=== block 1 ===
### Supply network, block 1

Pins as bars on the die edge. Tap cells in gray.
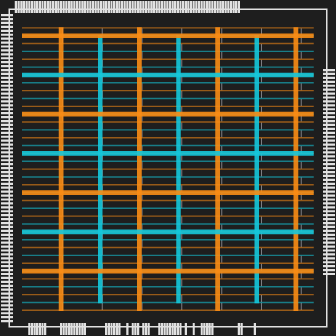
[config.mk]
export PLATFORM = sky130hd
export DESIGN_NAME = mem_arbiter
export DESIGN_NICKNAME = d
export VERILOG_FILES = /design/src/rtl/mem_arbiter.sv
export SDC_FILE = /design/constraint.sdc
export NUM_CORES = 1
export LEC_CHECK = 0
export CORE_MARGIN = 4
export CORE_UTILIZATION = 35
export CTS_CLUSTER_DIAMETER = 120
export DETAILED_ROUTE_END_ITERATION = 12
export PLACE_DENSITY_LB_ADDON = 0.3
export SLEW_MARGIN = 20
export SYNTH_ARGS = -nofsm -noshare
export SYNTH_HDL_FRONTEND = slang
export SYNTH_SLANG_ARGS = --single-unit
[constraint.sdc]
create_clock -name clk -period 1.8 [get_ports clk]
set_input_delay 0.18 -clock clk [delete_from_list [all_inputs] [get_ports clk]]
set_output_delay 0.18 -clock clk [all_outputs]
set_load 0.03 [all_outputs]
[src/rtl/mem_arbiter.sv]
// mem_arbiter
// Round-robin arbiter that shares one main-memory port between an
// instruction read port (i_*) and a data read/write port (d_*).
// Each granted access drives the memory for ACCESS_CYCLES cycles. It then
// captures the read data and pulses the owner's ack for one cycle in DONE.
//
// Ports:
//   clk, rst_n             clock, synchronous active-low reset
//   i_req/i_addr           instruction read request and address
//   i_ack/i_rdata          instruction completion pulse and registered data
//   d_req/d_we/d_addr/d_wdata  data request, direction, address, write data
//   d_ack/d_rdata          data completion pulse and registered read data
//   mem_addr/mem_re/mem_we/mem_wdata  main-memory strobes (only in BUSY)
//   mem_rdata              combinational read data from main memory
//   busy                   high while in BUSY or DONE
module mem_arbiter #(
  parameter int ADDR_W        = 32,
  parameter int DATA_W        = 32,
  parameter int ACCESS_CYCLES = 1
) (
  input  logic              clk,
  input  logic              rst_n,
  input  logic              i_req,
  input  logic [ADDR_W-1:0] i_addr,
  output logic              i_ack,
  output logic [DATA_W-1:0] i_rdata,
  input  logic              d_req,
  input  logic              d_we,
  input  logic [ADDR_W-1:0] d_addr,
  input  logic [DATA_W-1:0] d_wdata,
  output logic              d_ack,
  output logic [DATA_W-1:0] d_rdata,
  output logic [ADDR_W-1:0] mem_addr,
  output logic              mem_re,
  output logic              mem_we,
  output logic [DATA_W-1:0] mem_wdata,
  input  logic [DATA_W-1:0] mem_rdata,
  output logic              busy
);

  typedef enum logic [1:0] {S_IDLE, S_BUSY, S_DONE} state_t;

  localparam logic [3:0] CNT_LOAD = 4'(ACCESS_CYCLES - 1);

  state_t            r_state;
  state_t            w_state_next;
  logic [3:0]        r_cnt;
  logic              r_owner_d;   // 1 = data port owns the current access
  logic              r_last_d;    // 1 = data port won the most recent grant
  logic              r_i_ack;
  logic              r_d_ack;
  logic [DATA_W-1:0] r_i_rdata;
  logic [DATA_W-1:0] r_d_rdata;

  logic              w_any_req;
  logic              w_grant_d;
  logic              w_mem_we;

  // Arbitration: on a tie the port that did not win last time gets it.
  always_comb begin
    w_any_req = i_req | d_req;
    if (i_req && d_req) begin
      w_grant_d = ~r_last_d;
    end else begin
      w_grant_d = d_req;
    end
  end

  // State register
  always_ff @(posedge clk) begin
    if (!rst_n) begin
      r_state <= S_IDLE;
    end else begin
      r_state <= w_state_next;
    end
  end

  // Next-state logic
  always_comb begin
    w_state_next = r_state;
    case (r_state)
      S_IDLE:  if (w_any_req) w_state_next = S_BUSY;
      S_BUSY:  if (r_cnt == 4'd0) w_state_next = S_DONE;
      S_DONE:  w_state_next = S_IDLE;
      default: w_state_next = S_IDLE;
    endcase
  end

  // Output logic: the memory bus is driven only while BUSY.
  always_comb begin
    mem_addr  = '0;
    mem_wdata = '0;
    w_mem_we  = 1'b0;
    mem_re    = 1'b0;
    if (r_state == S_BUSY) begin
      mem_addr  = r_owner_d ? d_addr : i_addr;
      w_mem_we  = r_owner_d & d_we;
      mem_re    = ~w_mem_we;
      mem_wdata = d_wdata;
    end
    mem_we = w_mem_we;
    busy   = (r_state != S_IDLE);
  end

  // Datapath: access counter, ownership, acks and read-data capture.
  // The acks are set on the BUSY->DONE edge, so they are high only in DONE.
  always_ff @(posedge clk) begin
    if (!rst_n) begin
      r_cnt     <= 4'd0;
      r_owner_d <= 1'b0;
      r_last_d  <= 1'b1;
      r_i_ack   <= 1'b0;
      r_d_ack   <= 1'b0;
      r_i_rdata <= '0;
      r_d_rdata <= '0;
    end else begin
      r_i_ack <= 1'b0;
      r_d_ack <= 1'b0;
      case (r_state)
        S_IDLE: begin
          if (w_any_req) begin
            r_owner_d <= w_grant_d;
            r_last_d  <= w_grant_d;
            r_cnt     <= CNT_LOAD;
          end
        end
        S_BUSY: begin
          if (r_cnt != 4'd0) begin
            r_cnt <= r_cnt - 4'd1;
          end else if (r_owner_d) begin
            r_d_ack <= 1'b1;
            if (!w_mem_we) r_d_rdata <= mem_rdata;
          end else begin
            r_i_ack   <= 1'b1;
            r_i_rdata <= mem_rdata;
          end
        end
        default: ;
      endcase
    end
  end

  assign i_ack   = r_i_ack;
  assign d_ack   = r_d_ack;
  assign i_rdata = r_i_rdata;
  assign d_rdata = r_d_rdata;

endmodule

==> run_results.csv <==
group,metric,value,unit
synth,ys_sh_mux,26.6,%
critical_path,cp_top_family,"buffers and inverters",
synth,top_area_cell,"dfxtp_1",
cts,cts_num_sinks,74,
cts,root_buffer,"clkbuf_8",
drt,ant_nets,0,
synth,synthArstFlopShare,0,%
final_timing,final.period_utilization,95.8,%
place,post-place-ws,0.0474,ns
run_status,outcome,"finished clean",
cells_and_area,fin_area,6470,sq um
synth,yosysTopAreaCellShare,41.0,%
cts,ctsHtreeMaxLevel,3,
final_timing,tns,0,ns
synth,ys_types,31,
synth,synth_cells,401,
synth,ys_top_cells_by_count,"nand2_1 (99), mux2i_1 (96), dfxtp_1 (74)",
critical_path,arrival,1.55,ns
critical_path,crit_path_max_incr_delay,0.37,ns
synth,top_cells_by_area,"dfxtp_1 (41%), mux2i_1 (27%), nand2_1 (10%), and2_1 (6.1%), nor2_1 (3.5%)",
global_routing,antenna_found_initial,0,
cells_and_area,fillers,842,
final_timing,fin_hold_ws,0.314,ns
critical_path,critPathMaxFanout,14,
global_routing,grt_pass1_wl,18.8,mm
global_routing,grt-ovfl-total,0,
Notes on 'Supply network' of block 1 above:
[orange] VSS
[cyan] VDD
met1 rails: 37
met5 straps: 7

[final cells by class]
class / instances / area share, %
clock inverter: 6 / 1.76
sequential: 74 / 22.9
clock buffer: 10 / 1.97
tap: 133 / 2.57
timing repair buffer: 278 / 40.7
multi-input combinational: 293 / 29.8
inverter: 4 / 0.232
[metal layers]
metal	routed length (um)	vias to the layer above	track usage (%)	share of wire (%)
li1	-	1845	-	-
met1	4660	1691	21.6	37
met2	6580	149	37.0	53
met3	1030	14	6.58	8.2
met4	193	0	5.70	1.5
met5	0	-	0	0
[sequential cells by signal, indices dropped and copies added, names as in the netlist]
| signal | flops |
|---|---|
| d_ack | 1 |
| d_rdata | 32 |
| i_ack | 1 |
| i_rdata | 32 |
| r_cnt | 4 |
| r_last_d | 1 |
| r_owner_d | 1 |
| r_state | 2 |
[worst max-delay path by stage]
stage,start,to,depth (start not counted)
CTS,r_owner_d,mem_addr[4],4
finish,r_owner_d,mem_addr[5],4
global route,r_state[0],mem_wdata[18],4
global placement,d_addr[4],mem_addr[4],4
floorplan,r_cnt[0],i_rdata[10],7
detailed placement,d_addr[4],mem_addr[4],4

=== block 2 ===
### Supply network, block 2

Pins as bars on the die edge. Tap cells in gray.
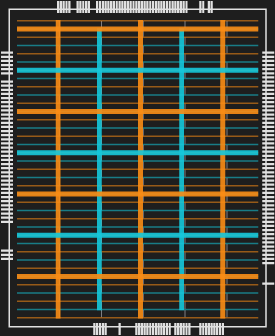
### Placement by cell class, block 2

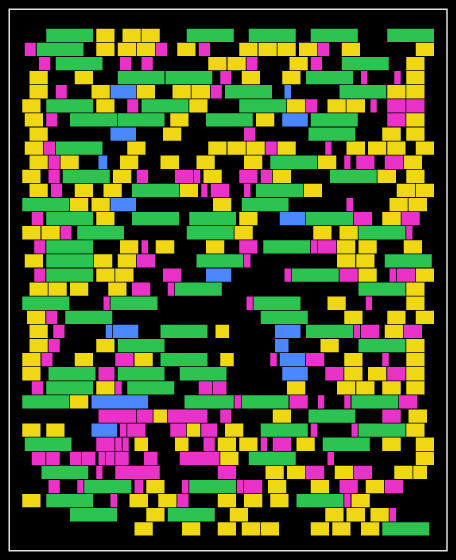
### src/rtl/comp_fifo_arbiter.sv
// Result-FIFO controller: round-robin write arbitration, fixed-latency reads, clear sequencing.
// Keeps its own occupancy count since the FIFO flags trail the FIFO contents.
module comp_fifo_arbiter #(
    parameter int WIDTH   = 32,
    parameter int DEPTH   = 4,
    parameter int FCWIDTH = 2
) (
    input  logic               clock,
    input  logic               reset,
    input  logic               req0,
    input  logic [WIDTH-1:0]   data0,
    output logic               ack0,
    input  logic               req1,
    input  logic [WIDTH-1:0]   data1,
    output logic               ack1,
    input  logic               rd_req,
    output logic [WIDTH-1:0]   rd_data,
    output logic               rd_valid,
    input  logic               clr_req,
    output logic               clr_done,
    output logic [FCWIDTH:0]   count,
    output logic [WIDTH-1:0]   fifo_din,
    output logic               fifo_write,
    output logic               fifo_read,
    output logic               fifo_clr,
    input  logic               fifo_full,
    input  logic               fifo_empty,
    input  logic [WIDTH-1:0]   fifo_dout
);

    typedef enum logic [1:0] {
        IDLE,
        CLEAR,
        CLEAR_WAIT
    } state_t;

    localparam logic [FCWIDTH:0] CNT_MAX = (FCWIDTH+1)'(DEPTH);
    localparam logic [FCWIDTH:0] CNT_ONE = (FCWIDTH+1)'(1);

    state_t state;
    logic   last_grant;
    logic   rd_stage;
    logic   elig0;
    logic   elig1;
    logic   idle_go;
    logic   grant;
    logic   gsel;
    logic   rd_ok;

    // An acked requester sits out one cycle so one request is never taken twice
    always_comb begin
        elig0   = req0 & ~ack0;
        elig1   = req1 & ~ack1;
        idle_go = (state == IDLE) & ~clr_req;
        grant   = idle_go & (elig0 | elig1) & (count < CNT_MAX) & ~fifo_full;
        gsel    = (elig0 & elig1) ? ~last_grant : elig1;
        rd_ok   = idle_go & rd_req & (count != '0) & ~fifo_empty;
    end

    always_ff @(posedge clock or negedge reset) begin
        if (!reset) begin
            state      <= IDLE;
            last_grant <= 1'b1;
            rd_stage   <= 1'b0;
            ack0       <= 1'b0;
            ack1       <= 1'b0;
            rd_data    <= '0;
            rd_valid   <= 1'b0;
            clr_done   <= 1'b0;
            count      <= '0;
            fifo_din   <= '0;
            fifo_write <= 1'b0;
            fifo_read  <= 1'b0;
            fifo_clr   <= 1'b0;
        end else begin
            ack0       <= 1'b0;
            ack1       <= 1'b0;
            fifo_write <= 1'b0;
            fifo_read  <= 1'b0;
            fifo_clr   <= 1'b0;
            clr_done   <= 1'b0;
            // Read pipeline runs regardless of state so in-flight reads finish
            rd_stage   <= fifo_read;
            rd_valid   <= rd_stage;
            rd_data    <= rd_stage ? fifo_dout : '0;
            unique case (state)
                IDLE: begin
                    if (clr_req) begin
                        state    <= CLEAR;
                        fifo_clr <= 1'b1;
                    end else begin
                        if (grant) begin
                            ack0       <= ~gsel;
                            ack1       <= gsel;
                            fifo_write <= 1'b1;
                            fifo_din   <= gsel ? data1 : data0;
                            last_grant <= gsel;
                        end
                        if (rd_ok) begin
                            fifo_read <= 1'b1;
                        end
                        if (grant & ~rd_ok) begin
                            count <= count + CNT_ONE;
                        end else if (rd_ok & ~grant) begin
                            count <= count - CNT_ONE;
                        end
                    end
                end
                CLEAR: begin
                    state <= CLEAR_WAIT;
                    count <= '0;
                end
                CLEAR_WAIT: begin
                    state    <= IDLE;
                    clr_done <= 1'b1;
                end
                default: begin
                    state <= IDLE;
                end
            endcase
        end
    end

endmodule

### config.mk
export PLATFORM = sky130hd
export DESIGN_NAME = comp_fifo_arbiter
export DESIGN_NICKNAME = d
export VERILOG_FILES = /design/src/rtl/comp_fifo_arbiter.sv
export SDC_FILE = /design/constraint.sdc
export NUM_CORES = 1
export LEC_CHECK = 0
export ABC_AREA = 0
export CAP_MARGIN = 15
export CORE_ASPECT_RATIO = 1.25
export CORE_MARGIN = 2
export CORE_UTILIZATION = 37
export CTS_CLUSTER_SIZE = 12
export DETAILED_ROUTE_END_ITERATION = 6
export GPL_ROUTABILITY_DRIVEN = 1
export PLACE_DENSITY_LB_ADDON = 0.05
export SYNTH_ARGS = -nofsm -noshare
export SYNTH_HDL_FRONTEND = slang
export SYNTH_SLANG_ARGS = --single-unit
export TNS_END_PERCENT = 50
### constraint.sdc
create_clock -name clock -period 3.13 [get_ports clock]
set_clock_uncertainty 0.2 [all_clocks]
set_input_delay 0.4695 -clock clock [delete_from_list [all_inputs] [get_ports clock]]
set_output_delay 0.4695 -clock clock [all_outputs]
set_load 0.02 [all_outputs]
==> run_results.csv <==
group,metric,value,unit
critical_path,r2r_slack,0.59,ns
power,p_per_area,699,nW/um^2
critical_path,startpoint_type,"input pin",
die,die_area,8770,sq um
final_timing,slew_headroom,35.8,%
critical_path,crit_buf_inv,1,
cells_and_area,syn_to_final_growth,68.6,%
cells_and_area,nonClkBufAreaFrac,36.2,%
drt,wl_met1,3.16,mm
cells_and_area,num-clock-buffers,13,
final_timing,setup_viol,0,
synth,ys_sh_adder,0.674,%
job,max_cap_violations,0,
power,swShare,32.8,%
run_status,outcome,"finished clean",
synth,ys_seq_share,65.8,%
Notes on 'Supply network' of block 2 above:
[orange] VSS
[cyan] VDD
met4 straps: 5
rows: 36
met1 rails: 37
signal pins: 178
met5 straps: 7
die width: 84.1 um
Die Y: 104 um
VDD IR max: 0.000359 V

Notes on 'Placement by cell class' of block 2 above:
[green] registers | cells: 78
[blue] clock drivers and dummy loads | cells: 16
[magenta] remaining logic cells | cells: 130
[yellow] remaining buffers and delay cells | cells: 183
Post-Layout Inst Area: 5010 sq um
final core utilization: 64.3%

[layout by cell type, fill, tap and decap left out]
cell type        instances
a211o_1                  1
a211oi_1                 1
a21o_1                   1
a21oi_1                  1
a222oi_1                32
a311o_1                  1
and2_1                  32
and3b_1                  1
and4_1                   1
buf_4                    7
bufinv_16                1
clkbuf_1                 2
clkbuf_8                11
clkdlybuf4s50_1        176
clkinv_2                 1
clkinvlp_4               1
dfrtp_1                 77
dfstp_2                  1
fa_1                     1
inv_1                   36
mux2i_1                  2
nand2_1                  4
nand2b_1                 2
nor2_1                   1
nor2b_1                  1
nor3_1                   1
nor3b_1                  4
nor4_4                   2
nor4b_4                  1
or2_2                    1
or2b_1                   1
or3_1                    1
xor2_1                   1
[cells in the mapped netlist, drive strengths merged (2+ instances only)]
cell    count  area share (%)
dfrtp      77              65
inv        36             4.5
a222oi     32              11
and2       32             6.7
buf        11             2.9
nand2       4            0.51
nor3b       4             1.0
clkbuf      3            0.38
mux2i       2            0.67
nand2b      2            0.42
nor4        2             1.4
[through the flow]
stage | std cells | setup WS, ns
after global routing | 502 | 0.476
after floorplan | 222 | 0.643
after global placement | 486 | 0.269
after CTS | 502 | 0.538
after detailed placement | 486 | 0.189
final | 502 | 0.514

=== block 3 ===
### Supply network, block 3

Pins as bars on the die edge. Tap cells in gray.
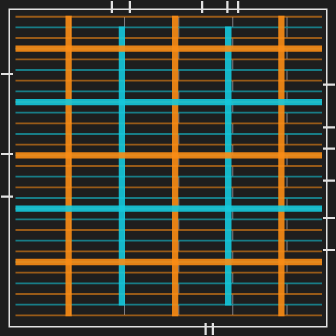
### Placement by cell class, block 3

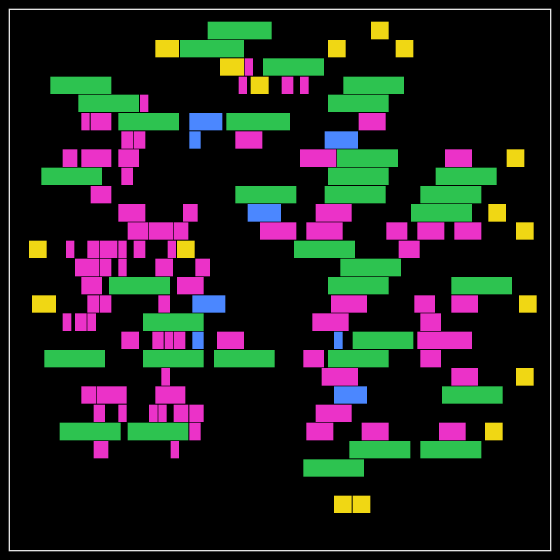
### Clock network drawn from the DEF, block 3

Bar = 20 um.
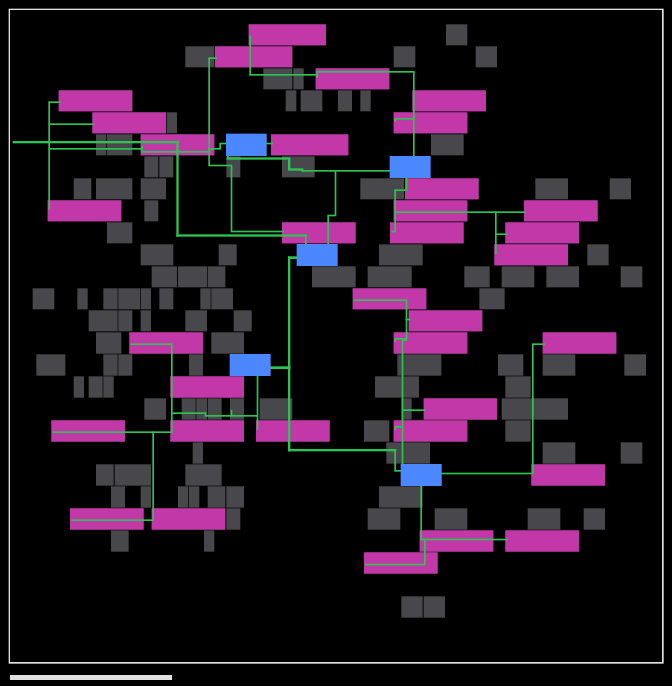
## src/rtl/uart_pkg.sv

```systemverilog
// Shared UART definitions: rx state encodings, frame geometry, parity helper.
// Latency: n/a (types and constants only).
// Backpressure: n/a.
package uart_pkg;

  localparam int DATA_BITS  = 8;
  localparam int FRAME_BITS = 11;  // start + 8 data + parity + stop

  // Rx state encodings, binary-coded like the Tx state constants.
  typedef enum logic [2:0] {
    IDLE      = 3'd0,
    START     = 3'd1,
    DATA      = 3'd2,
    PARITY    = 3'd3,
    STOP      = 3'd4,
    WAIT_IDLE = 3'd5
  } rx_state_t;

  // Returns 1 when the received parity bit disagrees with the expected sense.
  function automatic logic parity_err(input logic [DATA_BITS-1:0] d,
                                      input logic                 p,
                                      input logic                 odd);
    return ((^d) ^ p) != odd;
  endfunction

endpackage

```

## src/rtl/uart_sync2.sv

```systemverilog
// Two-flop synchronizer for an asynchronous single-bit input; both flops reset to 1 (idle line).
// Latency: 2 clk cycles from d to q.
// Backpressure: none.
module uart_sync2 (
  input  logic clk,
  input  logic reset,
  input  logic d,
  output logic q
);

  logic meta;

  // Shift the raw input through two flops to settle metastability.
  always_ff @(posedge clk or posedge reset) begin
    if (reset) begin
      meta <= 1'b1;
      q    <= 1'b1;
    end else begin
      meta <= d;
      q    <= meta;
    end
  end

endmodule

```

## src/rtl/rx_uart.sv

```systemverilog
// UART receiver: 8N-parity-1 frames, LSB first, oversampled on clk, byte + error flags on a strobe.
// Latency: o_valid CLKS_PER_BIT/2 + 10*CLKS_PER_BIT + 1 cycles after start detect (+2 sync cycles).
// Backpressure: none; consumer must take o_data/flags on the o_valid cycle (held until next strobe).
module rx_uart
  import uart_pkg::*;
#(
  parameter int CLKS_PER_BIT = 16,
  parameter bit PARITY_ODD   = 1'b0
) (
  input  logic                 clk,
  input  logic                 reset,
  input  logic                 enable,
  input  logic                 serial_in,
  output logic [DATA_BITS-1:0] o_data,
  output logic                 o_valid,
  output logic                 o_parity_err,
  output logic                 o_frame_err,
  output logic                 o_busy
);

  localparam int OS_CW  = $clog2(CLKS_PER_BIT);
  localparam int BIT_CW = $clog2(DATA_BITS);
  localparam logic [OS_CW-1:0]  OS_MID   = OS_CW'(CLKS_PER_BIT/2 - 1);
  localparam logic [OS_CW-1:0]  OS_LAST  = OS_CW'(CLKS_PER_BIT - 1);
  localparam logic [BIT_CW-1:0] BIT_LAST = BIT_CW'(DATA_BITS - 1);

  rx_state_t            state, state_nxt;
  logic                 rx;
  logic [OS_CW-1:0]     os_cnt;
  logic [BIT_CW-1:0]    bit_cnt;
  logic [DATA_BITS-1:0] shift_reg;
  logic                 par_bit;
  logic                 stop_bit;
  logic                 pend;
  logic                 mid;

  uart_sync2 u_sync (
    .clk   (clk),
    .reset (reset),
    .d     (serial_in),
    .q     (rx)
  );

  // The counter is zero on the start-detect edge, so every mid-bit sample lands on OS_MID.
  assign mid    = (os_cnt == OS_MID);
  assign o_busy = (state != IDLE);

  // State register.
  always_ff @(posedge clk or posedge reset) begin
    if (reset) state <= IDLE;
    else       state <= state_nxt;
  end

  // Next-state decode; only IDLE looks at enable, so a frame in flight always completes.
  always_comb begin
    state_nxt = state;
    case (state)
      IDLE:      if (enable && !rx) state_nxt = START;
      START:     if (mid) state_nxt = rx ? IDLE : DATA;
      DATA:      if (mid && (bit_cnt == BIT_LAST)) state_nxt = PARITY;
      PARITY:    if (mid) state_nxt = STOP;
      STOP:      if (mid) state_nxt = rx ? IDLE : WAIT_IDLE;
      WAIT_IDLE: if (rx) state_nxt = IDLE;
      default:   state_nxt = IDLE;
    endcase
  end

  // Oversample counter: held at zero in IDLE, free-running with wrap elsewhere.
  always_ff @(posedge clk or posedge reset) begin
    if (reset)                 os_cnt <= '0;
    else if (state == IDLE)    os_cnt <= '0;
    else if (os_cnt == OS_LAST) os_cnt <= '0;
    else                       os_cnt <= os_cnt + 1'b1;
  end

  // Bit counter and sampled frame fields; pend marks the stop sample for the output stage.
  always_ff @(posedge clk or posedge reset) begin
    if (reset) begin
      bit_cnt   <= '0;
      shift_reg <= '0;
      par_bit   <= 1'b0;
      stop_bit  <= 1'b1;
      pend      <= 1'b0;
    end else begin
      if (state == START && mid) bit_cnt <= '0;
      if (state == DATA && mid) begin
        bit_cnt   <= bit_cnt + 1'b1;
        shift_reg <= {rx, shift_reg[DATA_BITS-1:1]};
      end
      if (state == PARITY && mid) par_bit  <= rx;
      if (state == STOP && mid)   stop_bit <= rx;
      pend <= (state == STOP) && mid;
    end
  end

  // Output stage: data and flags change only together with the strobe, one cycle after the stop sample.
  always_ff @(posedge clk or posedge reset) begin
    if (reset) begin
      o_data       <= '0;
      o_valid      <= 1'b0;
      o_parity_err <= 1'b0;
      o_frame_err  <= 1'b0;
    end else begin
      o_valid <= pend;
      if (pend) begin
        o_data       <= shift_reg;
        o_parity_err <= parity_err(shift_reg, par_bit, PARITY_ODD);
        o_frame_err  <= !stop_bit;
      end
    end
  end

endmodule

```

## config.mk

```make
export PLATFORM = sky130hd
export DESIGN_NAME = rx_uart
export DESIGN_NICKNAME = d
export VERILOG_FILES = /design/src/rtl/uart_pkg.sv /design/src/rtl/uart_sync2.sv /design/src/rtl/rx_uart.sv
export SDC_FILE = /design/constraint.sdc
export NUM_CORES = 1
export LEC_CHECK = 0
export CAP_MARGIN = 20
export CORE_UTILIZATION = 25
export CTS_BUF_LIST = sky130_fd_sc_hd__clkbuf_8
export CTS_CLUSTER_SIZE = 14
export DETAILED_ROUTE_END_ITERATION = 16
export GPL_ROUTABILITY_DRIVEN = 0
export PLACE_DENSITY_LB_ADDON = 0.1
export SLEW_MARGIN = 20
export SYNTH_ARGS = -nofsm -noshare
export SYNTH_HDL_FRONTEND = slang
export SYNTH_HIERARCHICAL = 1
export SYNTH_SLANG_ARGS = --single-unit
export TNS_END_PERCENT = 30
```

## constraint.sdc

```tcl
create_clock -name clk -period 2.6 [get_ports clk]
set_input_delay 0.26 -clock clk [delete_from_list [all_inputs] [get_ports clk]]
set_output_delay 0.26 -clock clk [all_outputs]
set_load 0.1 [all_outputs]
```

==> run_results.csv <==
group,metric,value,unit
power,powerClk,364,uW
synth,xor_area_share,5.43,%
drt,via_per_inst,4.40,
final_timing,max_freq,474,MHz
synth,ys_seq_share,55.3,%
drt,wirelength,2.75,mm
final_timing,rsz0062_at_grt,"no",
synth,netlist_area,1540,sq um
critical_path,r2r_end,"shift_reg[1]",
drt,ant_nets,0,
drt,drcViolationCount,0,
cts,ctsHtreeMaxLevel,2,
critical_path,crit_end,"shift_reg[1]",
synth,synthTopLogicFamily,"multiplexers",
power,power_leader,"registers",
synth,top_area_cell,"dfrtp_1",
final_timing,tns,0,ns
synth,postSynthAreaPerCell,12.8,sq um
synth,flop_cell,"dfrtp_1",
critical_path,critPathMaxFanout,8,
synth,yosys_cells,121,
cts,cts_buffers,5,
run_status,outcome,"finished clean",
Notes on 'Supply network' of block 3 above:
[cyan] VDD
[orange] VSS
met1 rails: 29
rows: 28
met5 straps: 5
signal pins: 16
tap cells: 75
Core ar.: 5960 sq um
die width: 80.6 um
Die Y: 80.6 um

Notes on 'Placement by cell class' of block 3 above:
[green] registers | cells: 34
[yellow] remaining buffers and delay cells | cells: 17
[blue] clock drivers and dummy loads | cells: 8
[magenta] remaining logic cells | cells: 81
final core utilization: 30.6%
Rows: 28
Seq/total area: 46.9%
Post-Layout Inst Area: 1820 sq um

Notes on 'Clock network drawn from the DEF' of block 3 above:
[blue] clock-net drivers | count: 5
[magenta] flip-flops | count: 34
[green] clock wires | length: 462 um
routed clock nets: 6
flops lie: all over the die

==> cell usage in the layout, fill, tap and decap left out, types with 2 or more instances in the layout <==
| master | count |
|---|---|
| a21oi_1 | 5 |
| a31oi_1 | 2 |
| buf_4 | 14 |
| clkbuf_8 | 5 |
| clkdlybuf4s50_1 | 3 |
| clkinv_2 | 2 |
| dfrtp_1 | 31 |
| dfstp_2 | 3 |
| ha_1 | 3 |
| inv_1 | 5 |
| mux2_2 | 12 |
| mux2_4 | 8 |
| nand2_1 | 7 |
| nand3_1 | 2 |
| nor2_1 | 6 |
| nor2b_1 | 3 |
| o21ai_0 | 7 |
| xnor2_1 | 6 |
==> metal layers <==
metal  vias to the layer above  global-route usage [%]  part of all wire (%)  wire [um]
li1                        465                       -                     -          -
met1                       461                    11.7                    46       1260
met2                        14                    15.9                    49       1350
met3                         5                    4.09                   3.9        106
met4                         0                    4.29                   1.3         35
met5                         -                       0                     0          0
==> critical path: stages (launching register included) <==
cell	delay, ns
dfrtp_1	0.40
ha_1	0.27
nor4bb_1	0.46
nand2_2	0.09
or2_1	0.41
mux2_4	0.37

=== block 4 ===
===== src/rtl/traffic_intersection_ctrl.sv =====
// Two-road intersection controller: main road A, side road B, and a
// pedestrian crossing over road A. Road A rests on green until a car waits
// on B or a pedestrian asks to cross. All-red clearance separates the
// greens, and night mode flashes both yellows.
module traffic_intersection_ctrl #(
    parameter int CNT_W     = 8,
    parameter int T_GREEN_A = 20,
    parameter int T_GREEN_B = 10,
    parameter int T_YELLOW  = 3,
    parameter int T_ALLRED  = 2,
    parameter int T_WALK    = 8,
    parameter int FLASH_DIV = 4
) (
    input  logic       clk,
    input  logic       rst_n,
    input  logic       en,
    input  logic       night_mode,
    input  logic       sensor_b,
    input  logic       ped_req,
    output logic [2:0] lights_a,
    output logic [2:0] lights_b,
    output logic       walk,
    output logic       ped_ack,
    output logic [2:0] phase
);

    typedef enum logic [2:0] {
        IDLE     = 3'd0,
        A_GREEN  = 3'd1,
        A_YELLOW = 3'd2,
        ALLRED_1 = 3'd3,
        B_GREEN  = 3'd4,
        B_YELLOW = 3'd5,
        ALLRED_2 = 3'd6,
        FLASH    = 3'd7
    } state_t;

    // Each phase ends on the cycle where the counter reaches its duration minus one.
    localparam logic [CNT_W-1:0] L_GA_LAST  = CNT_W'(T_GREEN_A - 1);
    localparam logic [CNT_W-1:0] L_GB_LAST  = CNT_W'(T_GREEN_B - 1);
    localparam logic [CNT_W-1:0] L_Y_LAST   = CNT_W'(T_YELLOW - 1);
    localparam logic [CNT_W-1:0] L_AR_LAST  = CNT_W'(T_ALLRED - 1);
    localparam logic [CNT_W-1:0] L_FD_LAST  = CNT_W'(FLASH_DIV - 1);
    localparam logic [CNT_W-1:0] L_WALK_LEN = CNT_W'(T_WALK);

    localparam logic [2:0] LAMP_OFF = 3'b000;
    localparam logic [2:0] LAMP_R   = 3'b100;
    localparam logic [2:0] LAMP_Y   = 3'b010;
    localparam logic [2:0] LAMP_G   = 3'b001;

    state_t           r_state;
    state_t           w_next;
    logic [CNT_W-1:0] r_cnt;
    logic [CNT_W-1:0] r_flashCnt;
    logic             r_flashOff;
    logic             r_pedPending;
    logic             r_walkGrant;
    logic             w_enterB;
    logic             w_enterFlash;
    logic             w_demand;

    assign w_enterB     = (w_next == B_GREEN) && (r_state != B_GREEN);
    assign w_enterFlash = (w_next == FLASH) && (r_state != FLASH);
    assign w_demand     = sensor_b | r_pedPending | ped_req;

    // State register.
    always_ff @(posedge clk or negedge rst_n) begin
        if (!rst_n) begin
            r_state <= IDLE;
        end else begin
            r_state <= w_next;
        end
    end

    // Next-state selection; a low enable beats every other transition.
    always_comb begin
        w_next = r_state;
        if (!en) begin
            w_next = IDLE;
        end else begin
            case (r_state)
                IDLE:     w_next = ALLRED_2;
                A_GREEN:  if (r_cnt == L_GA_LAST && w_demand) w_next = A_YELLOW;
                A_YELLOW: if (r_cnt == L_Y_LAST) w_next = ALLRED_1;
                ALLRED_1: if (r_cnt == L_AR_LAST) w_next = night_mode ? FLASH : B_GREEN;
                B_GREEN:  if (r_cnt == L_GB_LAST) w_next = B_YELLOW;
                B_YELLOW: if (r_cnt == L_Y_LAST) w_next = ALLRED_2;
                ALLRED_2: if (r_cnt == L_AR_LAST) w_next = night_mode ? FLASH : A_GREEN;
                FLASH:    if (!night_mode) w_next = ALLRED_2;
                default:  w_next = IDLE;
            endcase
        end
    end

    // Phase counter: cleared on entry, parked at the last A-green count so late demand exits at once.
    always_ff @(posedge clk or negedge rst_n) begin
        if (!rst_n) begin
            r_cnt <= '0;
        end else if (w_next != r_state) begin
            r_cnt <= '0;
        end else if (r_state == A_GREEN && r_cnt == L_GA_LAST) begin
            r_cnt <= r_cnt;
        end else if (r_cnt != '1) begin
            r_cnt <= r_cnt + 1'b1;
        end
    end

    // Flash divider: yellows start lit on FLASH entry, then swap every FLASH_DIV cycles.
    always_ff @(posedge clk or negedge rst_n) begin
        if (!rst_n) begin
            r_flashCnt <= '0;
            r_flashOff <= 1'b0;
        end else if (w_enterFlash) begin
            r_flashCnt <= '0;
            r_flashOff <= 1'b0;
        end else if (r_state == FLASH) begin
            if (r_flashCnt == L_FD_LAST) begin
                r_flashCnt <= '0;
                r_flashOff <= ~r_flashOff;
            end else begin
                r_flashCnt <= r_flashCnt + 1'b1;
            end
        end
    end

    // Pedestrian latch; a request seen on the B-green entry edge is folded into that grant.
    always_ff @(posedge clk or negedge rst_n) begin
        if (!rst_n) begin
            r_pedPending <= 1'b0;
            r_walkGrant  <= 1'b0;
        end else if (w_enterB) begin
            r_pedPending <= 1'b0;
            r_walkGrant  <= r_pedPending | ped_req;
        end else if (ped_req) begin
            r_pedPending <= 1'b1;
        end
    end

    // Output decode from registered state only, so no input reaches a pin combinationally.
    always_comb begin
        lights_a = LAMP_OFF;
        lights_b = LAMP_OFF;
        walk     = 1'b0;
        ped_ack  = 1'b0;
        phase    = r_state;
        case (r_state)
            A_GREEN:  begin lights_a = LAMP_G; lights_b = LAMP_R; end
            A_YELLOW: begin lights_a = LAMP_Y; lights_b = LAMP_R; end
            ALLRED_1: begin lights_a = LAMP_R; lights_b = LAMP_R; end
            B_GREEN: begin
                lights_a = LAMP_R;
                lights_b = LAMP_G;
                walk     = r_walkGrant && (r_cnt < L_WALK_LEN);
                ped_ack  = r_walkGrant && (r_cnt == '0);
            end
            B_YELLOW: begin lights_a = LAMP_R; lights_b = LAMP_Y; end
            ALLRED_2: begin lights_a = LAMP_R; lights_b = LAMP_R; end
            FLASH: begin
                lights_a = r_flashOff ? LAMP_OFF : LAMP_Y;
                lights_b = r_flashOff ? LAMP_OFF : LAMP_Y;
            end
            default: begin lights_a = LAMP_OFF; lights_b = LAMP_OFF; end
        endcase
    end

endmodule


===== config.mk =====
export PLATFORM = sky130hd
export DESIGN_NAME = traffic_intersection_ctrl
export DESIGN_NICKNAME = d
export VERILOG_FILES = /design/src/rtl/traffic_intersection_ctrl.sv
export SDC_FILE = /design/constraint.sdc
export NUM_CORES = 1
export LEC_CHECK = 0
export CORE_UTILIZATION = 57
export DETAILED_ROUTE_END_ITERATION = 6
export PLACE_DENSITY = 0.8
export SYNTH_ARGS = -nofsm -noshare
export SYNTH_HDL_FRONTEND = slang
export SYNTH_SLANG_ARGS = --single-unit

===== constraint.sdc =====
create_clock -name clk -period 2.6 [get_ports clk]
set_input_delay 0.65 -clock clk [delete_from_list [all_inputs] [get_ports clk]]
set_output_delay 0.65 -clock clk [all_outputs]
set_load 0.02 [all_outputs]

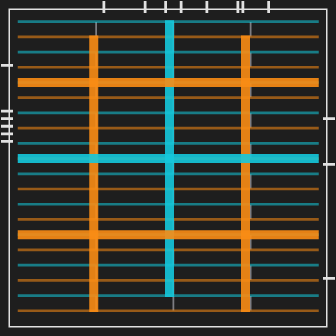
*Supply network, block 4*
Pins as bars on the die edge. Tap cells in gray.
[cyan] VDD
[orange] VSS
rows: 19
tap cells: 31
met5 straps: 3
die width: 56.5 um
VDD IR max: 0.000690 V
Core ar.: 2780 sq um
Die Y: 56.5 um

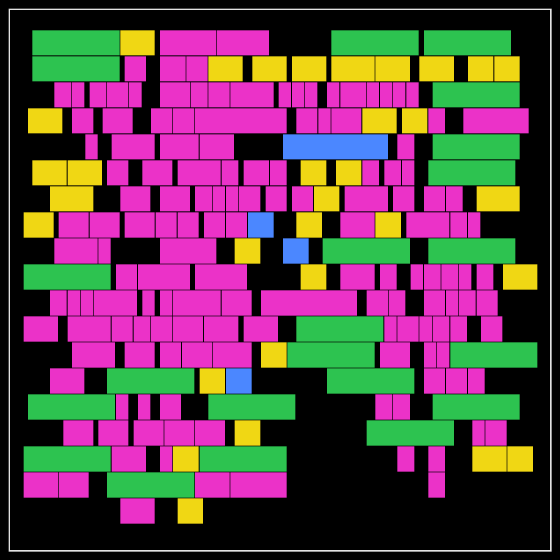
*Placement by cell class, block 4*
[green] registers | cells: 22
[yellow] remaining buffers and delay cells | cells: 32
[magenta] remaining logic cells | cells: 146
[blue] clock drivers and dummy loads | cells: 4
Rows: 19
Post-Layout Inst Area: 2010 sq um
final core utilization: 72.1%
Seq/total area: 27.4%

==> run_results.csv <==
group,metric,value,unit
global_routing,grt_pass1_wl,6.71,mm
drt,wl_per_cell,16.1,um
synth,ys_types,53,
power,switchingPower,576,uW
critical_path,critPathCaptureType,"output port",
final_timing,worst_slack,0.0663,ns
drt,wl_met1,1.57,mm
power,pwr-share-seq,36.6,%
cells_and_area,regArea,551,sq um
die,die_area,3190,sq um
job,warning_count,29,
synth,edf_count,0,
global_routing,grt_pass1_vias,1514,
critical_path,startpoint_type,"register",
cells_and_area,antenna_cells,0,
cells_and_area,num-clock-buffers,3,
critical_path,critPathMaxFanout,21,
final_timing,slew_headroom,63.6,%
power,internal-power,875,uW
synth,xor_area_share,6.80,%
cells_and_area,logic_area,1050,sq um
run_status,outcome,"finished clean",
worst_hold_path,hp-start,"r_flashCnt[7]",
drt,via_per_inst,6.32,
final_timing,max_freq,395,MHz
drt,drt-pass1-iter-count,4,
state kept, by name, summed over array words and instances, names as in the netlist:
signal,flops
r_pedPending,1
r_walkGrant,1
phase,3
r_flashOff,1
r_cnt,8
r_flashCnt,8
Yosys cell counts, types with 3 or more instances:
master	number	share of area (%)
buf_4	3	1.3
buf_6	4	2.7
nor2_1	11	2.4
ha_1	5	3.7
xor2_1	5	2.6
nor3_1	5	1.5
or3_1	7	2.6
a31oi_1	4	1.5
o21ai_0	11	3.3
xnor2_1	5	2.6
and3_1	4	1.5
nand4_1	6	2.2
nor3_2	9	5.3
nand3_1	6	1.8
inv_1	7	1.6
a21oi_1	5	1.5
dfrtp_1	22	33
nand2_1	14	3.1
worst max-delay path, stage by stage (launching register included):
cell and delay, ns:
dfrtp_1 0.41, buf_4 0.30, nand2_1 0.11, xnor2_1 0.13, clkdlybuf4s50_1 0.62
worst max path at each step:
stage / to / from / slack (ns)
finish: lights_a[2] / phase[1] / 0.07
global route: lights_a[0] / phase[0] / 0.007
CTS: lights_a[1] / phase[0] / 0.02
detailed placement: r_flashCnt[5] / sensor_b / -0.19
global placement: r_flashCnt[5] / sensor_b / -0.12
floorplan: ped_ack / phase[1] / 0.08

=== block 5 ===
### Supply network, block 5

Pins as bars on the die edge. Tap cells in gray.
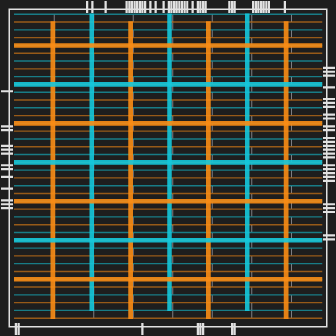
### Placement by cell class, block 5

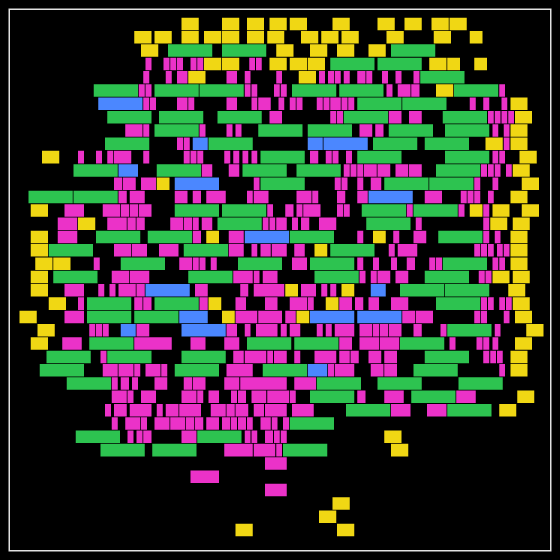
### Clock network drawn from the DEF, block 5

Bar = 20 um.
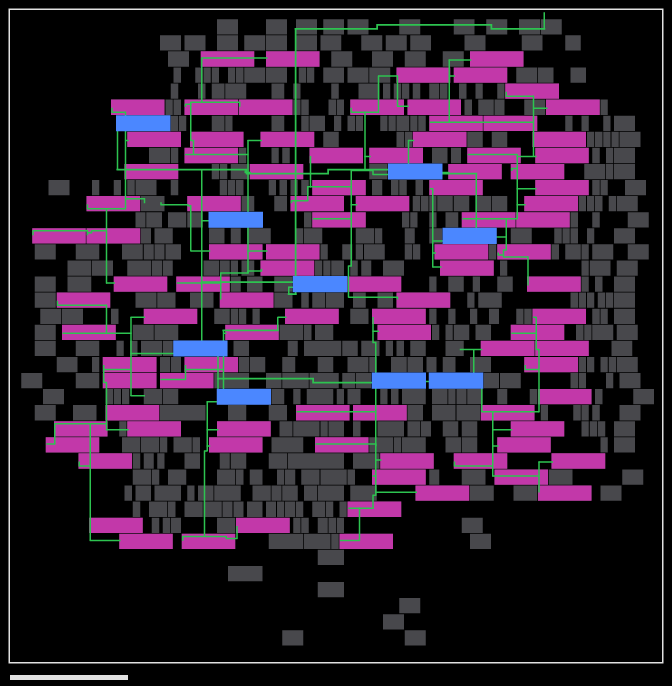
**config.mk**
```make
export PLATFORM = sky130hd
export DESIGN_NAME = grid_scan_driver
export DESIGN_NICKNAME = d
export VERILOG_FILES = /design/src/rtl/gol_pkg.sv /design/src/rtl/scan_tick_counter.sv /design/src/rtl/grid_scan_driver.sv
export SDC_FILE = /design/constraint.sdc
export NUM_CORES = 1
export LEC_CHECK = 0
export CORE_UTILIZATION = 40
export CTS_CLUSTER_DIAMETER = 100
export DETAILED_ROUTE_END_ITERATION = 7
export GPL_ROUTABILITY_DRIVEN = 0
export PLACE_DENSITY = 0.72
export SYNTH_ARGS = -nofsm -noshare
export SYNTH_HDL_FRONTEND = slang
export SYNTH_SLANG_ARGS = --single-unit
```
**constraint.sdc**
```tcl
create_clock -name clka -period 3.8 [get_ports clka]
set_input_delay 0.57 -clock clka [delete_from_list [all_inputs] [get_ports clka]]
set_output_delay 0.57 -clock clka [all_outputs]
set_load 0.005 [all_outputs]
```
**src/rtl/gol_pkg.sv**
```systemverilog
// gol_pkg: definitions shared across the Game of Life display path.
// Contains the game-mode encodings, the board geometry, the scan FSM state
// type, and a helper that converts a row index to a one-hot row drive.
package gol_pkg;

    // Game mode encodings, as presented on the datapath's state output
    localparam logic [1:0] ST_IDLE    = 2'b00;
    localparam logic [1:0] ST_PROGRAM = 2'b01;
    localparam logic [1:0] ST_RUN     = 2'b10;
    localparam logic [1:0] ST_PAUSE   = 2'b11;

    // Board geometry
    localparam int GRID_DIM   = 8;
    localparam int GRID_CELLS = 64;

    // Scan FSM states
    typedef enum logic [1:0] {
        SCAN_IDLE = 2'b00,
        LOAD      = 2'b01,
        ACTIVE    = 2'b10,
        BLANK     = 2'b11
    } scan_state_t;

    // One-hot row drive for a row index
    function automatic logic [GRID_DIM-1:0] row_onehot(input logic [2:0] row);
        return 8'b0000_0001 << row;
    endfunction

endpackage

```
**src/rtl/scan_tick_counter.sv**
```systemverilog
// scan_tick_counter: loadable down-counter with a terminal-count flag.
// A load sets the count.  Otherwise the count decrements and stops at zero.
// The tc flag is high while the count is zero, so a load of N-1 gives a
// dwell of N cycles before tc is seen.
module scan_tick_counter #(
    parameter int WIDTH = 10
) (
    input  logic             clka,
    input  logic             rst_n,
    input  logic             load,
    input  logic [WIDTH-1:0] load_val,
    output logic             tc
);

    logic [WIDTH-1:0] count_r;

    // Reload on request, otherwise count down and hold at zero
    always_ff @(posedge clka or negedge rst_n) begin
        if (!rst_n) begin
            count_r <= {WIDTH{1'b0}};
        end else if (load) begin
            count_r <= load_val;
        end else if (count_r != {WIDTH{1'b0}}) begin
            count_r <= count_r - {{(WIDTH-1){1'b0}}, 1'b1};
        end else begin
            count_r <= count_r;
        end
    end

    assign tc = (count_r == {WIDTH{1'b0}});

endmodule

```
**src/rtl/grid_scan_driver.sv**
```systemverilog
// grid_scan_driver: row-multiplexed scan driver for the 8x8 Game of Life LED
// matrix.  The board is snapshotted once per frame in LOAD.  Each row is then
// lit for ROW_TICKS-BLANK_TICKS cycles, followed by BLANK_TICKS dark cycles.
// Optional feature: define GRID_SCAN_BLINK_EN to blink the display while the
// game is in PAUSE.  The blink half-period is BLINK_FRAMES frames.
module grid_scan_driver
    import gol_pkg::*;
#(
    parameter int ROW_TICKS    = 1000,
    parameter int BLANK_TICKS  = 50,
    parameter int BLINK_FRAMES = 32
) (
    input  logic        clka,
    input  logic        rst_n,
    input  logic [63:0] grid,
    input  logic [1:0]  state,
    input  logic        en,
    output logic [7:0]  row_sel,
    output logic [7:0]  col_data,
    output logic        frame_start
);

    localparam int CNT_W = (ROW_TICKS > 1) ? $clog2(ROW_TICKS) : 1;
    localparam logic [CNT_W-1:0] ACTIVE_RELOAD = CNT_W'(ROW_TICKS - BLANK_TICKS - 1);
    localparam logic [CNT_W-1:0] BLANK_RELOAD  = CNT_W'((BLANK_TICKS > 0) ? (BLANK_TICKS - 1) : 0);
    localparam logic             HAS_BLANK     = (BLANK_TICKS > 0) ? 1'b1 : 1'b0;
    localparam logic [2:0]       ROW_LAST      = 3'(GRID_DIM - 1);

    scan_state_t           scan_state_r, scan_state_s;
    logic [2:0]            row_r, row_s;
    logic [GRID_CELLS-1:0] frame_buf_r, frame_buf_s;
    logic                  cnt_load_s;
    logic [CNT_W-1:0]      cnt_load_val_s;
    logic                  cnt_tc_s;
    logic                  row_done_s;
    logic                  load_exit_s;
    logic                  blink_phase_s;
    logic [7:0]            row_sel_r, row_sel_s;
    logic [7:0]            col_data_r, col_data_s;
    logic                  frame_start_r, frame_start_s;

    scan_tick_counter #(
        .WIDTH    (CNT_W)
    ) u_tick (
        .clka     (clka),
        .rst_n    (rst_n),
        .load     (cnt_load_s),
        .load_val (cnt_load_val_s),
        .tc       (cnt_tc_s)
    );

    // Next scan state, row index, snapshot and dwell-counter reloads
    always_comb begin
        scan_state_s   = scan_state_r;
        row_s          = row_r;
        frame_buf_s    = frame_buf_r;
        cnt_load_s     = 1'b0;
        cnt_load_val_s = ACTIVE_RELOAD;
        row_done_s     = 1'b0;
        load_exit_s    = 1'b0;
        if (!en) begin
            scan_state_s = SCAN_IDLE;
        end else begin
            case (scan_state_r)
                SCAN_IDLE: begin
                    scan_state_s = LOAD;
                end
                LOAD: begin
                    frame_buf_s    = grid;
                    row_s          = 3'd0;
                    scan_state_s   = ACTIVE;
                    cnt_load_s     = 1'b1;
                    cnt_load_val_s = ACTIVE_RELOAD;
                    load_exit_s    = 1'b1;
                end
                ACTIVE: begin
                    if (cnt_tc_s) begin
                        if (HAS_BLANK) begin
                            scan_state_s   = BLANK;
                            cnt_load_s     = 1'b1;
                            cnt_load_val_s = BLANK_RELOAD;
                        end else begin
                            row_done_s = 1'b1;
                        end
                    end else begin
                        scan_state_s = ACTIVE;
                    end
                end
                BLANK: begin
                    if (cnt_tc_s) begin
                        row_done_s = 1'b1;
                    end else begin
                        scan_state_s = BLANK;
                    end
                end
                default: begin
                    scan_state_s = SCAN_IDLE;
                end
            endcase
            // End of a row slot: advance to the next row or start a new frame
            if (row_done_s) begin
                if (row_r == ROW_LAST) begin
                    scan_state_s = LOAD;
                end else begin
                    row_s          = row_r + 3'd1;
                    scan_state_s   = ACTIVE;
                    cnt_load_s     = 1'b1;
                    cnt_load_val_s = ACTIVE_RELOAD;
                end
            end else begin
                row_s = row_s;
            end
        end
    end

`ifdef GRID_SCAN_BLINK_EN
    localparam int BLINK_W = (BLINK_FRAMES > 1) ? $clog2(BLINK_FRAMES) : 1;
    localparam logic [BLINK_W-1:0] BLINK_LAST = BLINK_W'(BLINK_FRAMES - 1);

    logic [BLINK_W-1:0] blink_cnt_r, blink_cnt_s;
    logic               blink_next_r, blink_next_s;
    logic               blink_phase_r;

    // Per-frame blink decision, taken only as each new snapshot is loaded
    always_comb begin
        blink_cnt_s   = blink_cnt_r;
        blink_next_s  = blink_next_r;
        blink_phase_s = blink_phase_r;
        if (load_exit_s) begin
            if (state == ST_PAUSE) begin
                blink_phase_s = blink_next_r;
                if (blink_cnt_r == BLINK_LAST) begin
                    blink_cnt_s  = {BLINK_W{1'b0}};
                    blink_next_s = ~blink_next_r;
                end else begin
                    blink_cnt_s = blink_cnt_r + {{(BLINK_W-1){1'b0}}, 1'b1};
                end
            end else begin
                blink_cnt_s   = {BLINK_W{1'b0}};
                blink_next_s  = 1'b0;
                blink_phase_s = 1'b0;
            end
        end else begin
            blink_phase_s = blink_phase_r;
        end
    end

    // Blink frame counter and phase registers
    always_ff @(posedge clka or negedge rst_n) begin
        if (!rst_n) begin
            blink_cnt_r   <= {BLINK_W{1'b0}};
            blink_next_r  <= 1'b0;
            blink_phase_r <= 1'b0;
        end else begin
            blink_cnt_r   <= blink_cnt_s;
            blink_next_r  <= blink_next_s;
            blink_phase_r <= blink_phase_s;
        end
    end
`else
    localparam int unused_blink_frames = BLINK_FRAMES;
    logic unused_state_s;
    assign unused_state_s = ^state;
    assign blink_phase_s  = 1'b0;
`endif

    // Output values follow the state being entered, so registering them keeps them aligned with the FSM
    always_comb begin
        frame_start_s = (scan_state_s == LOAD);
        if (scan_state_s == ACTIVE) begin
            row_sel_s  = row_onehot(row_s);
            col_data_s = blink_phase_s ? 8'h00 : frame_buf_s[{row_s, 3'b000} +: GRID_DIM];
        end else begin
            row_sel_s  = 8'h00;
            col_data_s = 8'h00;
        end
    end

    // FSM state, row index, frame snapshot and registered outputs
    always_ff @(posedge clka or negedge rst_n) begin
        if (!rst_n) begin
            scan_state_r  <= SCAN_IDLE;
            row_r         <= 3'd0;
            frame_buf_r   <= {GRID_CELLS{1'b0}};
            row_sel_r     <= 8'h00;
            col_data_r    <= 8'h00;
            frame_start_r <= 1'b0;
        end else begin
            scan_state_r  <= scan_state_s;
            row_r         <= row_s;
            frame_buf_r   <= frame_buf_s;
            row_sel_r     <= row_sel_s;
            col_data_r    <= col_data_s;
            frame_start_r <= frame_start_s;
        end
    end

    assign row_sel     = row_sel_r;
    assign col_data    = col_data_r;
    assign frame_start = frame_start_r;

endmodule

```
==> run_results.csv <==
group,metric,value,unit
synth,synth_cells,487,
synth,postSynthAreaPerCell,9.63,sq um
cells_and_area,layout_top_cells,"nand2_1 (158), dfrtp_1 (96), clkdlybuf4s50_1 (82)",
power,swShare,30.9,%
synth,yosys_cells,487,
critical_path,slowest_stage,"or4_1",
cells_and_area,syn_to_final_growth,27.7,%
die,fp_util,41.1,%
final_timing,tns,0,ns
final_timing,worst_slack,0.661,ns
global_routing,grt-ovfl-total,0,
job,max_cap_violations,0,
critical_path,reg2regPathDepth,9,
synth,yosys_area,4690,sq um
critical_path,cp-startpoint,"row_r[1]",
drt,vias,3758,
synth,yosysTopAreaCellShare,51.2,%
synth,ys_warn_count,0,
power,powerSeq,1420,uW
run_status,outcome,"finished clean",
synth,edf_count,0,
synth,flop_cell,"dfrtp_1",
synth,ys_ff,96,
drt,wirelength,11.4,mm
critical_path,crit_path_max_incr_delay,0.54,ns
About 'Supply network' of block 5:
[orange] VSS
[cyan] VDD
met5 straps: 7
met4 straps: 7
tap cells: 143
met1 rails: 40
signal pins: 86
Core ar.: 11400 sq um
Die Y: 110 um
die width: 110 um
VDD IR max: 0.000238 V

About 'Placement by cell class' of block 5:
[green] registers | cells: 96
[yellow] remaining buffers and delay cells | cells: 96
[magenta] remaining logic cells | cells: 365
[blue] clock drivers and dummy loads | cells: 16

About 'Clock network drawn from the DEF' of block 5:
[blue] clock-net drivers | count: 9
[green] clock wires | length: 1080 um
[magenta] flip-flops | count: 96
routed clock nets: 10

kinds of logic after synthesis:
group / after synthesis / share of synthesized area (%)
XOR/XNOR: 9 / 1.68
adder cells (fa/ha/maj): 9 / 2.40
flip-flops: 96 / 51.2
AND/OR/NAND/NOR: 227 / 22.2
AND-OR/OR-AND: 81 / 12.8
multiplexers: 28 / 6.56
buffers and inverters: 37 / 3.17
area by class of cell:
cell class	instances	area (sq um)	area share [%]
Clock buffer	9	225	3.76
Clock inverter	7	73.8	1.23
Inverter	11	41.3	0.690
Multi-Input combinational cell	354	2140	35.8
Sequential cell	96	2400	40.1
Tap cell	143	179	2.99
Timing Repair Buffer	96	926	15.5
state kept, by name (all words and copies together) (netlist names):
| name | flops |
|---|---|
| col_data | 8 |
| frame_buf_r | 64 |
| frame_start | 1 |
| row_r | 3 |
| row_sel | 8 |
| scan_state_r | 2 |
| u_tick.count_r | 10 |
metrics by stage:
| step | area [sq um] | instances | power, uW |
|---|---|---|---|
| floorplan | 4690 | 487 | 1900 |
| global placement | 5690 | 700 | 2110 |
| detailed placement | 5690 | 700 | 2160 |
| CTS | 5990 | 716 | 3050 |
| global route | 5990 | 716 | 3220 |
| finish | 5990 | 716 | 3030 |

=== block 6 ===
### Supply network, block 6

Pins as bars on the die edge. Tap cells in gray.
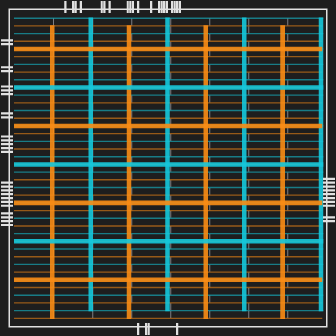
$ cat src/rtl/eda_pixel_stack.sv
// LIFO of {i, j} pixel addresses for the region-maximum flood fill: accepts a masked
// 8-neighbour window, serialises its set entries onto the stack, and pops one centre per request.
module eda_pixel_stack #(
    parameter int M            = 4,
    parameter int N            = 4,
    parameter int WINDOW_WIDTH = 9,
    parameter int ADDR_WIDTH   = 4,
    parameter int DEPTH        = M * N,
    parameter int CNT_WIDTH    = $clog2(DEPTH + 1)
) (
    input  logic                    clk,
    input  logic                    reset_n,
    input  logic                    clear,
    input  logic [ADDR_WIDTH-1:0]   upleft_addr,
    input  logic [ADDR_WIDTH-1:0]   up_addr,
    input  logic [ADDR_WIDTH-1:0]   upright_addr,
    input  logic [ADDR_WIDTH-1:0]   left_addr,
    input  logic [ADDR_WIDTH-1:0]   right_addr,
    input  logic [ADDR_WIDTH-1:0]   downleft_addr,
    input  logic [ADDR_WIDTH-1:0]   down_addr,
    input  logic [ADDR_WIDTH-1:0]   downright_addr,
    input  logic [WINDOW_WIDTH-2:0] push_mask,
    input  logic                    push_valid,
    output logic                    push_ready,
    input  logic                    pop_req,
    output logic                    pop_valid,
    output logic [ADDR_WIDTH-1:0]   pop_addr,
    output logic [CNT_WIDTH-1:0]    count,
    output logic                    empty,
    output logic                    full,
    output logic                    overflow
);

    localparam int NB    = WINDOW_WIDTH - 1;
    localparam int SEL_W = (NB > 1) ? $clog2(NB) : 1;
    localparam int IDX_W = (DEPTH > 1) ? $clog2(DEPTH) : 1;

    typedef enum logic {
        IDLE,
        DRAIN
    } state_t;

    state_t                state_q, state_d;
    logic [CNT_WIDTH-1:0]  count_q, count_d;
    logic [NB-1:0]         hold_mask_q, hold_mask_d;
    logic [ADDR_WIDTH-1:0] hold_addr_q [NB];
    logic [ADDR_WIDTH-1:0] hold_addr_d [NB];
    logic                  overflow_q, overflow_d;

    logic [ADDR_WIDTH-1:0] win_addr [NB];
    logic [ADDR_WIDTH-1:0] mem_q [DEPTH];
    logic [SEL_W-1:0]      low_idx;
    logic [NB-1:0]         rest_mask;
    logic                  is_empty, is_full, do_pop, wr_en;
    logic [CNT_WIDTH-1:0]  top_cnt;

    // Mask bit position equals array index: bit 7 upleft down to bit 0 downright.
    assign win_addr[7] = upleft_addr;
    assign win_addr[6] = up_addr;
    assign win_addr[5] = upright_addr;
    assign win_addr[4] = left_addr;
    assign win_addr[3] = right_addr;
    assign win_addr[2] = downleft_addr;
    assign win_addr[1] = down_addr;
    assign win_addr[0] = downright_addr;

    assign is_empty = (count_q == '0);
    assign is_full  = (count_q == CNT_WIDTH'(DEPTH));
    assign top_cnt  = count_q - CNT_WIDTH'(1);

    assign push_ready = (state_q == IDLE);
    assign pop_valid  = (state_q == IDLE) && !is_empty;
    assign pop_addr   = is_empty ? '0 : mem_q[top_cnt[IDX_W-1:0]];
    assign count      = count_q;
    assign empty      = is_empty;
    assign full       = is_full;
    assign overflow   = overflow_q;
    assign do_pop     = pop_req && pop_valid;

    // Lowest set bit drains first, so the highest set bit ends up on top.
    always_comb begin
        low_idx = '0;
        for (int b = NB - 1; b >= 0; b--) begin
            if (hold_mask_q[b]) low_idx = SEL_W'(b);
        end
        rest_mask          = hold_mask_q;
        rest_mask[low_idx] = 1'b0;
    end

    always_comb begin
        // NOTE: every output of this block is defaulted first so no path leaves it unassigned (no latches).
        state_d     = state_q;
        count_d     = count_q;
        hold_mask_d = hold_mask_q;
        hold_addr_d = hold_addr_q;
        overflow_d  = overflow_q;
        wr_en       = 1'b0;

        if (clear) begin
            state_d     = IDLE;
            count_d     = '0;
            hold_mask_d = '0;
            overflow_d  = 1'b0;
        end else begin
            unique case (state_q)
                IDLE: begin
                    if (do_pop) count_d = top_cnt;
                    if (push_valid && (push_mask != '0)) begin
                        hold_mask_d = push_mask;
                        hold_addr_d = win_addr;
                        state_d     = DRAIN;
                    end
                end
                DRAIN: begin
                    if (is_full) begin
                        overflow_d = 1'b1;
                    end else begin
                        wr_en   = 1'b1;
                        count_d = count_q + CNT_WIDTH'(1);
                    end
                    hold_mask_d = rest_mask;
                    if (rest_mask == '0) state_d = IDLE;
                end
                default: state_d = IDLE;
            endcase
        end
    end

    always_ff @(posedge clk or negedge reset_n) begin
        if (!reset_n) begin
            state_q     <= IDLE;
            count_q     <= '0;
            hold_mask_q <= '0;
            hold_addr_q <= '{default: '0};
            overflow_q  <= 1'b0;
        end else begin
            state_q     <= state_d;
            count_q     <= count_d;
            hold_mask_q <= hold_mask_d;
            hold_addr_q <= hold_addr_d;
            overflow_q  <= overflow_d;
        end
    end

    // NOTE: storage has no reset; count_q alone defines which entries are live.
    always_ff @(posedge clk) begin
        if (wr_en) mem_q[count_q[IDX_W-1:0]] <= hold_addr_q[low_idx];
    end

endmodule

$ cat config.mk
export PLATFORM = sky130hd
export DESIGN_NAME = eda_pixel_stack
export DESIGN_NICKNAME = d
export VERILOG_FILES = /design/src/rtl/eda_pixel_stack.sv
export SDC_FILE = /design/constraint.sdc
export NUM_CORES = 1
export LEC_CHECK = 0
export CELL_PAD_IN_SITES_DETAIL_PLACEMENT = 1
export CELL_PAD_IN_SITES_GLOBAL_PLACEMENT = 1
export CORE_MARGIN = 1
export CORE_UTILIZATION = 44
export DETAILED_ROUTE_END_ITERATION = 6
export PLACE_DENSITY = 0.84
export SLEW_MARGIN = 25
export SYNTH_ARGS = -nofsm -noshare
export SYNTH_HDL_FRONTEND = slang
export SYNTH_SLANG_ARGS = --single-unit
$ cat constraint.sdc
create_clock -name clk -period 4.4 [get_ports clk]
set_input_delay 0.44 -clock clk [delete_from_list [all_inputs] [get_ports clk]]
set_output_delay 0.44 -clock clk [all_outputs]
set_load 0.005 [all_outputs]
==> run_results.csv <==
group,metric,value,unit
run_status,outcome,"finished, violations left",
final_timing,slew_headroom,39.6,%
drt,drcViolationCount,3,
synth,ys_warn_count,0,
synth,ys_types,58,
global_routing,antenna_found_initial,0,
place,hpwl,9.20,mm
synth,ys_sh_adder,0.945,%
final_timing,final.period_utilization,87.9,%
run_status,violations,"DRC",
global_routing,use_met1,27.1,%
power,pwr-share-seq,41.4,%
drt,wl_per_cell,22.0,um
synth,edf_count,64,
synth,synthTopLogicFamily,"multiplexers",
die,fp_util,45.8,%
critical_path,cp_cell_sequence,"inv_1 > ha_1 > mux4_2 > nor2b_1 > a211oi_1 > a211oi_1 > clkdlybuf4s50_1",
global_routing,grt_pass1_wl,20.5,mm
drt,first_iter_violations,175,
cts,clkTransAtPathRegs,0.07,ns
About 'Supply network' of block 6:
[orange] VSS
[cyan] VDD
rows: 39
met4 straps: 8
die width: 112 um
Core ar.: 11600 sq um
VDD IR max: 0.000255 V

per-stage QoR:
stage          std cells  hold WS, ns  cell area, sq um  power, uW
2_1_floorplan        376        0.144              5300       2070
3_3_place_gp         558        0.480              5950       2460
3_5_place_dp         558        0.495              5970       2530
4_1_cts              574        0.106              6260       3330
5_1_grt              574        0.133              6260       3460
6_report             574       0.0935              6260       3310
sequential cells by signal, indices dropped and copies added (netlist names):
| register | flops |
|---|---|
| count | 5 |
| hold_addr_q | 32 |
| hold_mask_q | 8 |
| mem_q | 64 |
| overflow | 1 |
| state_q | 1 |
layout make-up:
type | instances | share of cell area, %
well taps | 143 | 2.86
multi-input cells | 233 | 32.9
clock inverters | 6 | 0.920
clock buffers | 10 | 3.66
repair buffers | 61 | 9.60
inverters | 10 | 0.600
flip-flops and latches | 111 | 49.5
power groups by stage:
stage / clock, uW / combinational [uW] / sequential, uW
2_1_floorplan: 0 / 747 / 1330
6_report: 799 / 1140 / 1370
4_1_cts: 816 / 1150 / 1370
3_3_place_gp: 0 / 1080 / 1380
3_5_place_dp: 0 / 1140 / 1390
5_1_grt: 849 / 1230 / 1380

=== block 7 ===
### Supply network, block 7

Pins as bars on the die edge. Tap cells in gray.
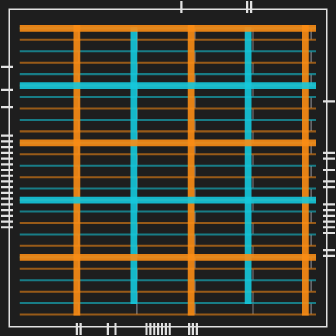
### Placement by cell class, block 7

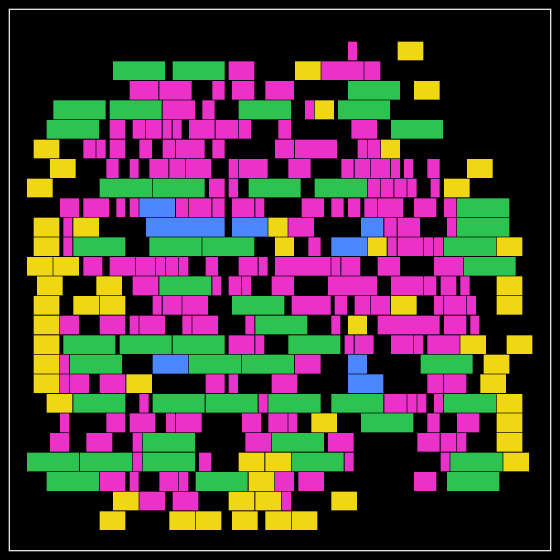
[src/rtl/apu_sequencer_if.sv]
// Song-memory fetch port, host write port and merged APU register-write bus.
// No latency of its own; plain wiring between the sequencer and its environment.
// Fetches handshake with mem_rd/mem_valid; host writes are never stalled.
interface apu_sequencer_if #(
  parameter int ADDR_W = 8
);
  logic              mem_rd;
  logic [ADDR_W-1:0] mem_addr;
  logic              mem_valid;
  logic [7:0]        mem_data;
  logic              host_wr;
  logic [3:0]        host_addr;
  logic [7:0]        host_data;
  logic              reg_wr;
  logic [3:0]        reg_addr;
  logic [7:0]        reg_data;
  logic              reg_change;

  // sequencer side
  modport master (
    output mem_rd, mem_addr, reg_wr, reg_addr, reg_data, reg_change,
    input  mem_valid, mem_data, host_wr, host_addr, host_data
  );

  // song memory, host and channel side
  modport slave (
    input  mem_rd, mem_addr, reg_wr, reg_addr, reg_data, reg_change,
    output mem_valid, mem_data, host_wr, host_addr, host_data
  );
endinterface

[src/rtl/apu_sequencer.sv]
// Byte-coded song player that issues tick-paced APU register writes, merged with host writes.
// Host writes appear on reg_wr one cycle after host_wr; song fetches take one idle cycle between reads.
// Host writes always win the register bus; a colliding sequencer write retries the next cycle.
module apu_sequencer #(
  parameter int ADDR_W    = 8,
  parameter int LOOP_ADDR = 0
) (
  input  logic            clk,
  input  logic            rst_n,
  input  logic            start,
  input  logic            stop,
  input  logic            tick,
  output logic            busy,
  apu_sequencer_if.master bus
);

  typedef enum logic [2:0] {
    S_IDLE,
    S_FETCH_OP,
    S_FETCH_DATA,
    S_WRITE,
    S_WAIT,
    S_DONE
  } state_t;

  localparam logic [ADDR_W-1:0] LOOP_PC = ADDR_W'(LOOP_ADDR);

  state_t            state_q, state_d;
  logic [ADDR_W-1:0] pc_q;
  logic [3:0]        idx_q;
  logic [7:0]        val_q;
  logic [6:0]        wait_q;
  logic              mem_rd_q, dirty_q, host_pend_q, busy_q;
  logic              reg_wr_q, reg_change_q;
  logic [3:0]        reg_addr_q;
  logic [7:0]        reg_data_q;

  logic       fetching, handshake, seq_commit, batch_end;
  logic [1:0] opc;

  assign opc        = bus.mem_data[7:6];
  assign fetching   = (state_q == S_FETCH_OP) || (state_q == S_FETCH_DATA);
  // a valid byte only counts while our own read request is up
  assign handshake  = fetching && mem_rd_q && bus.mem_valid;
  // host owns the bus this cycle if it writes; reserved indices are skipped silently
  assign seq_commit = (state_q == S_WRITE) && (idx_q < 4'hC) && !bus.host_wr && !stop;
  // reg_change marks the end of a batch when the player parks in WAIT or DONE
  assign batch_end  = ((state_d == S_WAIT) && (state_q != S_WAIT)) ||
                      ((state_d == S_DONE) && (state_q != S_DONE));

  // next-state decode of the song stream; stop overrides everything
  always_comb begin
    state_d = state_q;
    unique case (state_q)
      S_IDLE, S_DONE: if (start) state_d = S_FETCH_OP;
      S_FETCH_OP: begin
        if (handshake) begin
          unique case (opc)
            2'b00:   state_d = S_FETCH_DATA;
            2'b01:   state_d = S_WAIT;
            2'b10:   state_d = S_FETCH_OP;
            default: state_d = S_DONE;
          endcase
        end
      end
      S_FETCH_DATA: if (handshake) state_d = S_WRITE;
      S_WRITE:      if ((idx_q >= 4'hC) || !bus.host_wr) state_d = S_FETCH_OP;
      S_WAIT:       if (tick && (wait_q == 7'd1)) state_d = S_FETCH_OP;
      default:      state_d = S_IDLE;
    endcase
    if (stop) state_d = S_IDLE;
  end

  // state, program counter, fetch request and registered register-bus outputs
  always_ff @(posedge clk) begin
    if (!rst_n) begin
      state_q      <= S_IDLE;
      pc_q         <= '0;
      idx_q        <= 4'h0;
      val_q        <= 8'h00;
      wait_q       <= 7'd0;
      mem_rd_q     <= 1'b0;
      dirty_q      <= 1'b0;
      host_pend_q  <= 1'b0;
      busy_q       <= 1'b0;
      reg_wr_q     <= 1'b0;
      reg_change_q <= 1'b0;
      reg_addr_q   <= 4'h0;
      reg_data_q   <= 8'h00;
    end else begin
      state_q  <= state_d;
      busy_q   <= (state_d != S_IDLE) && (state_d != S_DONE);
      // request drops after each accepted byte, so every fetch starts one cycle later
      mem_rd_q <= fetching && !handshake && !stop;

      if (((state_q == S_IDLE) || (state_q == S_DONE)) && start && !stop) begin
        pc_q <= '0;
      end else if (handshake && !stop) begin
        if ((state_q == S_FETCH_OP) && (opc == 2'b10)) pc_q <= LOOP_PC;
        else                                            pc_q <= pc_q + ADDR_W'(1);
      end

      if (handshake && (state_q == S_FETCH_OP)) begin
        idx_q  <= bus.mem_data[3:0];
        wait_q <= (bus.mem_data[5:0] == 6'd0) ? 7'd64 : {1'b0, bus.mem_data[5:0]};
      end else if ((state_q == S_WAIT) && tick) begin
        wait_q <= wait_q - 7'd1;
      end

      if (handshake && (state_q == S_FETCH_DATA)) val_q <= bus.mem_data;

      reg_wr_q <= bus.host_wr || seq_commit;
      if (bus.host_wr) begin
        reg_addr_q <= bus.host_addr;
        reg_data_q <= bus.host_data;
      end else if (seq_commit) begin
        reg_addr_q <= idx_q;
        reg_data_q <= val_q;
      end

      host_pend_q  <= bus.host_wr;
      reg_change_q <= host_pend_q || (batch_end && dirty_q);

      if (stop || batch_end) dirty_q <= 1'b0;
      else if (seq_commit)   dirty_q <= 1'b1;
    end
  end

  assign bus.mem_rd     = mem_rd_q;
  assign bus.mem_addr   = pc_q;
  assign bus.reg_wr     = reg_wr_q;
  assign bus.reg_addr   = reg_addr_q;
  assign bus.reg_data   = reg_data_q;
  assign bus.reg_change = reg_change_q;
  assign busy           = busy_q;

endmodule
[src/flat_wrapper.sv]
// flat-port wrapper written by rule: the top's interface ports become plain ports
module apu_sequencer_flat 
#(
  parameter int ADDR_W    = 8,
  parameter int LOOP_ADDR = 0
)
  (clk, rst_n, start, stop, tick, busy, bus_mem_rd, bus_mem_addr, bus_reg_wr, bus_reg_addr, bus_reg_data, bus_reg_change, bus_mem_valid, bus_mem_data, bus_host_wr, bus_host_addr, bus_host_data);
  apu_sequencer_if #(.ADDR_W(ADDR_W)) bus_i ();
  input  logic clk;
  input  logic rst_n;
  input  logic start;
  input  logic stop;
  input  logic tick;
  output logic busy;
  output wire logic [$bits(bus_i.mem_rd)-1:0] bus_mem_rd;
  output wire logic [$bits(bus_i.mem_addr)-1:0] bus_mem_addr;
  output wire logic [$bits(bus_i.reg_wr)-1:0] bus_reg_wr;
  output wire logic [$bits(bus_i.reg_addr)-1:0] bus_reg_addr;
  output wire logic [$bits(bus_i.reg_data)-1:0] bus_reg_data;
  output wire logic [$bits(bus_i.reg_change)-1:0] bus_reg_change;
  input wire logic [$bits(bus_i.mem_valid)-1:0] bus_mem_valid;
  input wire logic [$bits(bus_i.mem_data)-1:0] bus_mem_data;
  input wire logic [$bits(bus_i.host_wr)-1:0] bus_host_wr;
  input wire logic [$bits(bus_i.host_addr)-1:0] bus_host_addr;
  input wire logic [$bits(bus_i.host_data)-1:0] bus_host_data;
  assign bus_mem_rd = bus_i.mem_rd;
  assign bus_mem_addr = bus_i.mem_addr;
  assign bus_reg_wr = bus_i.reg_wr;
  assign bus_reg_addr = bus_i.reg_addr;
  assign bus_reg_data = bus_i.reg_data;
  assign bus_reg_change = bus_i.reg_change;
  assign bus_i.mem_valid = bus_mem_valid;
  assign bus_i.mem_data = bus_mem_data;
  assign bus_i.host_wr = bus_host_wr;
  assign bus_i.host_addr = bus_host_addr;
  assign bus_i.host_data = bus_host_data;
  apu_sequencer #(.ADDR_W(ADDR_W), .LOOP_ADDR(LOOP_ADDR)) u_core (.clk(clk), .rst_n(rst_n), .start(start), .stop(stop), .tick(tick), .busy(busy), .bus(bus_i));
endmodule
[config.mk]
export PLATFORM = sky130hd
export DESIGN_NAME = apu_sequencer_flat
export DESIGN_NICKNAME = d
export VERILOG_FILES = /design/src/rtl/apu_sequencer_if.sv /design/src/rtl/apu_sequencer.sv /design/src/flat_wrapper.sv
export SDC_FILE = /design/constraint.sdc
export NUM_CORES = 1
export LEC_CHECK = 0
export CAP_MARGIN = 20
export CORE_MARGIN = 2
export CORE_UTILIZATION = 45
export DETAILED_ROUTE_END_ITERATION = 8
export PLACE_DENSITY = 0.78
export SYNTH_ARGS = -nofsm -noshare
export SYNTH_HDL_FRONTEND = slang
export SYNTH_SLANG_ARGS = --single-unit
[constraint.sdc]
create_clock -name clk -period 2.3 [get_ports clk]
set_input_delay 0.345 -clock clk [delete_from_list [all_inputs] [get_ports clk]]
set_output_delay 0.345 -clock clk [all_outputs]
set_load 0.01 [all_outputs]
==> run_results.csv <==
group,metric,value,unit
cells_and_area,num-clock-buffers,5,
final_timing,setup_viol,0,
final_timing,tns,0,ns
worst_hold_path,hp-start,"u_core.host_pend_q",
cts,cts_buffers,5,
power,p_per_area,559,nW/um^2
die,ios,51,
synth,postSynthAreaPerCell,9.43,sq um
synth,synthArstFlopShare,0,%
run_status,outcome,"finished clean",
cells_and_area,layout.nets,322,
place,place_area,2830,sq um
cts,root_buffer,"clkbuf_8",
die,tapCellCount,67,
cells_and_area,layout_top_cells,"clkdlybuf4s50_1 (50), dfxtp_1 (48), nor2_1 (37)",
critical_path,crit_path_max_incr_delay,0.50,ns
final_timing,rsz0062_at_grt,"no",
place,post-place-ws,0.256,ns
final_timing,fin_hold_ws,0.468,ns
job,warning_count,27,
place,hpwl,3.62,mm
die,dieWidth,75.1,um
About 'Supply network' of block 7:
[cyan] VDD
[orange] VSS
signal pins: 51
met1 rails: 26

About 'Placement by cell class' of block 7:
[magenta] remaining logic cells | cells: 181
[green] registers | cells: 48
[blue] clock drivers and dummy loads | cells: 8
[yellow] remaining buffers and delay cells | cells: 56
Core ar.: 4790 sq um
Seq/total area: 32.6%
Rows: 25
final core utilization: 61.6%

-- how the worst max path moves through the flow --
stage | start | to | slack (ns)
after CTS | u_core.state_q[2] | u_core.bus.reg_data[3] | 0.53
after global placement | stop | u_core.bus.mem_addr[6] | 0.33
final | u_core.state_q[2] | u_core.bus.reg_data[3] | 0.54
after detailed placement | stop | u_core.busy | 0.26
after floorplan | stop | u_core.bus.mem_addr[5] | 0.85
after global routing | u_core.state_q[1] | u_core.bus.mem_addr[3] | 0.43
-- routing by layer --
layer / vias to the layer above / wire length [um]
met1: 888 / 2300
met3: 2 / 294
li1: 957 / -
met5: - / 0
met2: 60 / 2430
met4: 0 / 13
-- power groups by stage --
stage | combinational [uW] | clock [uW] | sequential (uW)
6_report | 174 | 611 | 862
2_1_floorplan | 63.4 | 0 | 887
3_3_place_gp | 173 | 0 | 881
4_1_cts | 176 | 629 | 862
3_5_place_dp | 174 | 0 | 881
5_1_grt | 189 | 664 | 865
-- cells by family after synthesis --
kind of cell / count (synthesis) / synth area share, %
simple gates: 93 / 24.4
flops: 48 / 42.3
compound gates: 47 / 14.1
mux: 20 / 8.81
buf+inv: 18 / 4.13
xor+xnor: 12 / 4.62
fa+ha+maj: 3 / 1.65

=== block 8 ===
--- src/rtl/uart_rx_fifo.sv ---
// uart_rx_fifo: receive buffer behind the UART receiver.
// Captures one byte per wr_valid pulse into a circular FIFO and serves it
// first-word-fall-through over a valid/ready handshake. Reports occupancy and
// a sticky overrun flag.
// Optional feature macro: UART_RXF_OVERWRITE_EN
//   undefined: a write into a full FIFO (no pop that cycle) is dropped.
//   defined:   such a write overwrites the oldest entry instead.
module uart_rx_fifo #(
  parameter int unsigned DEPTH  = 16,
  parameter int unsigned DATA_W = 8,
  parameter int unsigned ADDR_W = 4
) (
  input  logic              clk,
  input  logic              rst,
  input  logic              wr_valid,
  input  logic [DATA_W-1:0] wr_data,
  input  logic              rd_ready,
  output logic              rd_valid,
  output logic [DATA_W-1:0] rd_data,
  output logic [ADDR_W:0]   count,
  output logic              full,
  output logic              empty,
  output logic              overrun,
  input  logic              clr_overrun
);

  localparam logic [ADDR_W:0] FullCount = (ADDR_W + 1)'(DEPTH);

  logic [DATA_W-1:0] mem [DEPTH];

  logic [ADDR_W-1:0] wr_ptr_q, wr_ptr_d;
  logic [ADDR_W-1:0] rd_ptr_q, rd_ptr_d;
  logic [ADDR_W:0]   count_q, count_d;
  logic              overrun_q, overrun_d;

  logic push, pop, ovf, mem_we;

  // Status and head-of-queue outputs
  always_comb begin
    empty    = (count_q == '0);
    full     = (count_q == FullCount);
    rd_valid = !empty;
    rd_data  = mem[rd_ptr_q];
    count    = count_q;
    overrun  = overrun_q;
  end

  // Handshake decode; a pop frees the slot an incoming byte needs when full
  always_comb begin
    pop  = rd_ready & rd_valid;
    push = wr_valid & (!full | pop);
    ovf  = wr_valid & full & !pop;
  end

  // Next-state for pointers, occupancy and the sticky overrun flag
  always_comb begin
    wr_ptr_d  = wr_ptr_q;
    rd_ptr_d  = rd_ptr_q;
    count_d   = count_q;
    overrun_d = overrun_q;
    mem_we    = 1'b0;

    if (push) begin
      mem_we   = 1'b1;
      wr_ptr_d = wr_ptr_q + 1'b1;
    end
    if (pop) begin
      rd_ptr_d = rd_ptr_q + 1'b1;
    end

    unique case ({push, pop})
      2'b10:   count_d = count_q + 1'b1;
      2'b01:   count_d = count_q - 1'b1;
      default: count_d = count_q;
    endcase

`ifdef UART_RXF_OVERWRITE_EN
    // Oldest entry is discarded: both pointers step, occupancy stays at DEPTH
    if (ovf) begin
      mem_we   = 1'b1;
      wr_ptr_d = wr_ptr_q + 1'b1;
      rd_ptr_d = rd_ptr_q + 1'b1;
    end
`endif

    // Set wins over clear in the same cycle
    if (ovf) begin
      overrun_d = 1'b1;
    end else if (clr_overrun) begin
      overrun_d = 1'b0;
    end
  end

  // Control registers with synchronous reset
  always_ff @(posedge clk) begin
    if (rst) begin
      wr_ptr_q  <= '0;
      rd_ptr_q  <= '0;
      count_q   <= '0;
      overrun_q <= 1'b0;
    end else begin
      wr_ptr_q  <= wr_ptr_d;
      rd_ptr_q  <= rd_ptr_d;
      count_q   <= count_d;
      overrun_q <= overrun_d;
    end
  end

  // Storage array; not reset, writes suppressed during reset
  always_ff @(posedge clk) begin
    if (!rst && mem_we) begin
      mem[wr_ptr_q] <= wr_data;
    end
  end

endmodule

--- config.mk ---
export PLATFORM = sky130hd
export DESIGN_NAME = uart_rx_fifo
export DESIGN_NICKNAME = d
export VERILOG_FILES = /design/src/rtl/uart_rx_fifo.sv
export SDC_FILE = /design/constraint.sdc
export NUM_CORES = 1
export LEC_CHECK = 0
export ABC_AREA = 1
export CAP_MARGIN = 20
export CORE_ASPECT_RATIO = 1.2
export CORE_UTILIZATION = 50
export CTS_CLUSTER_DIAMETER = 120
export DETAILED_ROUTE_END_ITERATION = 8
export PLACE_DENSITY_LB_ADDON = 0.12
export SLEW_MARGIN = 20
export SYNTH_ARGS = -nofsm -noshare
export SYNTH_HDL_FRONTEND = slang
export SYNTH_SLANG_ARGS = --single-unit
--- constraint.sdc ---
create_clock -name clk -period 1.65 [get_ports clk]
set_input_delay 0.165 -clock clk [delete_from_list [all_inputs] [get_ports clk]]
set_output_delay 0.165 -clock clk [all_outputs]
set_load 0.02 [all_outputs]
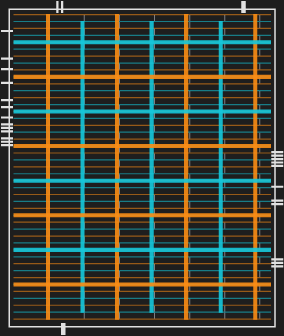
*Supply network, block 8*
Pins as bars on the die edge. Tap cells in gray.
[cyan] VDD
[orange] VSS
met1 rails: 45
rows: 44
met4 straps: 7
met5 straps: 8

==> run_results.csv <==
group,metric,value,unit
final_timing,setup_viol,9,
die,tapCellCount,161,
critical_path,critPathCaptureType,"output port",
run_status,outcome,"finished, violations left",
critical_path,arrival,1.80,ns
cells_and_area,seq_area_share,52.4,%
synth,edf_count,128,
cts,cts_tree,"built",
global_routing,use_met1,30.7,%
drt,first_iter_violations,300,
final_timing,worst_slack,-0.318,ns
synth,postSynthAreaPerCell,11.5,sq um
drt,wl_met3,948,um
drt,ant_nets,0,
cells_and_area,logic_area,1690,sq um
critical_path,startpoint_type,"register",
cells_and_area,layout_top_cells,"edfxtp_1 (128), inv_1 (85), nand3_1 (54)",
drt,wl_met2,7.32,mm
global_routing,grt_pass1_wl,22.9,mm
final_timing,max_freq,508,MHz
cts,cts_resized,95,
cts,cts_hold_buf,0,
power,switchingPower,3400,uW
drt,drt-pass1-iter-count,5,
final_timing,finalHoldViolCount,0,
cts,root_buffer,"clkbuf_16",
final_timing,slew_headroom,55.5,%
run_status,violations,"setup timing",
cells_and_area,area_share_clock_buf_inv,8.04,%
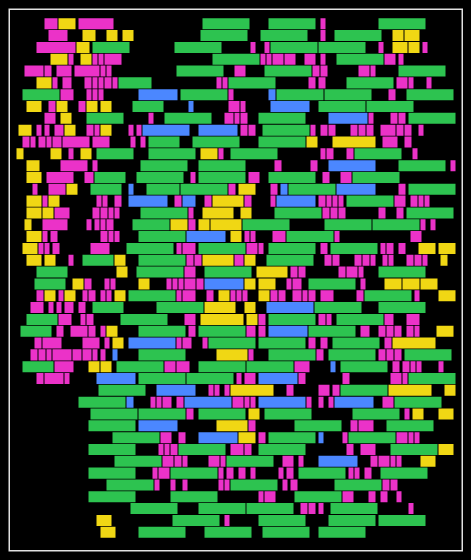
*Placement by cell class, block 8*
[magenta] remaining logic cells | cells: 371
[blue] clock drivers and dummy loads | cells: 32
[yellow] remaining buffers and delay cells | cells: 90
[green] registers | cells: 146

==> kinds of logic (layout without fill, tap and decap cells) <==
group	Yosys count	count (layout)	synth area share, %
simple gates	156	156	11.9
compound gates	115	115	10.8
flops	146	146	67.6
xor+xnor	3	3	0.422
fa+ha+maj	9	9	1.93
buf+inv	114	210	7.40
==> final timing paths <==
kind,from,end,slack [ns],cells after the start
worst max-delay path,register,rd_data[5],-0.32,7
worst min-delay path,clr_overrun,overrun,0.40,4
worst max register to register,count[1],count[4],-0.02,11
worst min register to register,overrun,overrun,0.49,2
==> stage by stage <==
step                hold slack (ns)  cells  cell area, sq um
floorplan                     0.227    543              6260
global placement              0.450    756              7060
detailed placement            0.483    756              7060
CTS                           0.385    799              8010
global route                  0.438    800              8060
finish                        0.398    800              8060
==> synthesized netlist by cell type (2+ instances only) <==
master and n:
nand3_2 2, nand3_4 2, nand3_1 60, nand2_4 2, a21oi_1 39, inv_1 87, o211ai_1 32, ha_1 8
clkbuf_1 6, nand2_2 2, nand2_1 54, nor2_4 2, nor2_1 31, xor2_1 2, buf_2 17, dfxtp_1 18
o21ai_0 41, edfxtp_1 128

=== block 9 ===
### Supply network, block 9

Pins as bars on the die edge. Tap cells in gray.
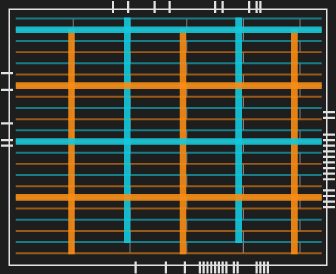
### Placement by cell class, block 9

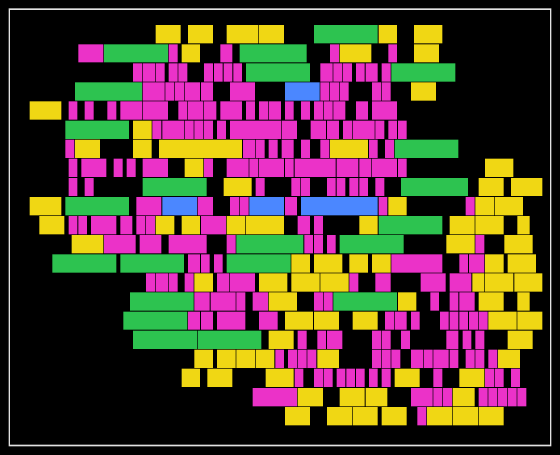
<file path="src/rtl/control_riesgos_pipeline.sv">
// Hazard and sequencing controller for the 5-stage core: memory wait-states,
// load-use bubbles and taken-branch flushes, plus a saturating stall counter.
//
//   state  | meaning
//   CORRE  | pipeline running, no outstanding memory wait
//   ESPERA | MEM access outstanding, wait counter running toward TIMEOUT-1
module control_riesgos_pipeline #(
    parameter int TIMEOUT = 16,
    parameter int CNT_W   = 16
) (
    input  logic             reloj,
    input  logic             resetHZ,
    input  logic             memread_EX,
    input  logic [4:0]       rt_EX,
    input  logic [4:0]       rs_ID,
    input  logic [4:0]       rt_ID,
    input  logic             usa_rt_ID,
    input  logic             salto_EX,
    input  logic             mem_req_MEM,
    input  logic             mem_ack,
    output logic             enablePC,
    output logic             enableIF,
    output logic             enableID,
    output logic             enableEX,
    output logic             enableMEM,
    output logic             flushIF,
    output logic             flushID,
    output logic             mem_err,
    output logic [CNT_W-1:0] cuenta_stall
);

    localparam int WC_W = (TIMEOUT > 2) ? $clog2(TIMEOUT) : 1;
    localparam logic [WC_W-1:0] WC_LAST = WC_W'(TIMEOUT - 1);

    typedef enum logic {CORRE, ESPERA} estado_t;

    estado_t          estado_q, estado_d;
    logic [WC_W-1:0]  espera_q, espera_d;
    logic             mem_err_q, mem_err_d;
    logic [CNT_W-1:0] cuenta_q;

    logic timeout_hit;
    logic stall_mem;
    logic load_use;
    logic en_pc, en_if, en_id, en_ex, en_mem, fl_if, fl_id;

    assign timeout_hit = (estado_q == ESPERA) && (espera_q == WC_LAST);
    assign stall_mem   = mem_req_MEM & ~mem_ack & ~timeout_hit;
    assign load_use    = memread_EX & (rt_EX != 5'd0) &
                         ((rt_EX == rs_ID) | (usa_rt_ID & (rt_EX == rt_ID)));

    always_comb begin
        en_pc  = 1'b1;
        en_if  = 1'b1;
        en_id  = 1'b1;
        en_ex  = 1'b1;
        en_mem = 1'b1;
        fl_if  = 1'b0;
        fl_id  = 1'b0;
        if (stall_mem) begin
            en_pc  = 1'b0;
            en_if  = 1'b0;
            en_id  = 1'b0;
            en_ex  = 1'b0;
            en_mem = 1'b0;
        end else if (salto_EX) begin
            fl_if = 1'b1;
            fl_id = 1'b1;
        end else if (load_use) begin
            en_pc = 1'b0;
            en_if = 1'b0;
            fl_id = 1'b1;
        end
    end

    // Reset forces every control low immediately, independent of the clock.
    assign enablePC     = en_pc  & resetHZ;
    assign enableIF     = en_if  & resetHZ;
    assign enableID     = en_id  & resetHZ;
    assign enableEX     = en_ex  & resetHZ;
    assign enableMEM    = en_mem & resetHZ;
    assign flushIF      = fl_if  & resetHZ;
    assign flushID      = fl_id  & resetHZ;
    assign mem_err      = mem_err_q;
    assign cuenta_stall = cuenta_q;

    always_comb begin
        estado_d  = estado_q;
        espera_d  = espera_q;
        mem_err_d = timeout_hit & ~mem_ack;
        case (estado_q)
            CORRE: begin
                if (mem_req_MEM && !mem_ack) begin
                    estado_d = ESPERA;
                    espera_d = '0;
                end
            end
            ESPERA: begin
                if (mem_ack || timeout_hit) estado_d = CORRE;
                else                        espera_d = espera_q + WC_W'(1);
            end
            default: estado_d = CORRE;
        endcase
    end

    always_ff @(posedge reloj or negedge resetHZ) begin
        if (!resetHZ) begin
            estado_q  <= CORRE;
            espera_q  <= '0;
            mem_err_q <= 1'b0;
            cuenta_q  <= '0;
        end else begin
            estado_q  <= estado_d;
            espera_q  <= espera_d;
            mem_err_q <= mem_err_d;
            if (!en_pc && (cuenta_q != '1)) cuenta_q <= cuenta_q + CNT_W'(1);
        end
    end

endmodule

</file>
<file path="config.mk">
export PLATFORM = sky130hd
export DESIGN_NAME = control_riesgos_pipeline
export DESIGN_NICKNAME = d
export VERILOG_FILES = /design/src/rtl/control_riesgos_pipeline.sv
export SDC_FILE = /design/constraint.sdc
export NUM_CORES = 1
export LEC_CHECK = 0
export ABC_AREA = 1
export CAP_MARGIN = 15
export CORE_ASPECT_RATIO = 0.8
export CORE_UTILIZATION = 36
export DETAILED_ROUTE_END_ITERATION = 12
export GPL_TIMING_DRIVEN = 0
export HOLD_SLACK_MARGIN = 0.08
export PLACE_DENSITY = 0.71
export SETUP_SLACK_MARGIN = 0.4
export SYNTH_ARGS = -nofsm -noshare
export SYNTH_HDL_FRONTEND = slang
export SYNTH_SLANG_ARGS = --single-unit
</file>
<file path="constraint.sdc">
create_clock -name reloj -period 2.05 [get_ports reloj]
set_clock_uncertainty 0.1 [all_clocks]
set_input_delay 0.3075 -clock reloj [delete_from_list [all_inputs] [get_ports reloj]]
set_output_delay 0.3075 -clock reloj [all_outputs]
set_load 0.005 [all_outputs]
</file>
==> run_results.csv <==
group,metric,value,unit
run_status,outcome,"finished, violations left",
run_status,violations,"setup timing",
drt,drcViolationCount,0,
power,power,1410,uW
cells_and_area,fillers,371,
final_timing,worst_slack,-0.0982,ns
cells_and_area,logic_area,903,sq um
place,gp_congestion,0.894,
global_routing,grt_pass1_wl,6.58,mm
synth,yosys.area_share.simple,43.8,%
synth,edf_count,0,
final_timing,setup_viol,14,
final_timing,slew_violations,0,
synth,synth_cells,233,
cts,clkTransAtPathRegs,0.08,ns
synth,flop_cell,"dfrtp_1",
cells_and_area,stdcell_count,371,
Notes on 'Supply network' of block 9 above:
[cyan] VDD
[orange] VSS
met4 straps: 5
rows: 21
tap cells: 57
met5 straps: 4
met1 rails: 22

Notes on 'Placement by cell class' of block 9 above:
[blue] clock drivers and dummy loads | cells: 4
[yellow] remaining buffers and delay cells | cells: 83
[magenta] remaining logic cells | cells: 205
[green] registers | cells: 22
Seq/total area: 21.5%
Post-Layout Inst Area: 2580 sq um
Rows: 21

==> power by group through the flow <==
stage,clock (uW),combinational (uW),sequential [uW]
after global routing,432,506,549
final,410,460,542
after floorplan,0,184,548
after detailed placement,0,361,558
after CTS,415,443,543
after global placement,0,352,557
==> worst paths after layout <==
check                              endpoint              from  depth (start not counted)
max                                enablePC       espera_q[1]                         11
min                        cuenta_stall[14]           resetHZ                          1
max reg2reg                        estado_q       espera_q[1]                         14
min reg2reg                cuenta_stall[14]  cuenta_stall[14]                          2
max in group asynchronous   cuenta_stall[6]           resetHZ                          1
min in group reloj         cuenta_stall[14]  cuenta_stall[14]                          2
==> routing by layer <==
metal,vias up,track usage [%],wire length (um)
met5,-,0,0
met4,0,4.95,23
met3,4,2.77,162
met2,37,30.5,1940
met1,771,23.2,2020
li1,877,-,-
==> area by class of cell <==
| class | count | share of cell area (%) |
|---|---|---|
| clock inverter | 1 | 1.16 |
| tap | 57 | 2.76 |
| clock buffer | 3 | 1.60 |
| inverter | 41 | 5.96 |
| sequential | 22 | 21.5 |
| timing repair buffer | 77 | 29.2 |
| multi-input combinational | 164 | 35.0 |
| buffer | 6 | 2.76 |

=== block 10 ===
### Supply network, block 10

Pins as bars on the die edge. Tap cells in gray.
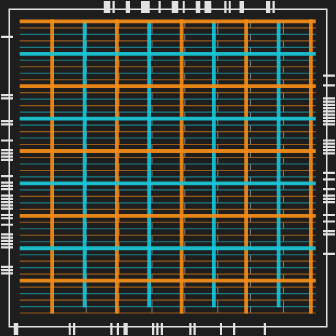
### Placement by cell class, block 10

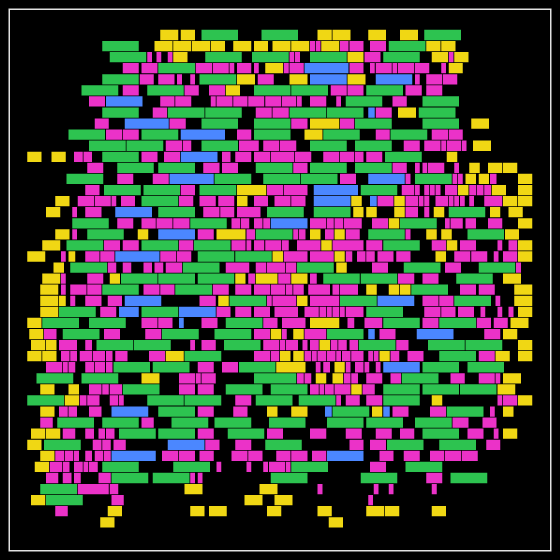
### src/rtl/polar_pkg.sv
// rtl/polar_pkg.sv - shared LLR types, bank states and saturation helper
package polar_pkg;

  localparam int WIDTH    = 8;
  localparam int IN_WIDTH = 12;

  typedef logic signed [WIDTH-1:0] llr_t;

  typedef enum logic [1:0] {
    EMPTY,
    FILLING,
    FULL
  } bank_state_e;

  typedef struct packed {
    llr_t q;
    logic clip;
  } sat_t;

  // Arithmetic shift then clamp to the symmetric range so -2^(WIDTH-1) never appears
  function automatic sat_t sat_llr(input logic signed [IN_WIDTH-1:0] in, input int unsigned shift);
    logic signed [IN_WIDTH-1:0] s;
    logic signed [IN_WIDTH-1:0] pos;
    logic signed [IN_WIDTH-1:0] neg;
    sat_t r;
    s      = in >>> shift;
    pos    = IN_WIDTH'((1 << (WIDTH - 1)) - 1);
    neg    = -pos;
    r.clip = 1'b0;
    r.q    = s[WIDTH-1:0];
    if (s > pos) begin
      r.q    = pos[WIDTH-1:0];
      r.clip = 1'b1;
    end else if (s < neg) begin
      r.q    = neg[WIDTH-1:0];
      r.clip = 1'b1;
    end
    return r;
  endfunction

endpackage

### src/rtl/polar_llr_quant.sv
// rtl/polar_llr_quant.sv - combinational shift and symmetric saturation of one LLR
module polar_llr_quant #(
  parameter int IN_WIDTH = 12,
  parameter int WIDTH    = 8,
  parameter int SHIFT    = 2
) (
  input  logic signed [IN_WIDTH-1:0] in_llr,
  output logic signed [WIDTH-1:0]    q,
  output logic                       clip
);

  localparam logic signed [IN_WIDTH-1:0] POS = IN_WIDTH'((1 << (WIDTH - 1)) - 1);
  localparam logic signed [IN_WIDTH-1:0] NEG = -POS;

  logic signed [IN_WIDTH-1:0] shifted;

  // Floor-shift, then clip to +/-(2^(WIDTH-1)-1) and flag the clip
  always_comb begin
    shifted = in_llr >>> SHIFT;
    q       = shifted[WIDTH-1:0];
    clip    = 1'b0;
    if (shifted > POS) begin
      q    = POS[WIDTH-1:0];
      clip = 1'b1;
    end else if (shifted < NEG) begin
      q    = NEG[WIDTH-1:0];
      clip = 1'b1;
    end
  end

endmodule

### src/rtl/polar_llr_framer.sv
// rtl/polar_llr_framer.sv - ping-pong framer from serial LLR stream to parallel frames
module polar_llr_framer #(
  parameter int N        = 8,
  parameter int WIDTH    = 8,
  parameter int IN_WIDTH = 12,
  parameter int SHIFT    = 2
) (
  input  logic                       clk,
  input  logic                       rst_n,
  input  logic                       in_valid,
  output logic                       in_ready,
  input  logic signed [IN_WIDTH-1:0] in_llr,
  input  logic                       in_last,
  output logic                       frame_valid,
  input  logic                       frame_ready,
  output logic signed [WIDTH-1:0]    frame_llr [N],
  output logic                       frame_err,
  output logic [15:0]                sat_cnt
);

  import polar_pkg::*;

  localparam int IW = $clog2(N);
  localparam int FW = IW + 1;

  logic signed [WIDTH-1:0] mem [2][N];
  bank_state_e             st [2];
  logic [FW-1:0]           fill [2];
  logic                    wr_bank;
  logic                    rd_bank;
  logic [IW-1:0]           wr_idx;

  logic signed [WIDTH-1:0] q;
  logic                    clip;
  logic                    xfer;
  logic                    at_end;
  logic                    close;
  logic                    consume;

  polar_llr_quant #(
    .IN_WIDTH(IN_WIDTH),
    .WIDTH   (WIDTH),
    .SHIFT   (SHIFT)
  ) u_quant (
    .in_llr(in_llr),
    .q     (q),
    .clip  (clip)
  );

  // Ready and valid depend only on bank state registers, never on frame_ready
  assign in_ready    = (st[wr_bank] != FULL);
  assign frame_valid = (st[rd_bank] == FULL);
  assign xfer        = in_valid && in_ready;
  assign at_end      = (wr_idx == IW'(N - 1));
  assign close       = xfer && (in_last || at_end);
  assign consume     = frame_valid && frame_ready;

  // Present the read bank, zeroing positions past the stored fill count
  always_comb begin
    for (int i = 0; i < N; i++) begin
      frame_llr[i] = (frame_valid && (FW'(i) < fill[rd_bank])) ? mem[rd_bank][i] : '0;
    end
  end

  // Bank state machines, pointers and sample storage; close and consume always hit different banks
  always_ff @(posedge clk or negedge rst_n) begin
    if (!rst_n) begin
      for (int b = 0; b < 2; b++) begin
        st[b]   <= EMPTY;
        fill[b] <= '0;
        for (int i = 0; i < N; i++) begin
          mem[b][i] <= '0;
        end
      end
      wr_bank <= 1'b0;
      rd_bank <= 1'b0;
      wr_idx  <= '0;
    end else begin
      if (xfer) begin
        mem[wr_bank][wr_idx] <= q;
        if (close) begin
          st[wr_bank]   <= FULL;
          fill[wr_bank] <= {1'b0, wr_idx} + FW'(1);
          wr_bank       <= ~wr_bank;
          wr_idx        <= '0;
        end else begin
          st[wr_bank] <= FILLING;
          wr_idx      <= wr_idx + IW'(1);
        end
      end
      if (consume) begin
        st[rd_bank] <= EMPTY;
        rd_bank     <= ~rd_bank;
      end
    end
  end

  // Flag a frame closed by an early last or by a full bank with no last
  always_ff @(posedge clk or negedge rst_n) begin
    if (!rst_n) begin
      frame_err <= 1'b0;
    end else begin
      frame_err <= xfer && (in_last != at_end);
    end
  end

  // Count clipped samples, holding at all-ones
  always_ff @(posedge clk or negedge rst_n) begin
    if (!rst_n) begin
      sat_cnt <= '0;
    end else if (xfer && clip && (sat_cnt != 16'hFFFF)) begin
      sat_cnt <= sat_cnt + 16'd1;
    end
  end

endmodule

### config.mk
export PLATFORM = sky130hd
export DESIGN_NAME = polar_llr_framer
export DESIGN_NICKNAME = d
export VERILOG_FILES = /design/src/rtl/polar_pkg.sv /design/src/rtl/polar_llr_quant.sv /design/src/rtl/polar_llr_framer.sv
export SDC_FILE = /design/constraint.sdc
export NUM_CORES = 1
export LEC_CHECK = 0
export CAP_MARGIN = 20
export CORE_MARGIN = 4
export CORE_UTILIZATION = 50
export DETAILED_ROUTE_END_ITERATION = 8
export PLACE_DENSITY = 0.76
export SKIP_CTS_REPAIR_TIMING = 1
export SYNTH_ARGS = -nofsm -noshare
export SYNTH_HDL_FRONTEND = slang
export SYNTH_HIERARCHICAL = 1
export SYNTH_SLANG_ARGS = --single-unit
### constraint.sdc
create_clock -name clk -period 2.4 [get_ports clk]
set_input_delay 0.36 -clock clk [delete_from_list [all_inputs] [get_ports clk]]
set_output_delay 0.36 -clock clk [all_outputs]
set_load 0.005 [all_outputs]
==> run_results.csv <==
group,metric,value,unit
job,max_cap_violations,0,
cells_and_area,regArea,4060,sq um
power,powerClk,3120,uW
power,switchingPower,3620,uW
critical_path,r2r_end,"mem[50]",
cts,cts_tree,"built",
synth,synth_cells,636,
drt,ant_nets,0,
final_timing,setup_viol,26,
cells_and_area,layout.nets,801,
run_status,violations,"setup timing",
cells_and_area,largest-register,"mem",
final_timing,worst_slack,-0.257,ns
critical_path,critPathCaptureType,"output port",
run_status,outcome,"finished, violations left",
cells_and_area,syn_to_final_growth,32.7,%
Notes on 'Supply network' of block 10 above:
[cyan] VDD
[orange] VSS
rows: 45
met4 straps: 9
met1 rails: 46

Notes on 'Placement by cell class' of block 10 above:
[green] registers | cells: 162
[blue] clock drivers and dummy loads | cells: 31
[magenta] remaining logic cells | cells: 443
[yellow] remaining buffers and delay cells | cells: 156
Rows: 45
Core ar.: 15200 sq um
final core utilization: 67.8%
Post-Layout Inst Area: 10300 sq um
Seq/total area: 39.4%

-- synth_stat cells (all sizes together), types with 2 or more instances --
library cell  number  share of area [%]
mux2             139                 20
nand3             19                1.3
xor2              15                1.7
nand2b             3               0.24
o22ai              2               0.16
nor2b              4               0.32
inv                3               0.15
nor3              15                1.6
o2bb2ai            6               0.68
nand3b             3               0.29
a31oi              2               0.16
a21oi              7               0.45
dfrtp            162                 52
o21ai             11               0.71
o31ai              2               0.19
mux2i             65                8.4
and3               5               0.40
ha                 4               0.64
clkbuf            16               0.77
nor4              13                1.6
buf               16                1.1
nand2             27                1.3
nand4              4               0.32
nor2              83                4.1
-- routing by layer --
metal / vias to the layer above / GRT usage [%] / wire (um)
met5: - / 0 / 0
met4: 0 / 5.43 / 304
met3: 27 / 5.78 / 1160
met2: 154 / 35.3 / 9380
met1: 2817 / 28.8 / 8150
li1: 2551 / - / -
-- metrics by stage --
stage / utilization [%] / area [sq um] / cells
floorplan: - / 7760 / 636
global placement: 60.5 / 9200 / 935
detailed placement: 60.5 / 9200 / 935
CTS: 65.0 / 9880 / 966
global route: 67.8 / 10300 / 980
finish: 67.8 / 10300 / 980

=== block 11 ===
### Track usage over the die, block 11

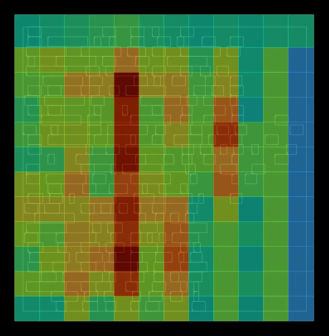
### Clock network drawn from the DEF, block 11

Bar = 20 um.
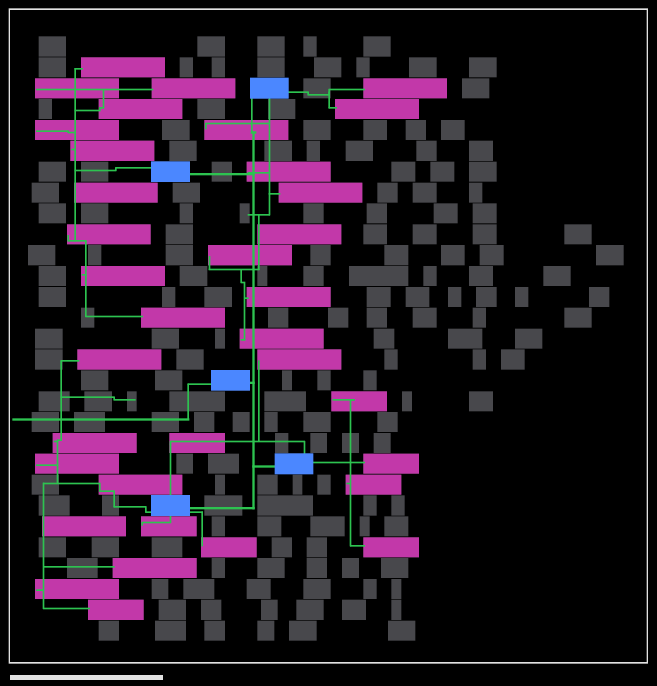
`config.mk`:
```
export PLATFORM = sky130hd
export DESIGN_NAME = rf_wr_arbiter_flat
export DESIGN_NICKNAME = d
export VERILOG_FILES = /design/src/rtl/rf_wr_arbiter_pkg.sv /design/src/rtl/rf_wr_arbiter_if.sv /design/src/rtl/rf_wr_arbiter_slot.sv /design/src/rtl/rf_wr_arbiter.sv /design/src/flat_wrapper.sv
export SDC_FILE = /design/constraint.sdc
export NUM_CORES = 1
export LEC_CHECK = 0
export CELL_PAD_IN_SITES_DETAIL_PLACEMENT = 2
export CELL_PAD_IN_SITES_GLOBAL_PLACEMENT = 2
export CORE_AREA = 2 2 81 83
export CTS_CLUSTER_SIZE = 25
export DETAILED_ROUTE_END_ITERATION = 8
export DIE_AREA = 0 0 83 85
export PLACE_DENSITY = 0.86
export REMOVE_ABC_BUFFERS = 1
export SYNTH_ARGS = -nofsm -noshare
export SYNTH_HDL_FRONTEND = slang
export SYNTH_SLANG_ARGS = --single-unit
```
`constraint.sdc`:
```
create_clock -name clk -period 3.8 [get_ports clk]
set_clock_uncertainty 0.2 [all_clocks]
set_input_delay 1.14 -clock clk [delete_from_list [all_inputs] [get_ports clk]]
set_output_delay 1.14 -clock clk [all_outputs]
set_load 0.02 [all_outputs]
```
`src/rtl/rf_wr_arbiter_pkg.sv`:
```
// Shared definitions for the register-file write arbiter.
//   PW            : address pointer width; register addresses are PW+1 bits
//   NUM_WR_PORTS  : number of writeback requesters sharing the write port
//   PORT_LD/ALU   : requester indices, also the encoding of the round-robin pointer
//   wr_req_t      : one pending write (destination, data, ALU flags)
package rf_pkg;

  localparam int PW           = 3;
  localparam int NUM_WR_PORTS = 2;
  localparam int PORT_LD      = 0;
  localparam int PORT_ALU     = 1;

  typedef struct packed {
    logic [PW:0] addr;
    logic [7:0]  data;
    logic        zero;
    logic        ngtv;
    logic        scry;
  } wr_req_t;

endpackage

```
`src/rtl/rf_wr_arbiter_if.sv`:
```
// Writeback bus between the two requesters / decoder and the write arbiter.
//   ld_*      : load writeback request and its ready
//   alu_*     : ALU writeback request (with flags) and its ready
//   rd_addr*  : decoder read addresses, haz* : read-after-write hazard flags
//   rf_*      : register file write port (enable, address, data, flags)
// Modports: slave = the arbiter, master = requesters/decoder/register file side.
interface rf_wr_arbiter_if #(
  parameter int PW = rf_pkg::PW
);

  logic        ld_valid;
  logic        ld_ready;
  logic [PW:0] ld_addr;
  logic [7:0]  ld_data;

  logic        alu_valid;
  logic        alu_ready;
  logic [PW:0] alu_addr;
  logic [7:0]  alu_data;
  logic        alu_zero;
  logic        alu_ngtv;
  logic        alu_scry;

  logic [PW:0] rd_addrA;
  logic [PW:0] rd_addrB;
  logic        hazA;
  logic        hazB;

  logic        rf_wr_en;
  logic [PW:0] rf_wr_addr;
  logic [7:0]  rf_dat;
  logic        rf_zero;
  logic        rf_ngtv;
  logic        rf_scry;

  modport slave (
    input  ld_valid, ld_addr, ld_data,
    input  alu_valid, alu_addr, alu_data, alu_zero, alu_ngtv, alu_scry,
    input  rd_addrA, rd_addrB,
    output ld_ready, alu_ready, hazA, hazB,
    output rf_wr_en, rf_wr_addr, rf_dat, rf_zero, rf_ngtv, rf_scry
  );

  modport master (
    output ld_valid, ld_addr, ld_data,
    output alu_valid, alu_addr, alu_data, alu_zero, alu_ngtv, alu_scry,
    output rd_addrA, rd_addrB,
    input  ld_ready, alu_ready, hazA, hazB,
    input  rf_wr_en, rf_wr_addr, rf_dat, rf_zero, rf_ngtv, rf_scry
  );

endinterface

```
`src/rtl/rf_wr_arbiter_slot.sv`:
```
// One-entry pending slot for a writeback requester.
//   clk, reset : clock, synchronous active-high reset
//   in_valid   : request offered this cycle, in_req : its payload
//   grant      : this slot is being written to the register file this cycle
//   ready      : slot can accept (empty, or draining on this edge)
//   valid      : slot holds a pending write, req : the held payload
//   age        : slot has already waited across at least one edge
module rf_wr_slot
  import rf_pkg::*;
(
  input  logic    clk,
  input  logic    reset,
  input  logic    in_valid,
  input  wr_req_t in_req,
  input  logic    grant,
  output logic    ready,
  output logic    valid,
  output logic    age,
  output wr_req_t req
);

  logic accept;

  // Ready depends only on slot state and reset, never on in_valid.
  assign ready  = !reset && (!valid || grant);
  assign accept = in_valid && ready;

  // NOTE: state registers use non-blocking assignments so every flop samples
  // the pre-edge values regardless of statement order.
  always_ff @(posedge clk) begin
    if (reset) begin
      valid <= 1'b0;
      age   <= 1'b0;
    end else if (accept) begin
      valid <= 1'b1;
      age   <= 1'b0;
    end else if (grant) begin
      valid <= 1'b0;
      age   <= 1'b0;
    end else if (valid) begin
      // Survived an edge without being written: now older than any newcomer.
      age   <= 1'b1;
    end
  end

  // NOTE: the payload is deliberately not reset; it is only ever consumed
  // while valid is set, so a reset here would just add datapath fan-out.
  always_ff @(posedge clk) begin
    if (accept) req <= in_req;
  end

endmodule

```
`src/rtl/rf_wr_arbiter.sv`:
```
// Arbitrates the single register-file write port between the load return
// (port 0) and the ALU result (port 1), keeps a shadow of the last ALU flags
// so load writes re-drive them unchanged, and flags read-after-write hazards.
//   clk, reset : clock, synchronous active-high reset
//   bus        : rf_wr_arbiter_if slave (requests, readies, hazards, rf_* write port)
module rf_wr_arbiter
  import rf_pkg::*;
#(
  parameter int PW = rf_pkg::PW
) (
  input  logic            clk,
  input  logic            reset,
  rf_wr_arbiter_if.slave  bus
);

  wr_req_t ld_in, alu_in, ld_q, alu_q, sel_q;
  logic    ld_v, alu_v, ld_age, alu_age;
  logic    both, same_addr, alu_first;
  logic    rr;
  logic [NUM_WR_PORTS-1:0] gnt;
  logic [PW:0] ld_addr_q, alu_addr_q;
  logic    sh_zero, sh_ngtv, sh_scry;

  assign ld_in  = '{addr: bus.ld_addr, data: bus.ld_data,
                    zero: 1'b0, ngtv: 1'b0, scry: 1'b0};
  assign alu_in = '{addr: bus.alu_addr, data: bus.alu_data,
                    zero: bus.alu_zero, ngtv: bus.alu_ngtv, scry: bus.alu_scry};

  rf_wr_slot u_ld_slot (
    .clk      (clk),
    .reset    (reset),
    .in_valid (bus.ld_valid),
    .in_req   (ld_in),
    .grant    (gnt[PORT_LD]),
    .ready    (bus.ld_ready),
    .valid    (ld_v),
    .age      (ld_age),
    .req      (ld_q)
  );

  rf_wr_slot u_alu_slot (
    .clk      (clk),
    .reset    (reset),
    .in_valid (bus.alu_valid),
    .in_req   (alu_in),
    .grant    (gnt[PORT_ALU]),
    .ready    (bus.alu_ready),
    .valid    (alu_v),
    .age      (alu_age),
    .req      (alu_q)
  );

  assign ld_addr_q  = ld_q.addr;
  assign alu_addr_q = alu_q.addr;
  assign both       = ld_v && alu_v;
  assign same_addr  = (ld_addr_q == alu_addr_q);

  // Same destination: strictly older slot first, ties to the load so the ALU
  // value lands last. Different destinations: round-robin pointer decides.
  assign alu_first = same_addr ? (alu_age && !ld_age) : (rr == 1'(PORT_ALU));

  // NOTE: every combinational output gets a default first so no path can
  // leave it unassigned and infer a latch.
  always_comb begin
    gnt = '0;
    if (!reset) begin
      if (both) begin
        if (alu_first) gnt[PORT_ALU] = 1'b1;
        else           gnt[PORT_LD]  = 1'b1;
      end else begin
        gnt[PORT_LD]  = ld_v;
        gnt[PORT_ALU] = alu_v;
      end
    end
  end

  assign sel_q = gnt[PORT_ALU] ? alu_q : ld_q;

  always_comb begin
    bus.rf_wr_en   = |gnt;
    bus.rf_wr_addr = '0;
    bus.rf_dat     = '0;
    bus.rf_zero    = sh_zero;
    bus.rf_ngtv    = sh_ngtv;
    bus.rf_scry    = sh_scry;
    if (|gnt) begin
      bus.rf_wr_addr = sel_q.addr;
      bus.rf_dat     = sel_q.data;
    end
    // Only ALU writes present fresh flags; loads re-drive the shadow.
    if (gnt[PORT_ALU]) begin
      bus.rf_zero = sel_q.zero;
      bus.rf_ngtv = sel_q.ngtv;
      bus.rf_scry = sel_q.scry;
    end
  end

  always_ff @(posedge clk) begin
    if (reset) begin
      rr      <= 1'(PORT_LD);
      sh_zero <= 1'b0;
      sh_ngtv <= 1'b0;
      sh_scry <= 1'b0;
    end else begin
      // After a contended grant the pointer favours the port that lost.
      if (both) rr <= gnt[PORT_LD] ? 1'(PORT_ALU) : 1'(PORT_LD);
      if (gnt[PORT_ALU]) begin
        sh_zero <= alu_q.zero;
        sh_ngtv <= alu_q.ngtv;
        sh_scry <= alu_q.scry;
      end
    end
  end

  // Only accepted (pending) writes are hazards; incoming requests are not.
  assign bus.hazA = (ld_v  && (ld_addr_q  == bus.rd_addrA)) ||
                    (alu_v && (alu_addr_q == bus.rd_addrA));
  assign bus.hazB = (ld_v  && (ld_addr_q  == bus.rd_addrB)) ||
                    (alu_v && (alu_addr_q == bus.rd_addrB));

endmodule

```
`src/flat_wrapper.sv`:
```
// flat-port wrapper written by rule: the top's interface ports become plain ports
module rf_wr_arbiter_flat import rf_pkg::*;
#(
  parameter int PW = rf_pkg::PW
)
  (clk, reset, bus_ld_valid, bus_ld_addr, bus_ld_data, bus_alu_valid, bus_alu_addr, bus_alu_data, bus_alu_zero, bus_alu_ngtv, bus_alu_scry, bus_rd_addrA, bus_rd_addrB, bus_ld_ready, bus_alu_ready, bus_hazA, bus_hazB, bus_rf_wr_en, bus_rf_wr_addr, bus_rf_dat, bus_rf_zero, bus_rf_ngtv, bus_rf_scry);
  rf_wr_arbiter_if #(.PW(PW)) bus_i ();
  input  logic clk;
  input  logic reset;
  input wire logic [$bits(bus_i.ld_valid)-1:0] bus_ld_valid;
  input wire logic [$bits(bus_i.ld_addr)-1:0] bus_ld_addr;
  input wire logic [$bits(bus_i.ld_data)-1:0] bus_ld_data;
  input wire logic [$bits(bus_i.alu_valid)-1:0] bus_alu_valid;
  input wire logic [$bits(bus_i.alu_addr)-1:0] bus_alu_addr;
  input wire logic [$bits(bus_i.alu_data)-1:0] bus_alu_data;
  input wire logic [$bits(bus_i.alu_zero)-1:0] bus_alu_zero;
  input wire logic [$bits(bus_i.alu_ngtv)-1:0] bus_alu_ngtv;
  input wire logic [$bits(bus_i.alu_scry)-1:0] bus_alu_scry;
  input wire logic [$bits(bus_i.rd_addrA)-1:0] bus_rd_addrA;
  input wire logic [$bits(bus_i.rd_addrB)-1:0] bus_rd_addrB;
  output wire logic [$bits(bus_i.ld_ready)-1:0] bus_ld_ready;
  output wire logic [$bits(bus_i.alu_ready)-1:0] bus_alu_ready;
  output wire logic [$bits(bus_i.hazA)-1:0] bus_hazA;
  output wire logic [$bits(bus_i.hazB)-1:0] bus_hazB;
  output wire logic [$bits(bus_i.rf_wr_en)-1:0] bus_rf_wr_en;
  output wire logic [$bits(bus_i.rf_wr_addr)-1:0] bus_rf_wr_addr;
  output wire logic [$bits(bus_i.rf_dat)-1:0] bus_rf_dat;
  output wire logic [$bits(bus_i.rf_zero)-1:0] bus_rf_zero;
  output wire logic [$bits(bus_i.rf_ngtv)-1:0] bus_rf_ngtv;
  output wire logic [$bits(bus_i.rf_scry)-1:0] bus_rf_scry;
  assign bus_i.ld_valid = bus_ld_valid;
  assign bus_i.ld_addr = bus_ld_addr;
  assign bus_i.ld_data = bus_ld_data;
  assign bus_i.alu_valid = bus_alu_valid;
  assign bus_i.alu_addr = bus_alu_addr;
  assign bus_i.alu_data = bus_alu_data;
  assign bus_i.alu_zero = bus_alu_zero;
  assign bus_i.alu_ngtv = bus_alu_ngtv;
  assign bus_i.alu_scry = bus_alu_scry;
  assign bus_i.rd_addrA = bus_rd_addrA;
  assign bus_i.rd_addrB = bus_rd_addrB;
  assign bus_ld_ready = bus_i.ld_ready;
  assign bus_alu_ready = bus_i.alu_ready;
  assign bus_hazA = bus_i.hazA;
  assign bus_hazB = bus_i.hazB;
  assign bus_rf_wr_en = bus_i.rf_wr_en;
  assign bus_rf_wr_addr = bus_i.rf_wr_addr;
  assign bus_rf_dat = bus_i.rf_dat;
  assign bus_rf_zero = bus_i.rf_zero;
  assign bus_rf_ngtv = bus_i.rf_ngtv;
  assign bus_rf_scry = bus_i.rf_scry;
  rf_wr_arbiter #(.PW(PW)) u_core (.clk(clk), .reset(reset), .bus(bus_i));
endmodule
```
==> run_results.csv <==
group,metric,value,unit
run_status,outcome,"finished clean",
cts,cts_buffers,5,
cells_and_area,nonClkBufAreaFrac,27.5,%
cells_and_area,final_util,40.8,%
drt,wl_met3,296,um
drt,wirelength,5.09,mm
synth,ys_types,28,
cells_and_area,multi_input_comb_cells,84,
cells_and_area,fin_area,2530,sq um
final_timing,slew_violations,0,
drt,via_per_inst,4.81,
place,gp_congestion,0.713,
global_routing,grt_pass1_wl,8.60,mm
synth,ys_ff,35,
cells_and_area,logic_area,686,sq um
final_timing,setup_viol,0,
synth,flop_cell,"edfxtp_1",
place,place_area,2470,sq um
place,post-place-ws,-0.796,ns
cts,ctsHtreeMaxLevel,2,
worst_hold_path,hold-path-cell-count,2,
drt,first_iter_violations,43,
critical_path,slowest_stage,"mux2_2",
synth,ys_top_cells_by_count,"edfxtp_1 (27), a32o_1 (12), xor2_1 (12)",
critical_path,reg2regPathDepth,7,
critical_path,cp_cell_sequence,"buf_2 > and2b_2 > o21ai_1 > mux2i_2 > buf_12 > mux2_2 > buf_6",
final_timing,finalHoldViolCount,0,
place,hpwl,3.75,mm
final_timing,worst_slack,0.0430,ns
About 'Track usage over the die' of block 11:
met2 GRT Util: 27.6%
Overall Global Routing Usage: 15.5%
drt wl/cell: 17.9 um
gr busiest metal: met2
met1 Use GR: 18.2%

About 'Clock network drawn from the DEF' of block 11:
[green] clock wires | length: 450 um
[blue] clock-net drivers | count: 5
[magenta] flip-flops | count: 35
routed clock nets: 6
Clk. pwr: 260 uW
Clk network pwr share: 29.9%

## state kept, by name, indices dropped and copies added, names as in the netlist
signal and cells:
u_core.sh_zero 1, u_core.u_ld_slot.valid 1, u_core.sh_ngtv 1, u_core.u_alu_slot.age 1, u_core.u_ld_slot.req 12, u_core.sh_scry 1, u_core.u_alu_slot.req 15, u_core.u_ld_slot.age 1
u_core.u_alu_slot.valid 1, u_core.rr 1
## worst reg2reg max path, stage by stage, from the launching register on
cell and delay [ns]:
edfxtp_1 0.40, xor2_1 0.21, nor4_4 0.33, buf_4 0.19, mux2_2 0.36, buf_4 0.15, a31oi_1 0.19, buf_4 0.25
## kinds of logic (layout without fill, tap and decap cells)
family | count (synthesis) | after routing | share of synthesized area (%)
DFF | 35 | 35 | 58.1
AOI/OAI and AO/OA | 28 | 28 | 13.5
xor gates and xnor gates | 20 | 20 | 10.5
buffers and inverters | 7 | 88 | 2.25
muxes | 8 | 8 | 5.46
and+or+nand+nor | 28 | 28 | 10.3
## per-layer routing
layer | vias to the layer above | global-route usage, %
met5 | - | 0
met4 | 0 | 4.62
met3 | 7 | 4.28
met2 | 48 | 27.6
met1 | 670 | 18.2
li1 | 642 | -

=== block 12 ===
### src/rtl/bus_arbiter_pkg.sv
// Shared types and constants for the four-master round-robin bus arbiter.
package bus_arbiter_pkg;
  localparam int NUM_MST     = 4;
  localparam int TIMEOUT_DEF = 16;

  // Signal level constants shared with the switch fabric.
  localparam logic LVL_ACT_HI = 1'b1;
  localparam logic LVL_ACT_LO = 1'b0;

  typedef enum logic {
    IDLE = 1'b0,
    BUSY = 1'b1
  } state_t;
endpackage

### src/rtl/bus_arbiter_rr_pick.sv
// Combinational round-robin selector: first requester after the pointer, wrapping mod 4.
module rr_pick
  import bus_arbiter_pkg::*;
(
  input  logic [3:0] i_req,
  input  logic [1:0] i_ptr,
  output logic [1:0] o_win,
  output logic       o_valid
);

  always_comb begin
    o_win   = i_ptr;
    o_valid = 1'b0;
    // Offset 4 wraps to the pointer itself, so the last grantee is searched last.
    for (int k = 1; k <= NUM_MST; k++) begin
      if (!o_valid && i_req[i_ptr + 2'(k)] == LVL_ACT_HI) begin
        o_win   = i_ptr + 2'(k);
        o_valid = 1'b1;
      end
    end
  end

endmodule

### src/rtl/bus_arbiter.sv
// Four-master round-robin arbiter: holds a grant until ack, request drop, or timeout.
module bus_arbiter
  import bus_arbiter_pkg::*;
#(
  parameter int TIMEOUT = TIMEOUT_DEF,
  parameter int CNT_W   = 8
) (
  input  logic       clk,
  input  logic       rst,
  input  logic       req0,
  input  logic       req1,
  input  logic       req2,
  input  logic       req3,
  input  logic       ack,
  output logic       gnt0,
  output logic       gnt1,
  output logic       gnt2,
  output logic       gnt3,
  output logic [1:0] owner,
  output logic       busy,
  output logic       timeout
);

  localparam logic [CNT_W-1:0] CNT_LAST = CNT_W'(TIMEOUT - 1);
  localparam logic [CNT_W-1:0] CNT_MAX  = '1;

  logic [3:0]       w_req;
  logic [1:0]       w_win;
  logic             w_valid;

  state_t           r_state;
  logic [3:0]       r_gnt;
  logic [1:0]       r_owner;
  logic             r_busy;
  logic             r_timeout;
  logic [CNT_W-1:0] r_cnt;

  assign w_req = {req3, req2, req1, req0};

  rr_pick u_pick (
    .i_req   (w_req),
    .i_ptr   (r_owner),
    .o_win   (w_win),
    .o_valid (w_valid)
  );

  // owner doubles as the round-robin pointer; reset to 3 so master 0 wins first.
  always_ff @(posedge clk or negedge rst) begin
    if (!rst) begin
      r_state   <= IDLE;
      r_gnt     <= '0;
      r_owner   <= 2'd3;
      r_busy    <= 1'b0;
      r_timeout <= 1'b0;
      r_cnt     <= '0;
    end else begin
      r_timeout <= 1'b0;
      case (r_state)
        IDLE: begin
          if (w_valid) begin
            r_gnt   <= 4'b0001 << w_win;
            r_owner <= w_win;
            r_busy  <= 1'b1;
            r_cnt   <= '0;
            r_state <= BUSY;
          end
        end
        BUSY: begin
          if (ack || w_req[r_owner] != LVL_ACT_HI) begin
            r_gnt   <= '0;
            r_busy  <= 1'b0;
            r_state <= IDLE;
          end else if (r_cnt == CNT_LAST) begin
            r_gnt     <= '0;
            r_busy    <= 1'b0;
            r_timeout <= 1'b1;
            r_state   <= IDLE;
          end else if (r_cnt != CNT_MAX) begin
            r_cnt <= r_cnt + 1'b1;
          end
        end
        default: r_state <= IDLE;
      endcase
    end
  end

  assign gnt0    = r_gnt[0];
  assign gnt1    = r_gnt[1];
  assign gnt2    = r_gnt[2];
  assign gnt3    = r_gnt[3];
  assign owner   = r_owner;
  assign busy    = r_busy;
  assign timeout = r_timeout;

endmodule

### config.mk
export PLATFORM = sky130hd
export DESIGN_NAME = bus_arbiter
export DESIGN_NICKNAME = d
export VERILOG_FILES = /design/src/rtl/bus_arbiter_pkg.sv /design/src/rtl/bus_arbiter_rr_pick.sv /design/src/rtl/bus_arbiter.sv
export SDC_FILE = /design/constraint.sdc
export NUM_CORES = 1
export LEC_CHECK = 0
export ABC_CLOCK_PERIOD_IN_PS = 2000
export CAP_MARGIN = 20
export CORE_ASPECT_RATIO = 1.75
export CORE_MARGIN = 5
export CORE_UTILIZATION = 33
export DETAILED_ROUTE_END_ITERATION = 7
export SLEW_MARGIN = 5
export SYNTH_ARGS = -nofsm -noshare
export SYNTH_HDL_FRONTEND = slang
export SYNTH_SLANG_ARGS = --single-unit
### constraint.sdc
create_clock -name clk -period 2 [get_ports clk]
set_input_delay 0.4 -clock clk [delete_from_list [all_inputs] [get_ports clk]]
set_output_delay 0.4 -clock clk [all_outputs]
set_load 0.02 [all_outputs]
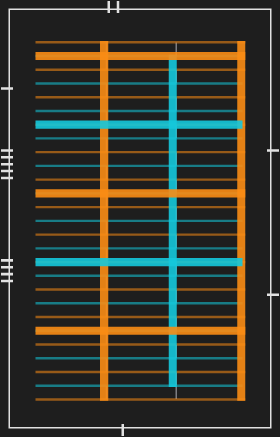
*Supply network, block 12*
Pins as bars on the die edge. Tap cells in gray.
[cyan] VDD
[orange] VSS
signal pins: 15
met5 straps: 5
tap cells: 28
met4 straps: 3
rows: 26
Core ar.: 2900 sq um
VDD IR max: 0.000796 V
Die Y: 82.5 um
die width: 51.5 um

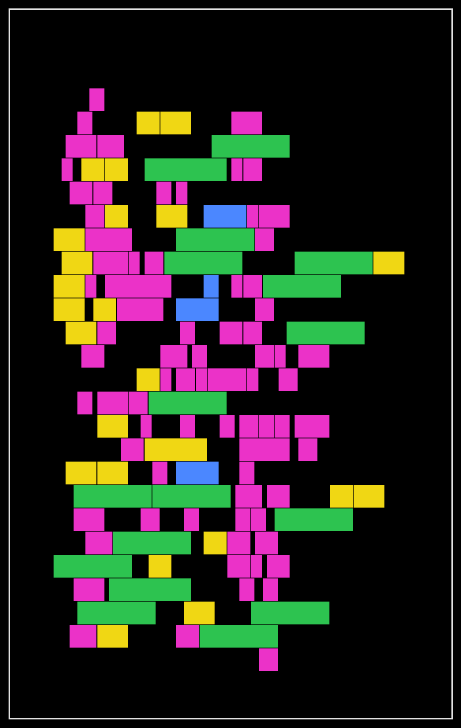
*Placement by cell class, block 12*
[green] registers | cells: 17
[magenta] remaining logic cells | cells: 76
[blue] clock drivers and dummy loads | cells: 4
[yellow] remaining buffers and delay cells | cells: 24

==> run_results.csv <==
group,metric,value,unit
die,rows,26,
critical_path,reg2regPathDepth,4,
critical_path,crit_type,"reg2out",
cts,clkLatencyLatePin,0.26,ns
synth,ys_seq_share,43.1,%
drt,drcViolationCount,0,
cells_and_area,num-clock-buffers,3,
cells_and_area,largest_register_ffs,8,
cts,root_buffer,"clkbuf_8",
cts,cts_buffers,3,
synth,edf_count,0,
cells_and_area,logic_area,520,sq um
cts,ctsHtreeMaxLevel,1,
final_timing,final.period_utilization,95.4,%
drt,via_per_inst,5.93,
final_timing,setup_viol,0,
critical_path,r2r_slack,0.09,ns
cells_and_area,regArea,428,sq um
synth,syn_nets,105,
final_timing,max_freq,524,MHz
synth,ys_ff,17,
synth,netlist_area,992,sq um
run_status,outcome,"finished clean",
worst_hold_path,min_path_type,"in2async",
synth,synthTopLogicFamily,"AND-OR/OR-AND gates",
per-stage QoR:
stage / hold WS, ns / total power [uW] / area (sq um) / cells
5_1_grt: 0.490 / 1740 / 1270 / 149
2_1_floorplan: 0.104 / 1030 / 992 / 97
3_5_place_dp: 0.494 / 1390 / 1220 / 145
4_1_cts: 0.477 / 1650 / 1270 / 149
3_3_place_gp: 0.462 / 1370 / 1220 / 145
6_report: 0.467 / 1630 / 1270 / 149
kinds of logic (layout without fill, tap and decap cells):
logic type | Yosys count | after routing
muxes | 5 | 5
adders and majority gates | 1 | 1
DFF | 17 | 17
AOI/OAI and AO/OA | 31 | 31
buffers and inverters | 7 | 31
and+or+nand+nor | 36 | 36
where the power goes:
group	internal, uW	leakage [uW]	total (uW)	switching (uW)
logic	401	0.000279	815	413
clock network	138	0.0000255	257	119
registers	451	0.000222	562	111
worst max path at each step:
stage                     startpoint        to  cells after the start
after global placement          req2  r_gnt[2]                      5
final                       owner[0]  owner[0]                      1
after CTS                   owner[0]  r_gnt[2]                      4
after floorplan             owner[1]  r_cnt[6]                      6
after detailed placement        req2  r_gnt[3]                      5
after global routing        owner[0]  r_gnt[3]                      4


## Gallery

Routed metal, one color a layer.
Bar = 20 um.
panel A
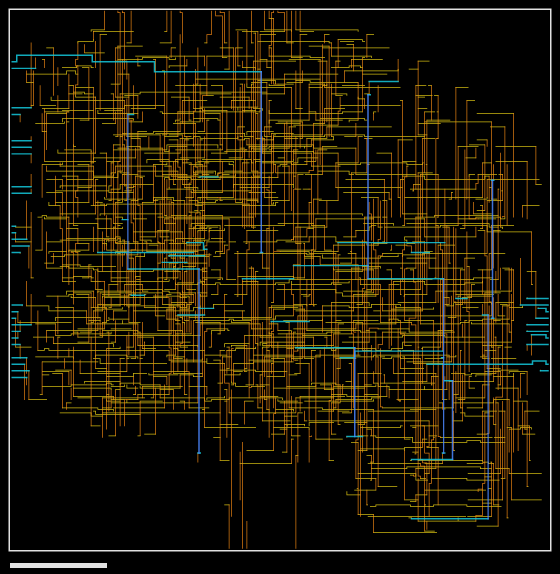
panel B
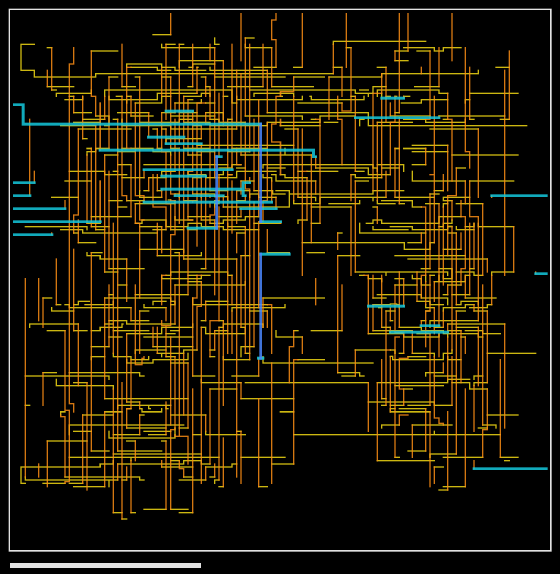
panel C
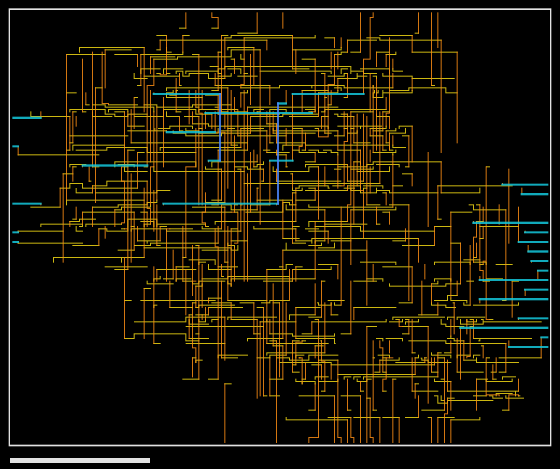
panel D
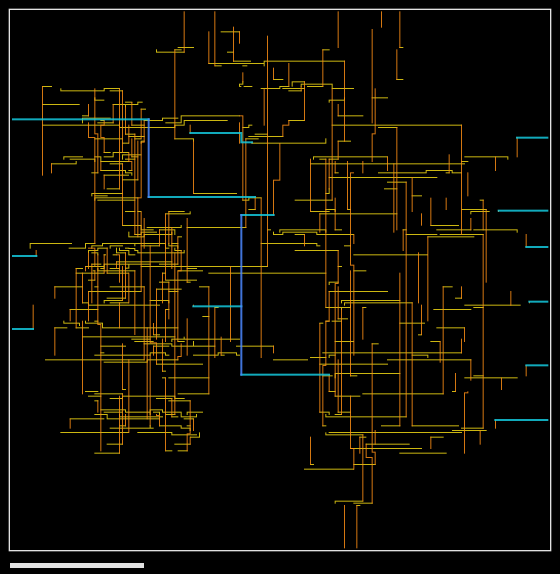
panel E
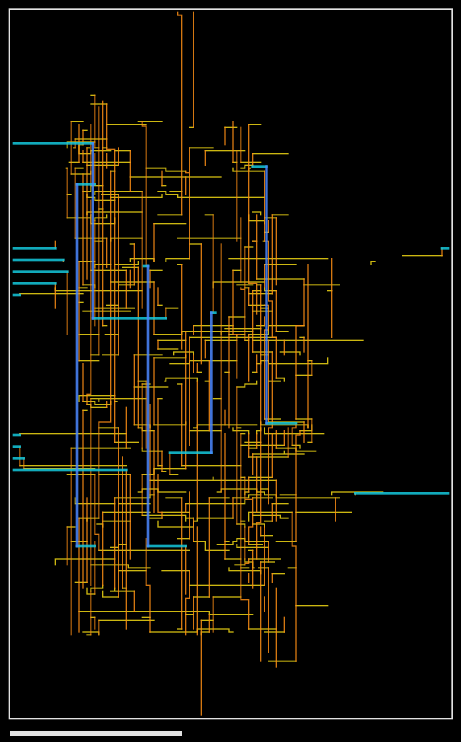
panel F
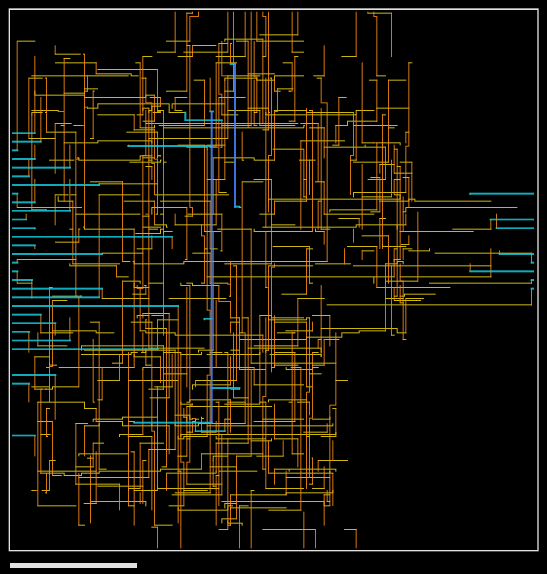
panel C: block 9
panel F: block 11
panel D: block 3
panel A: block 6
panel E: block 12
panel B: block 4


==> notes/layouts.md <==
Pictures saved along the way, in no particular order.

Placement by cell class.
(a)
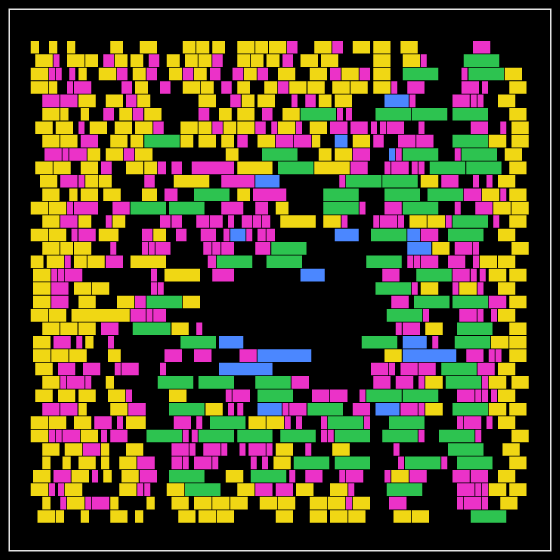
(b)
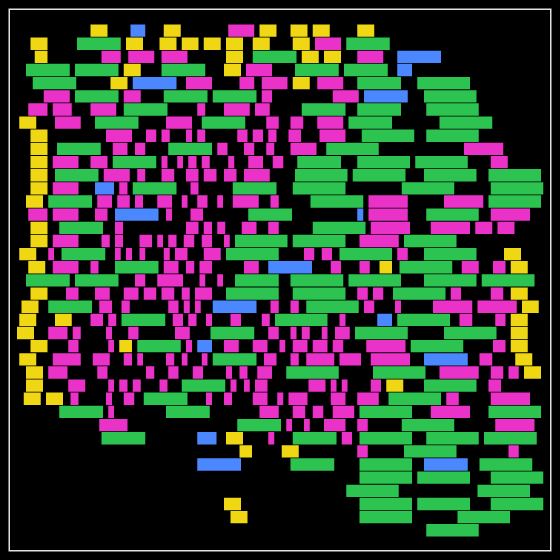
(c)
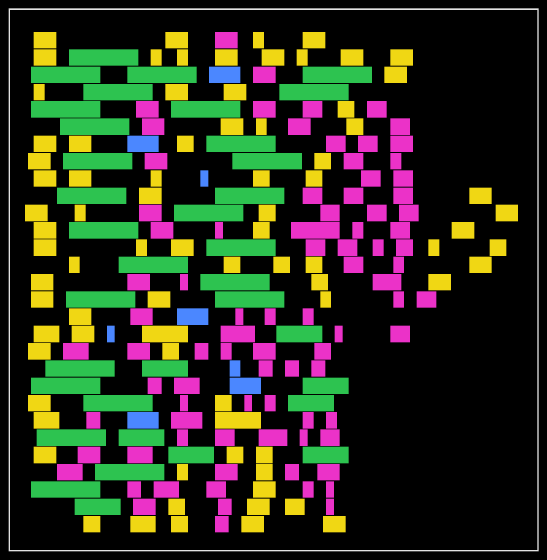
- fewest sequential cells: (c)
- highest utilization: (a)
block 1 -> (a)
block 6 -> (b)
block 11 -> (c)

Power figures rest on the tool's default switching activity, not on a simulated workload.
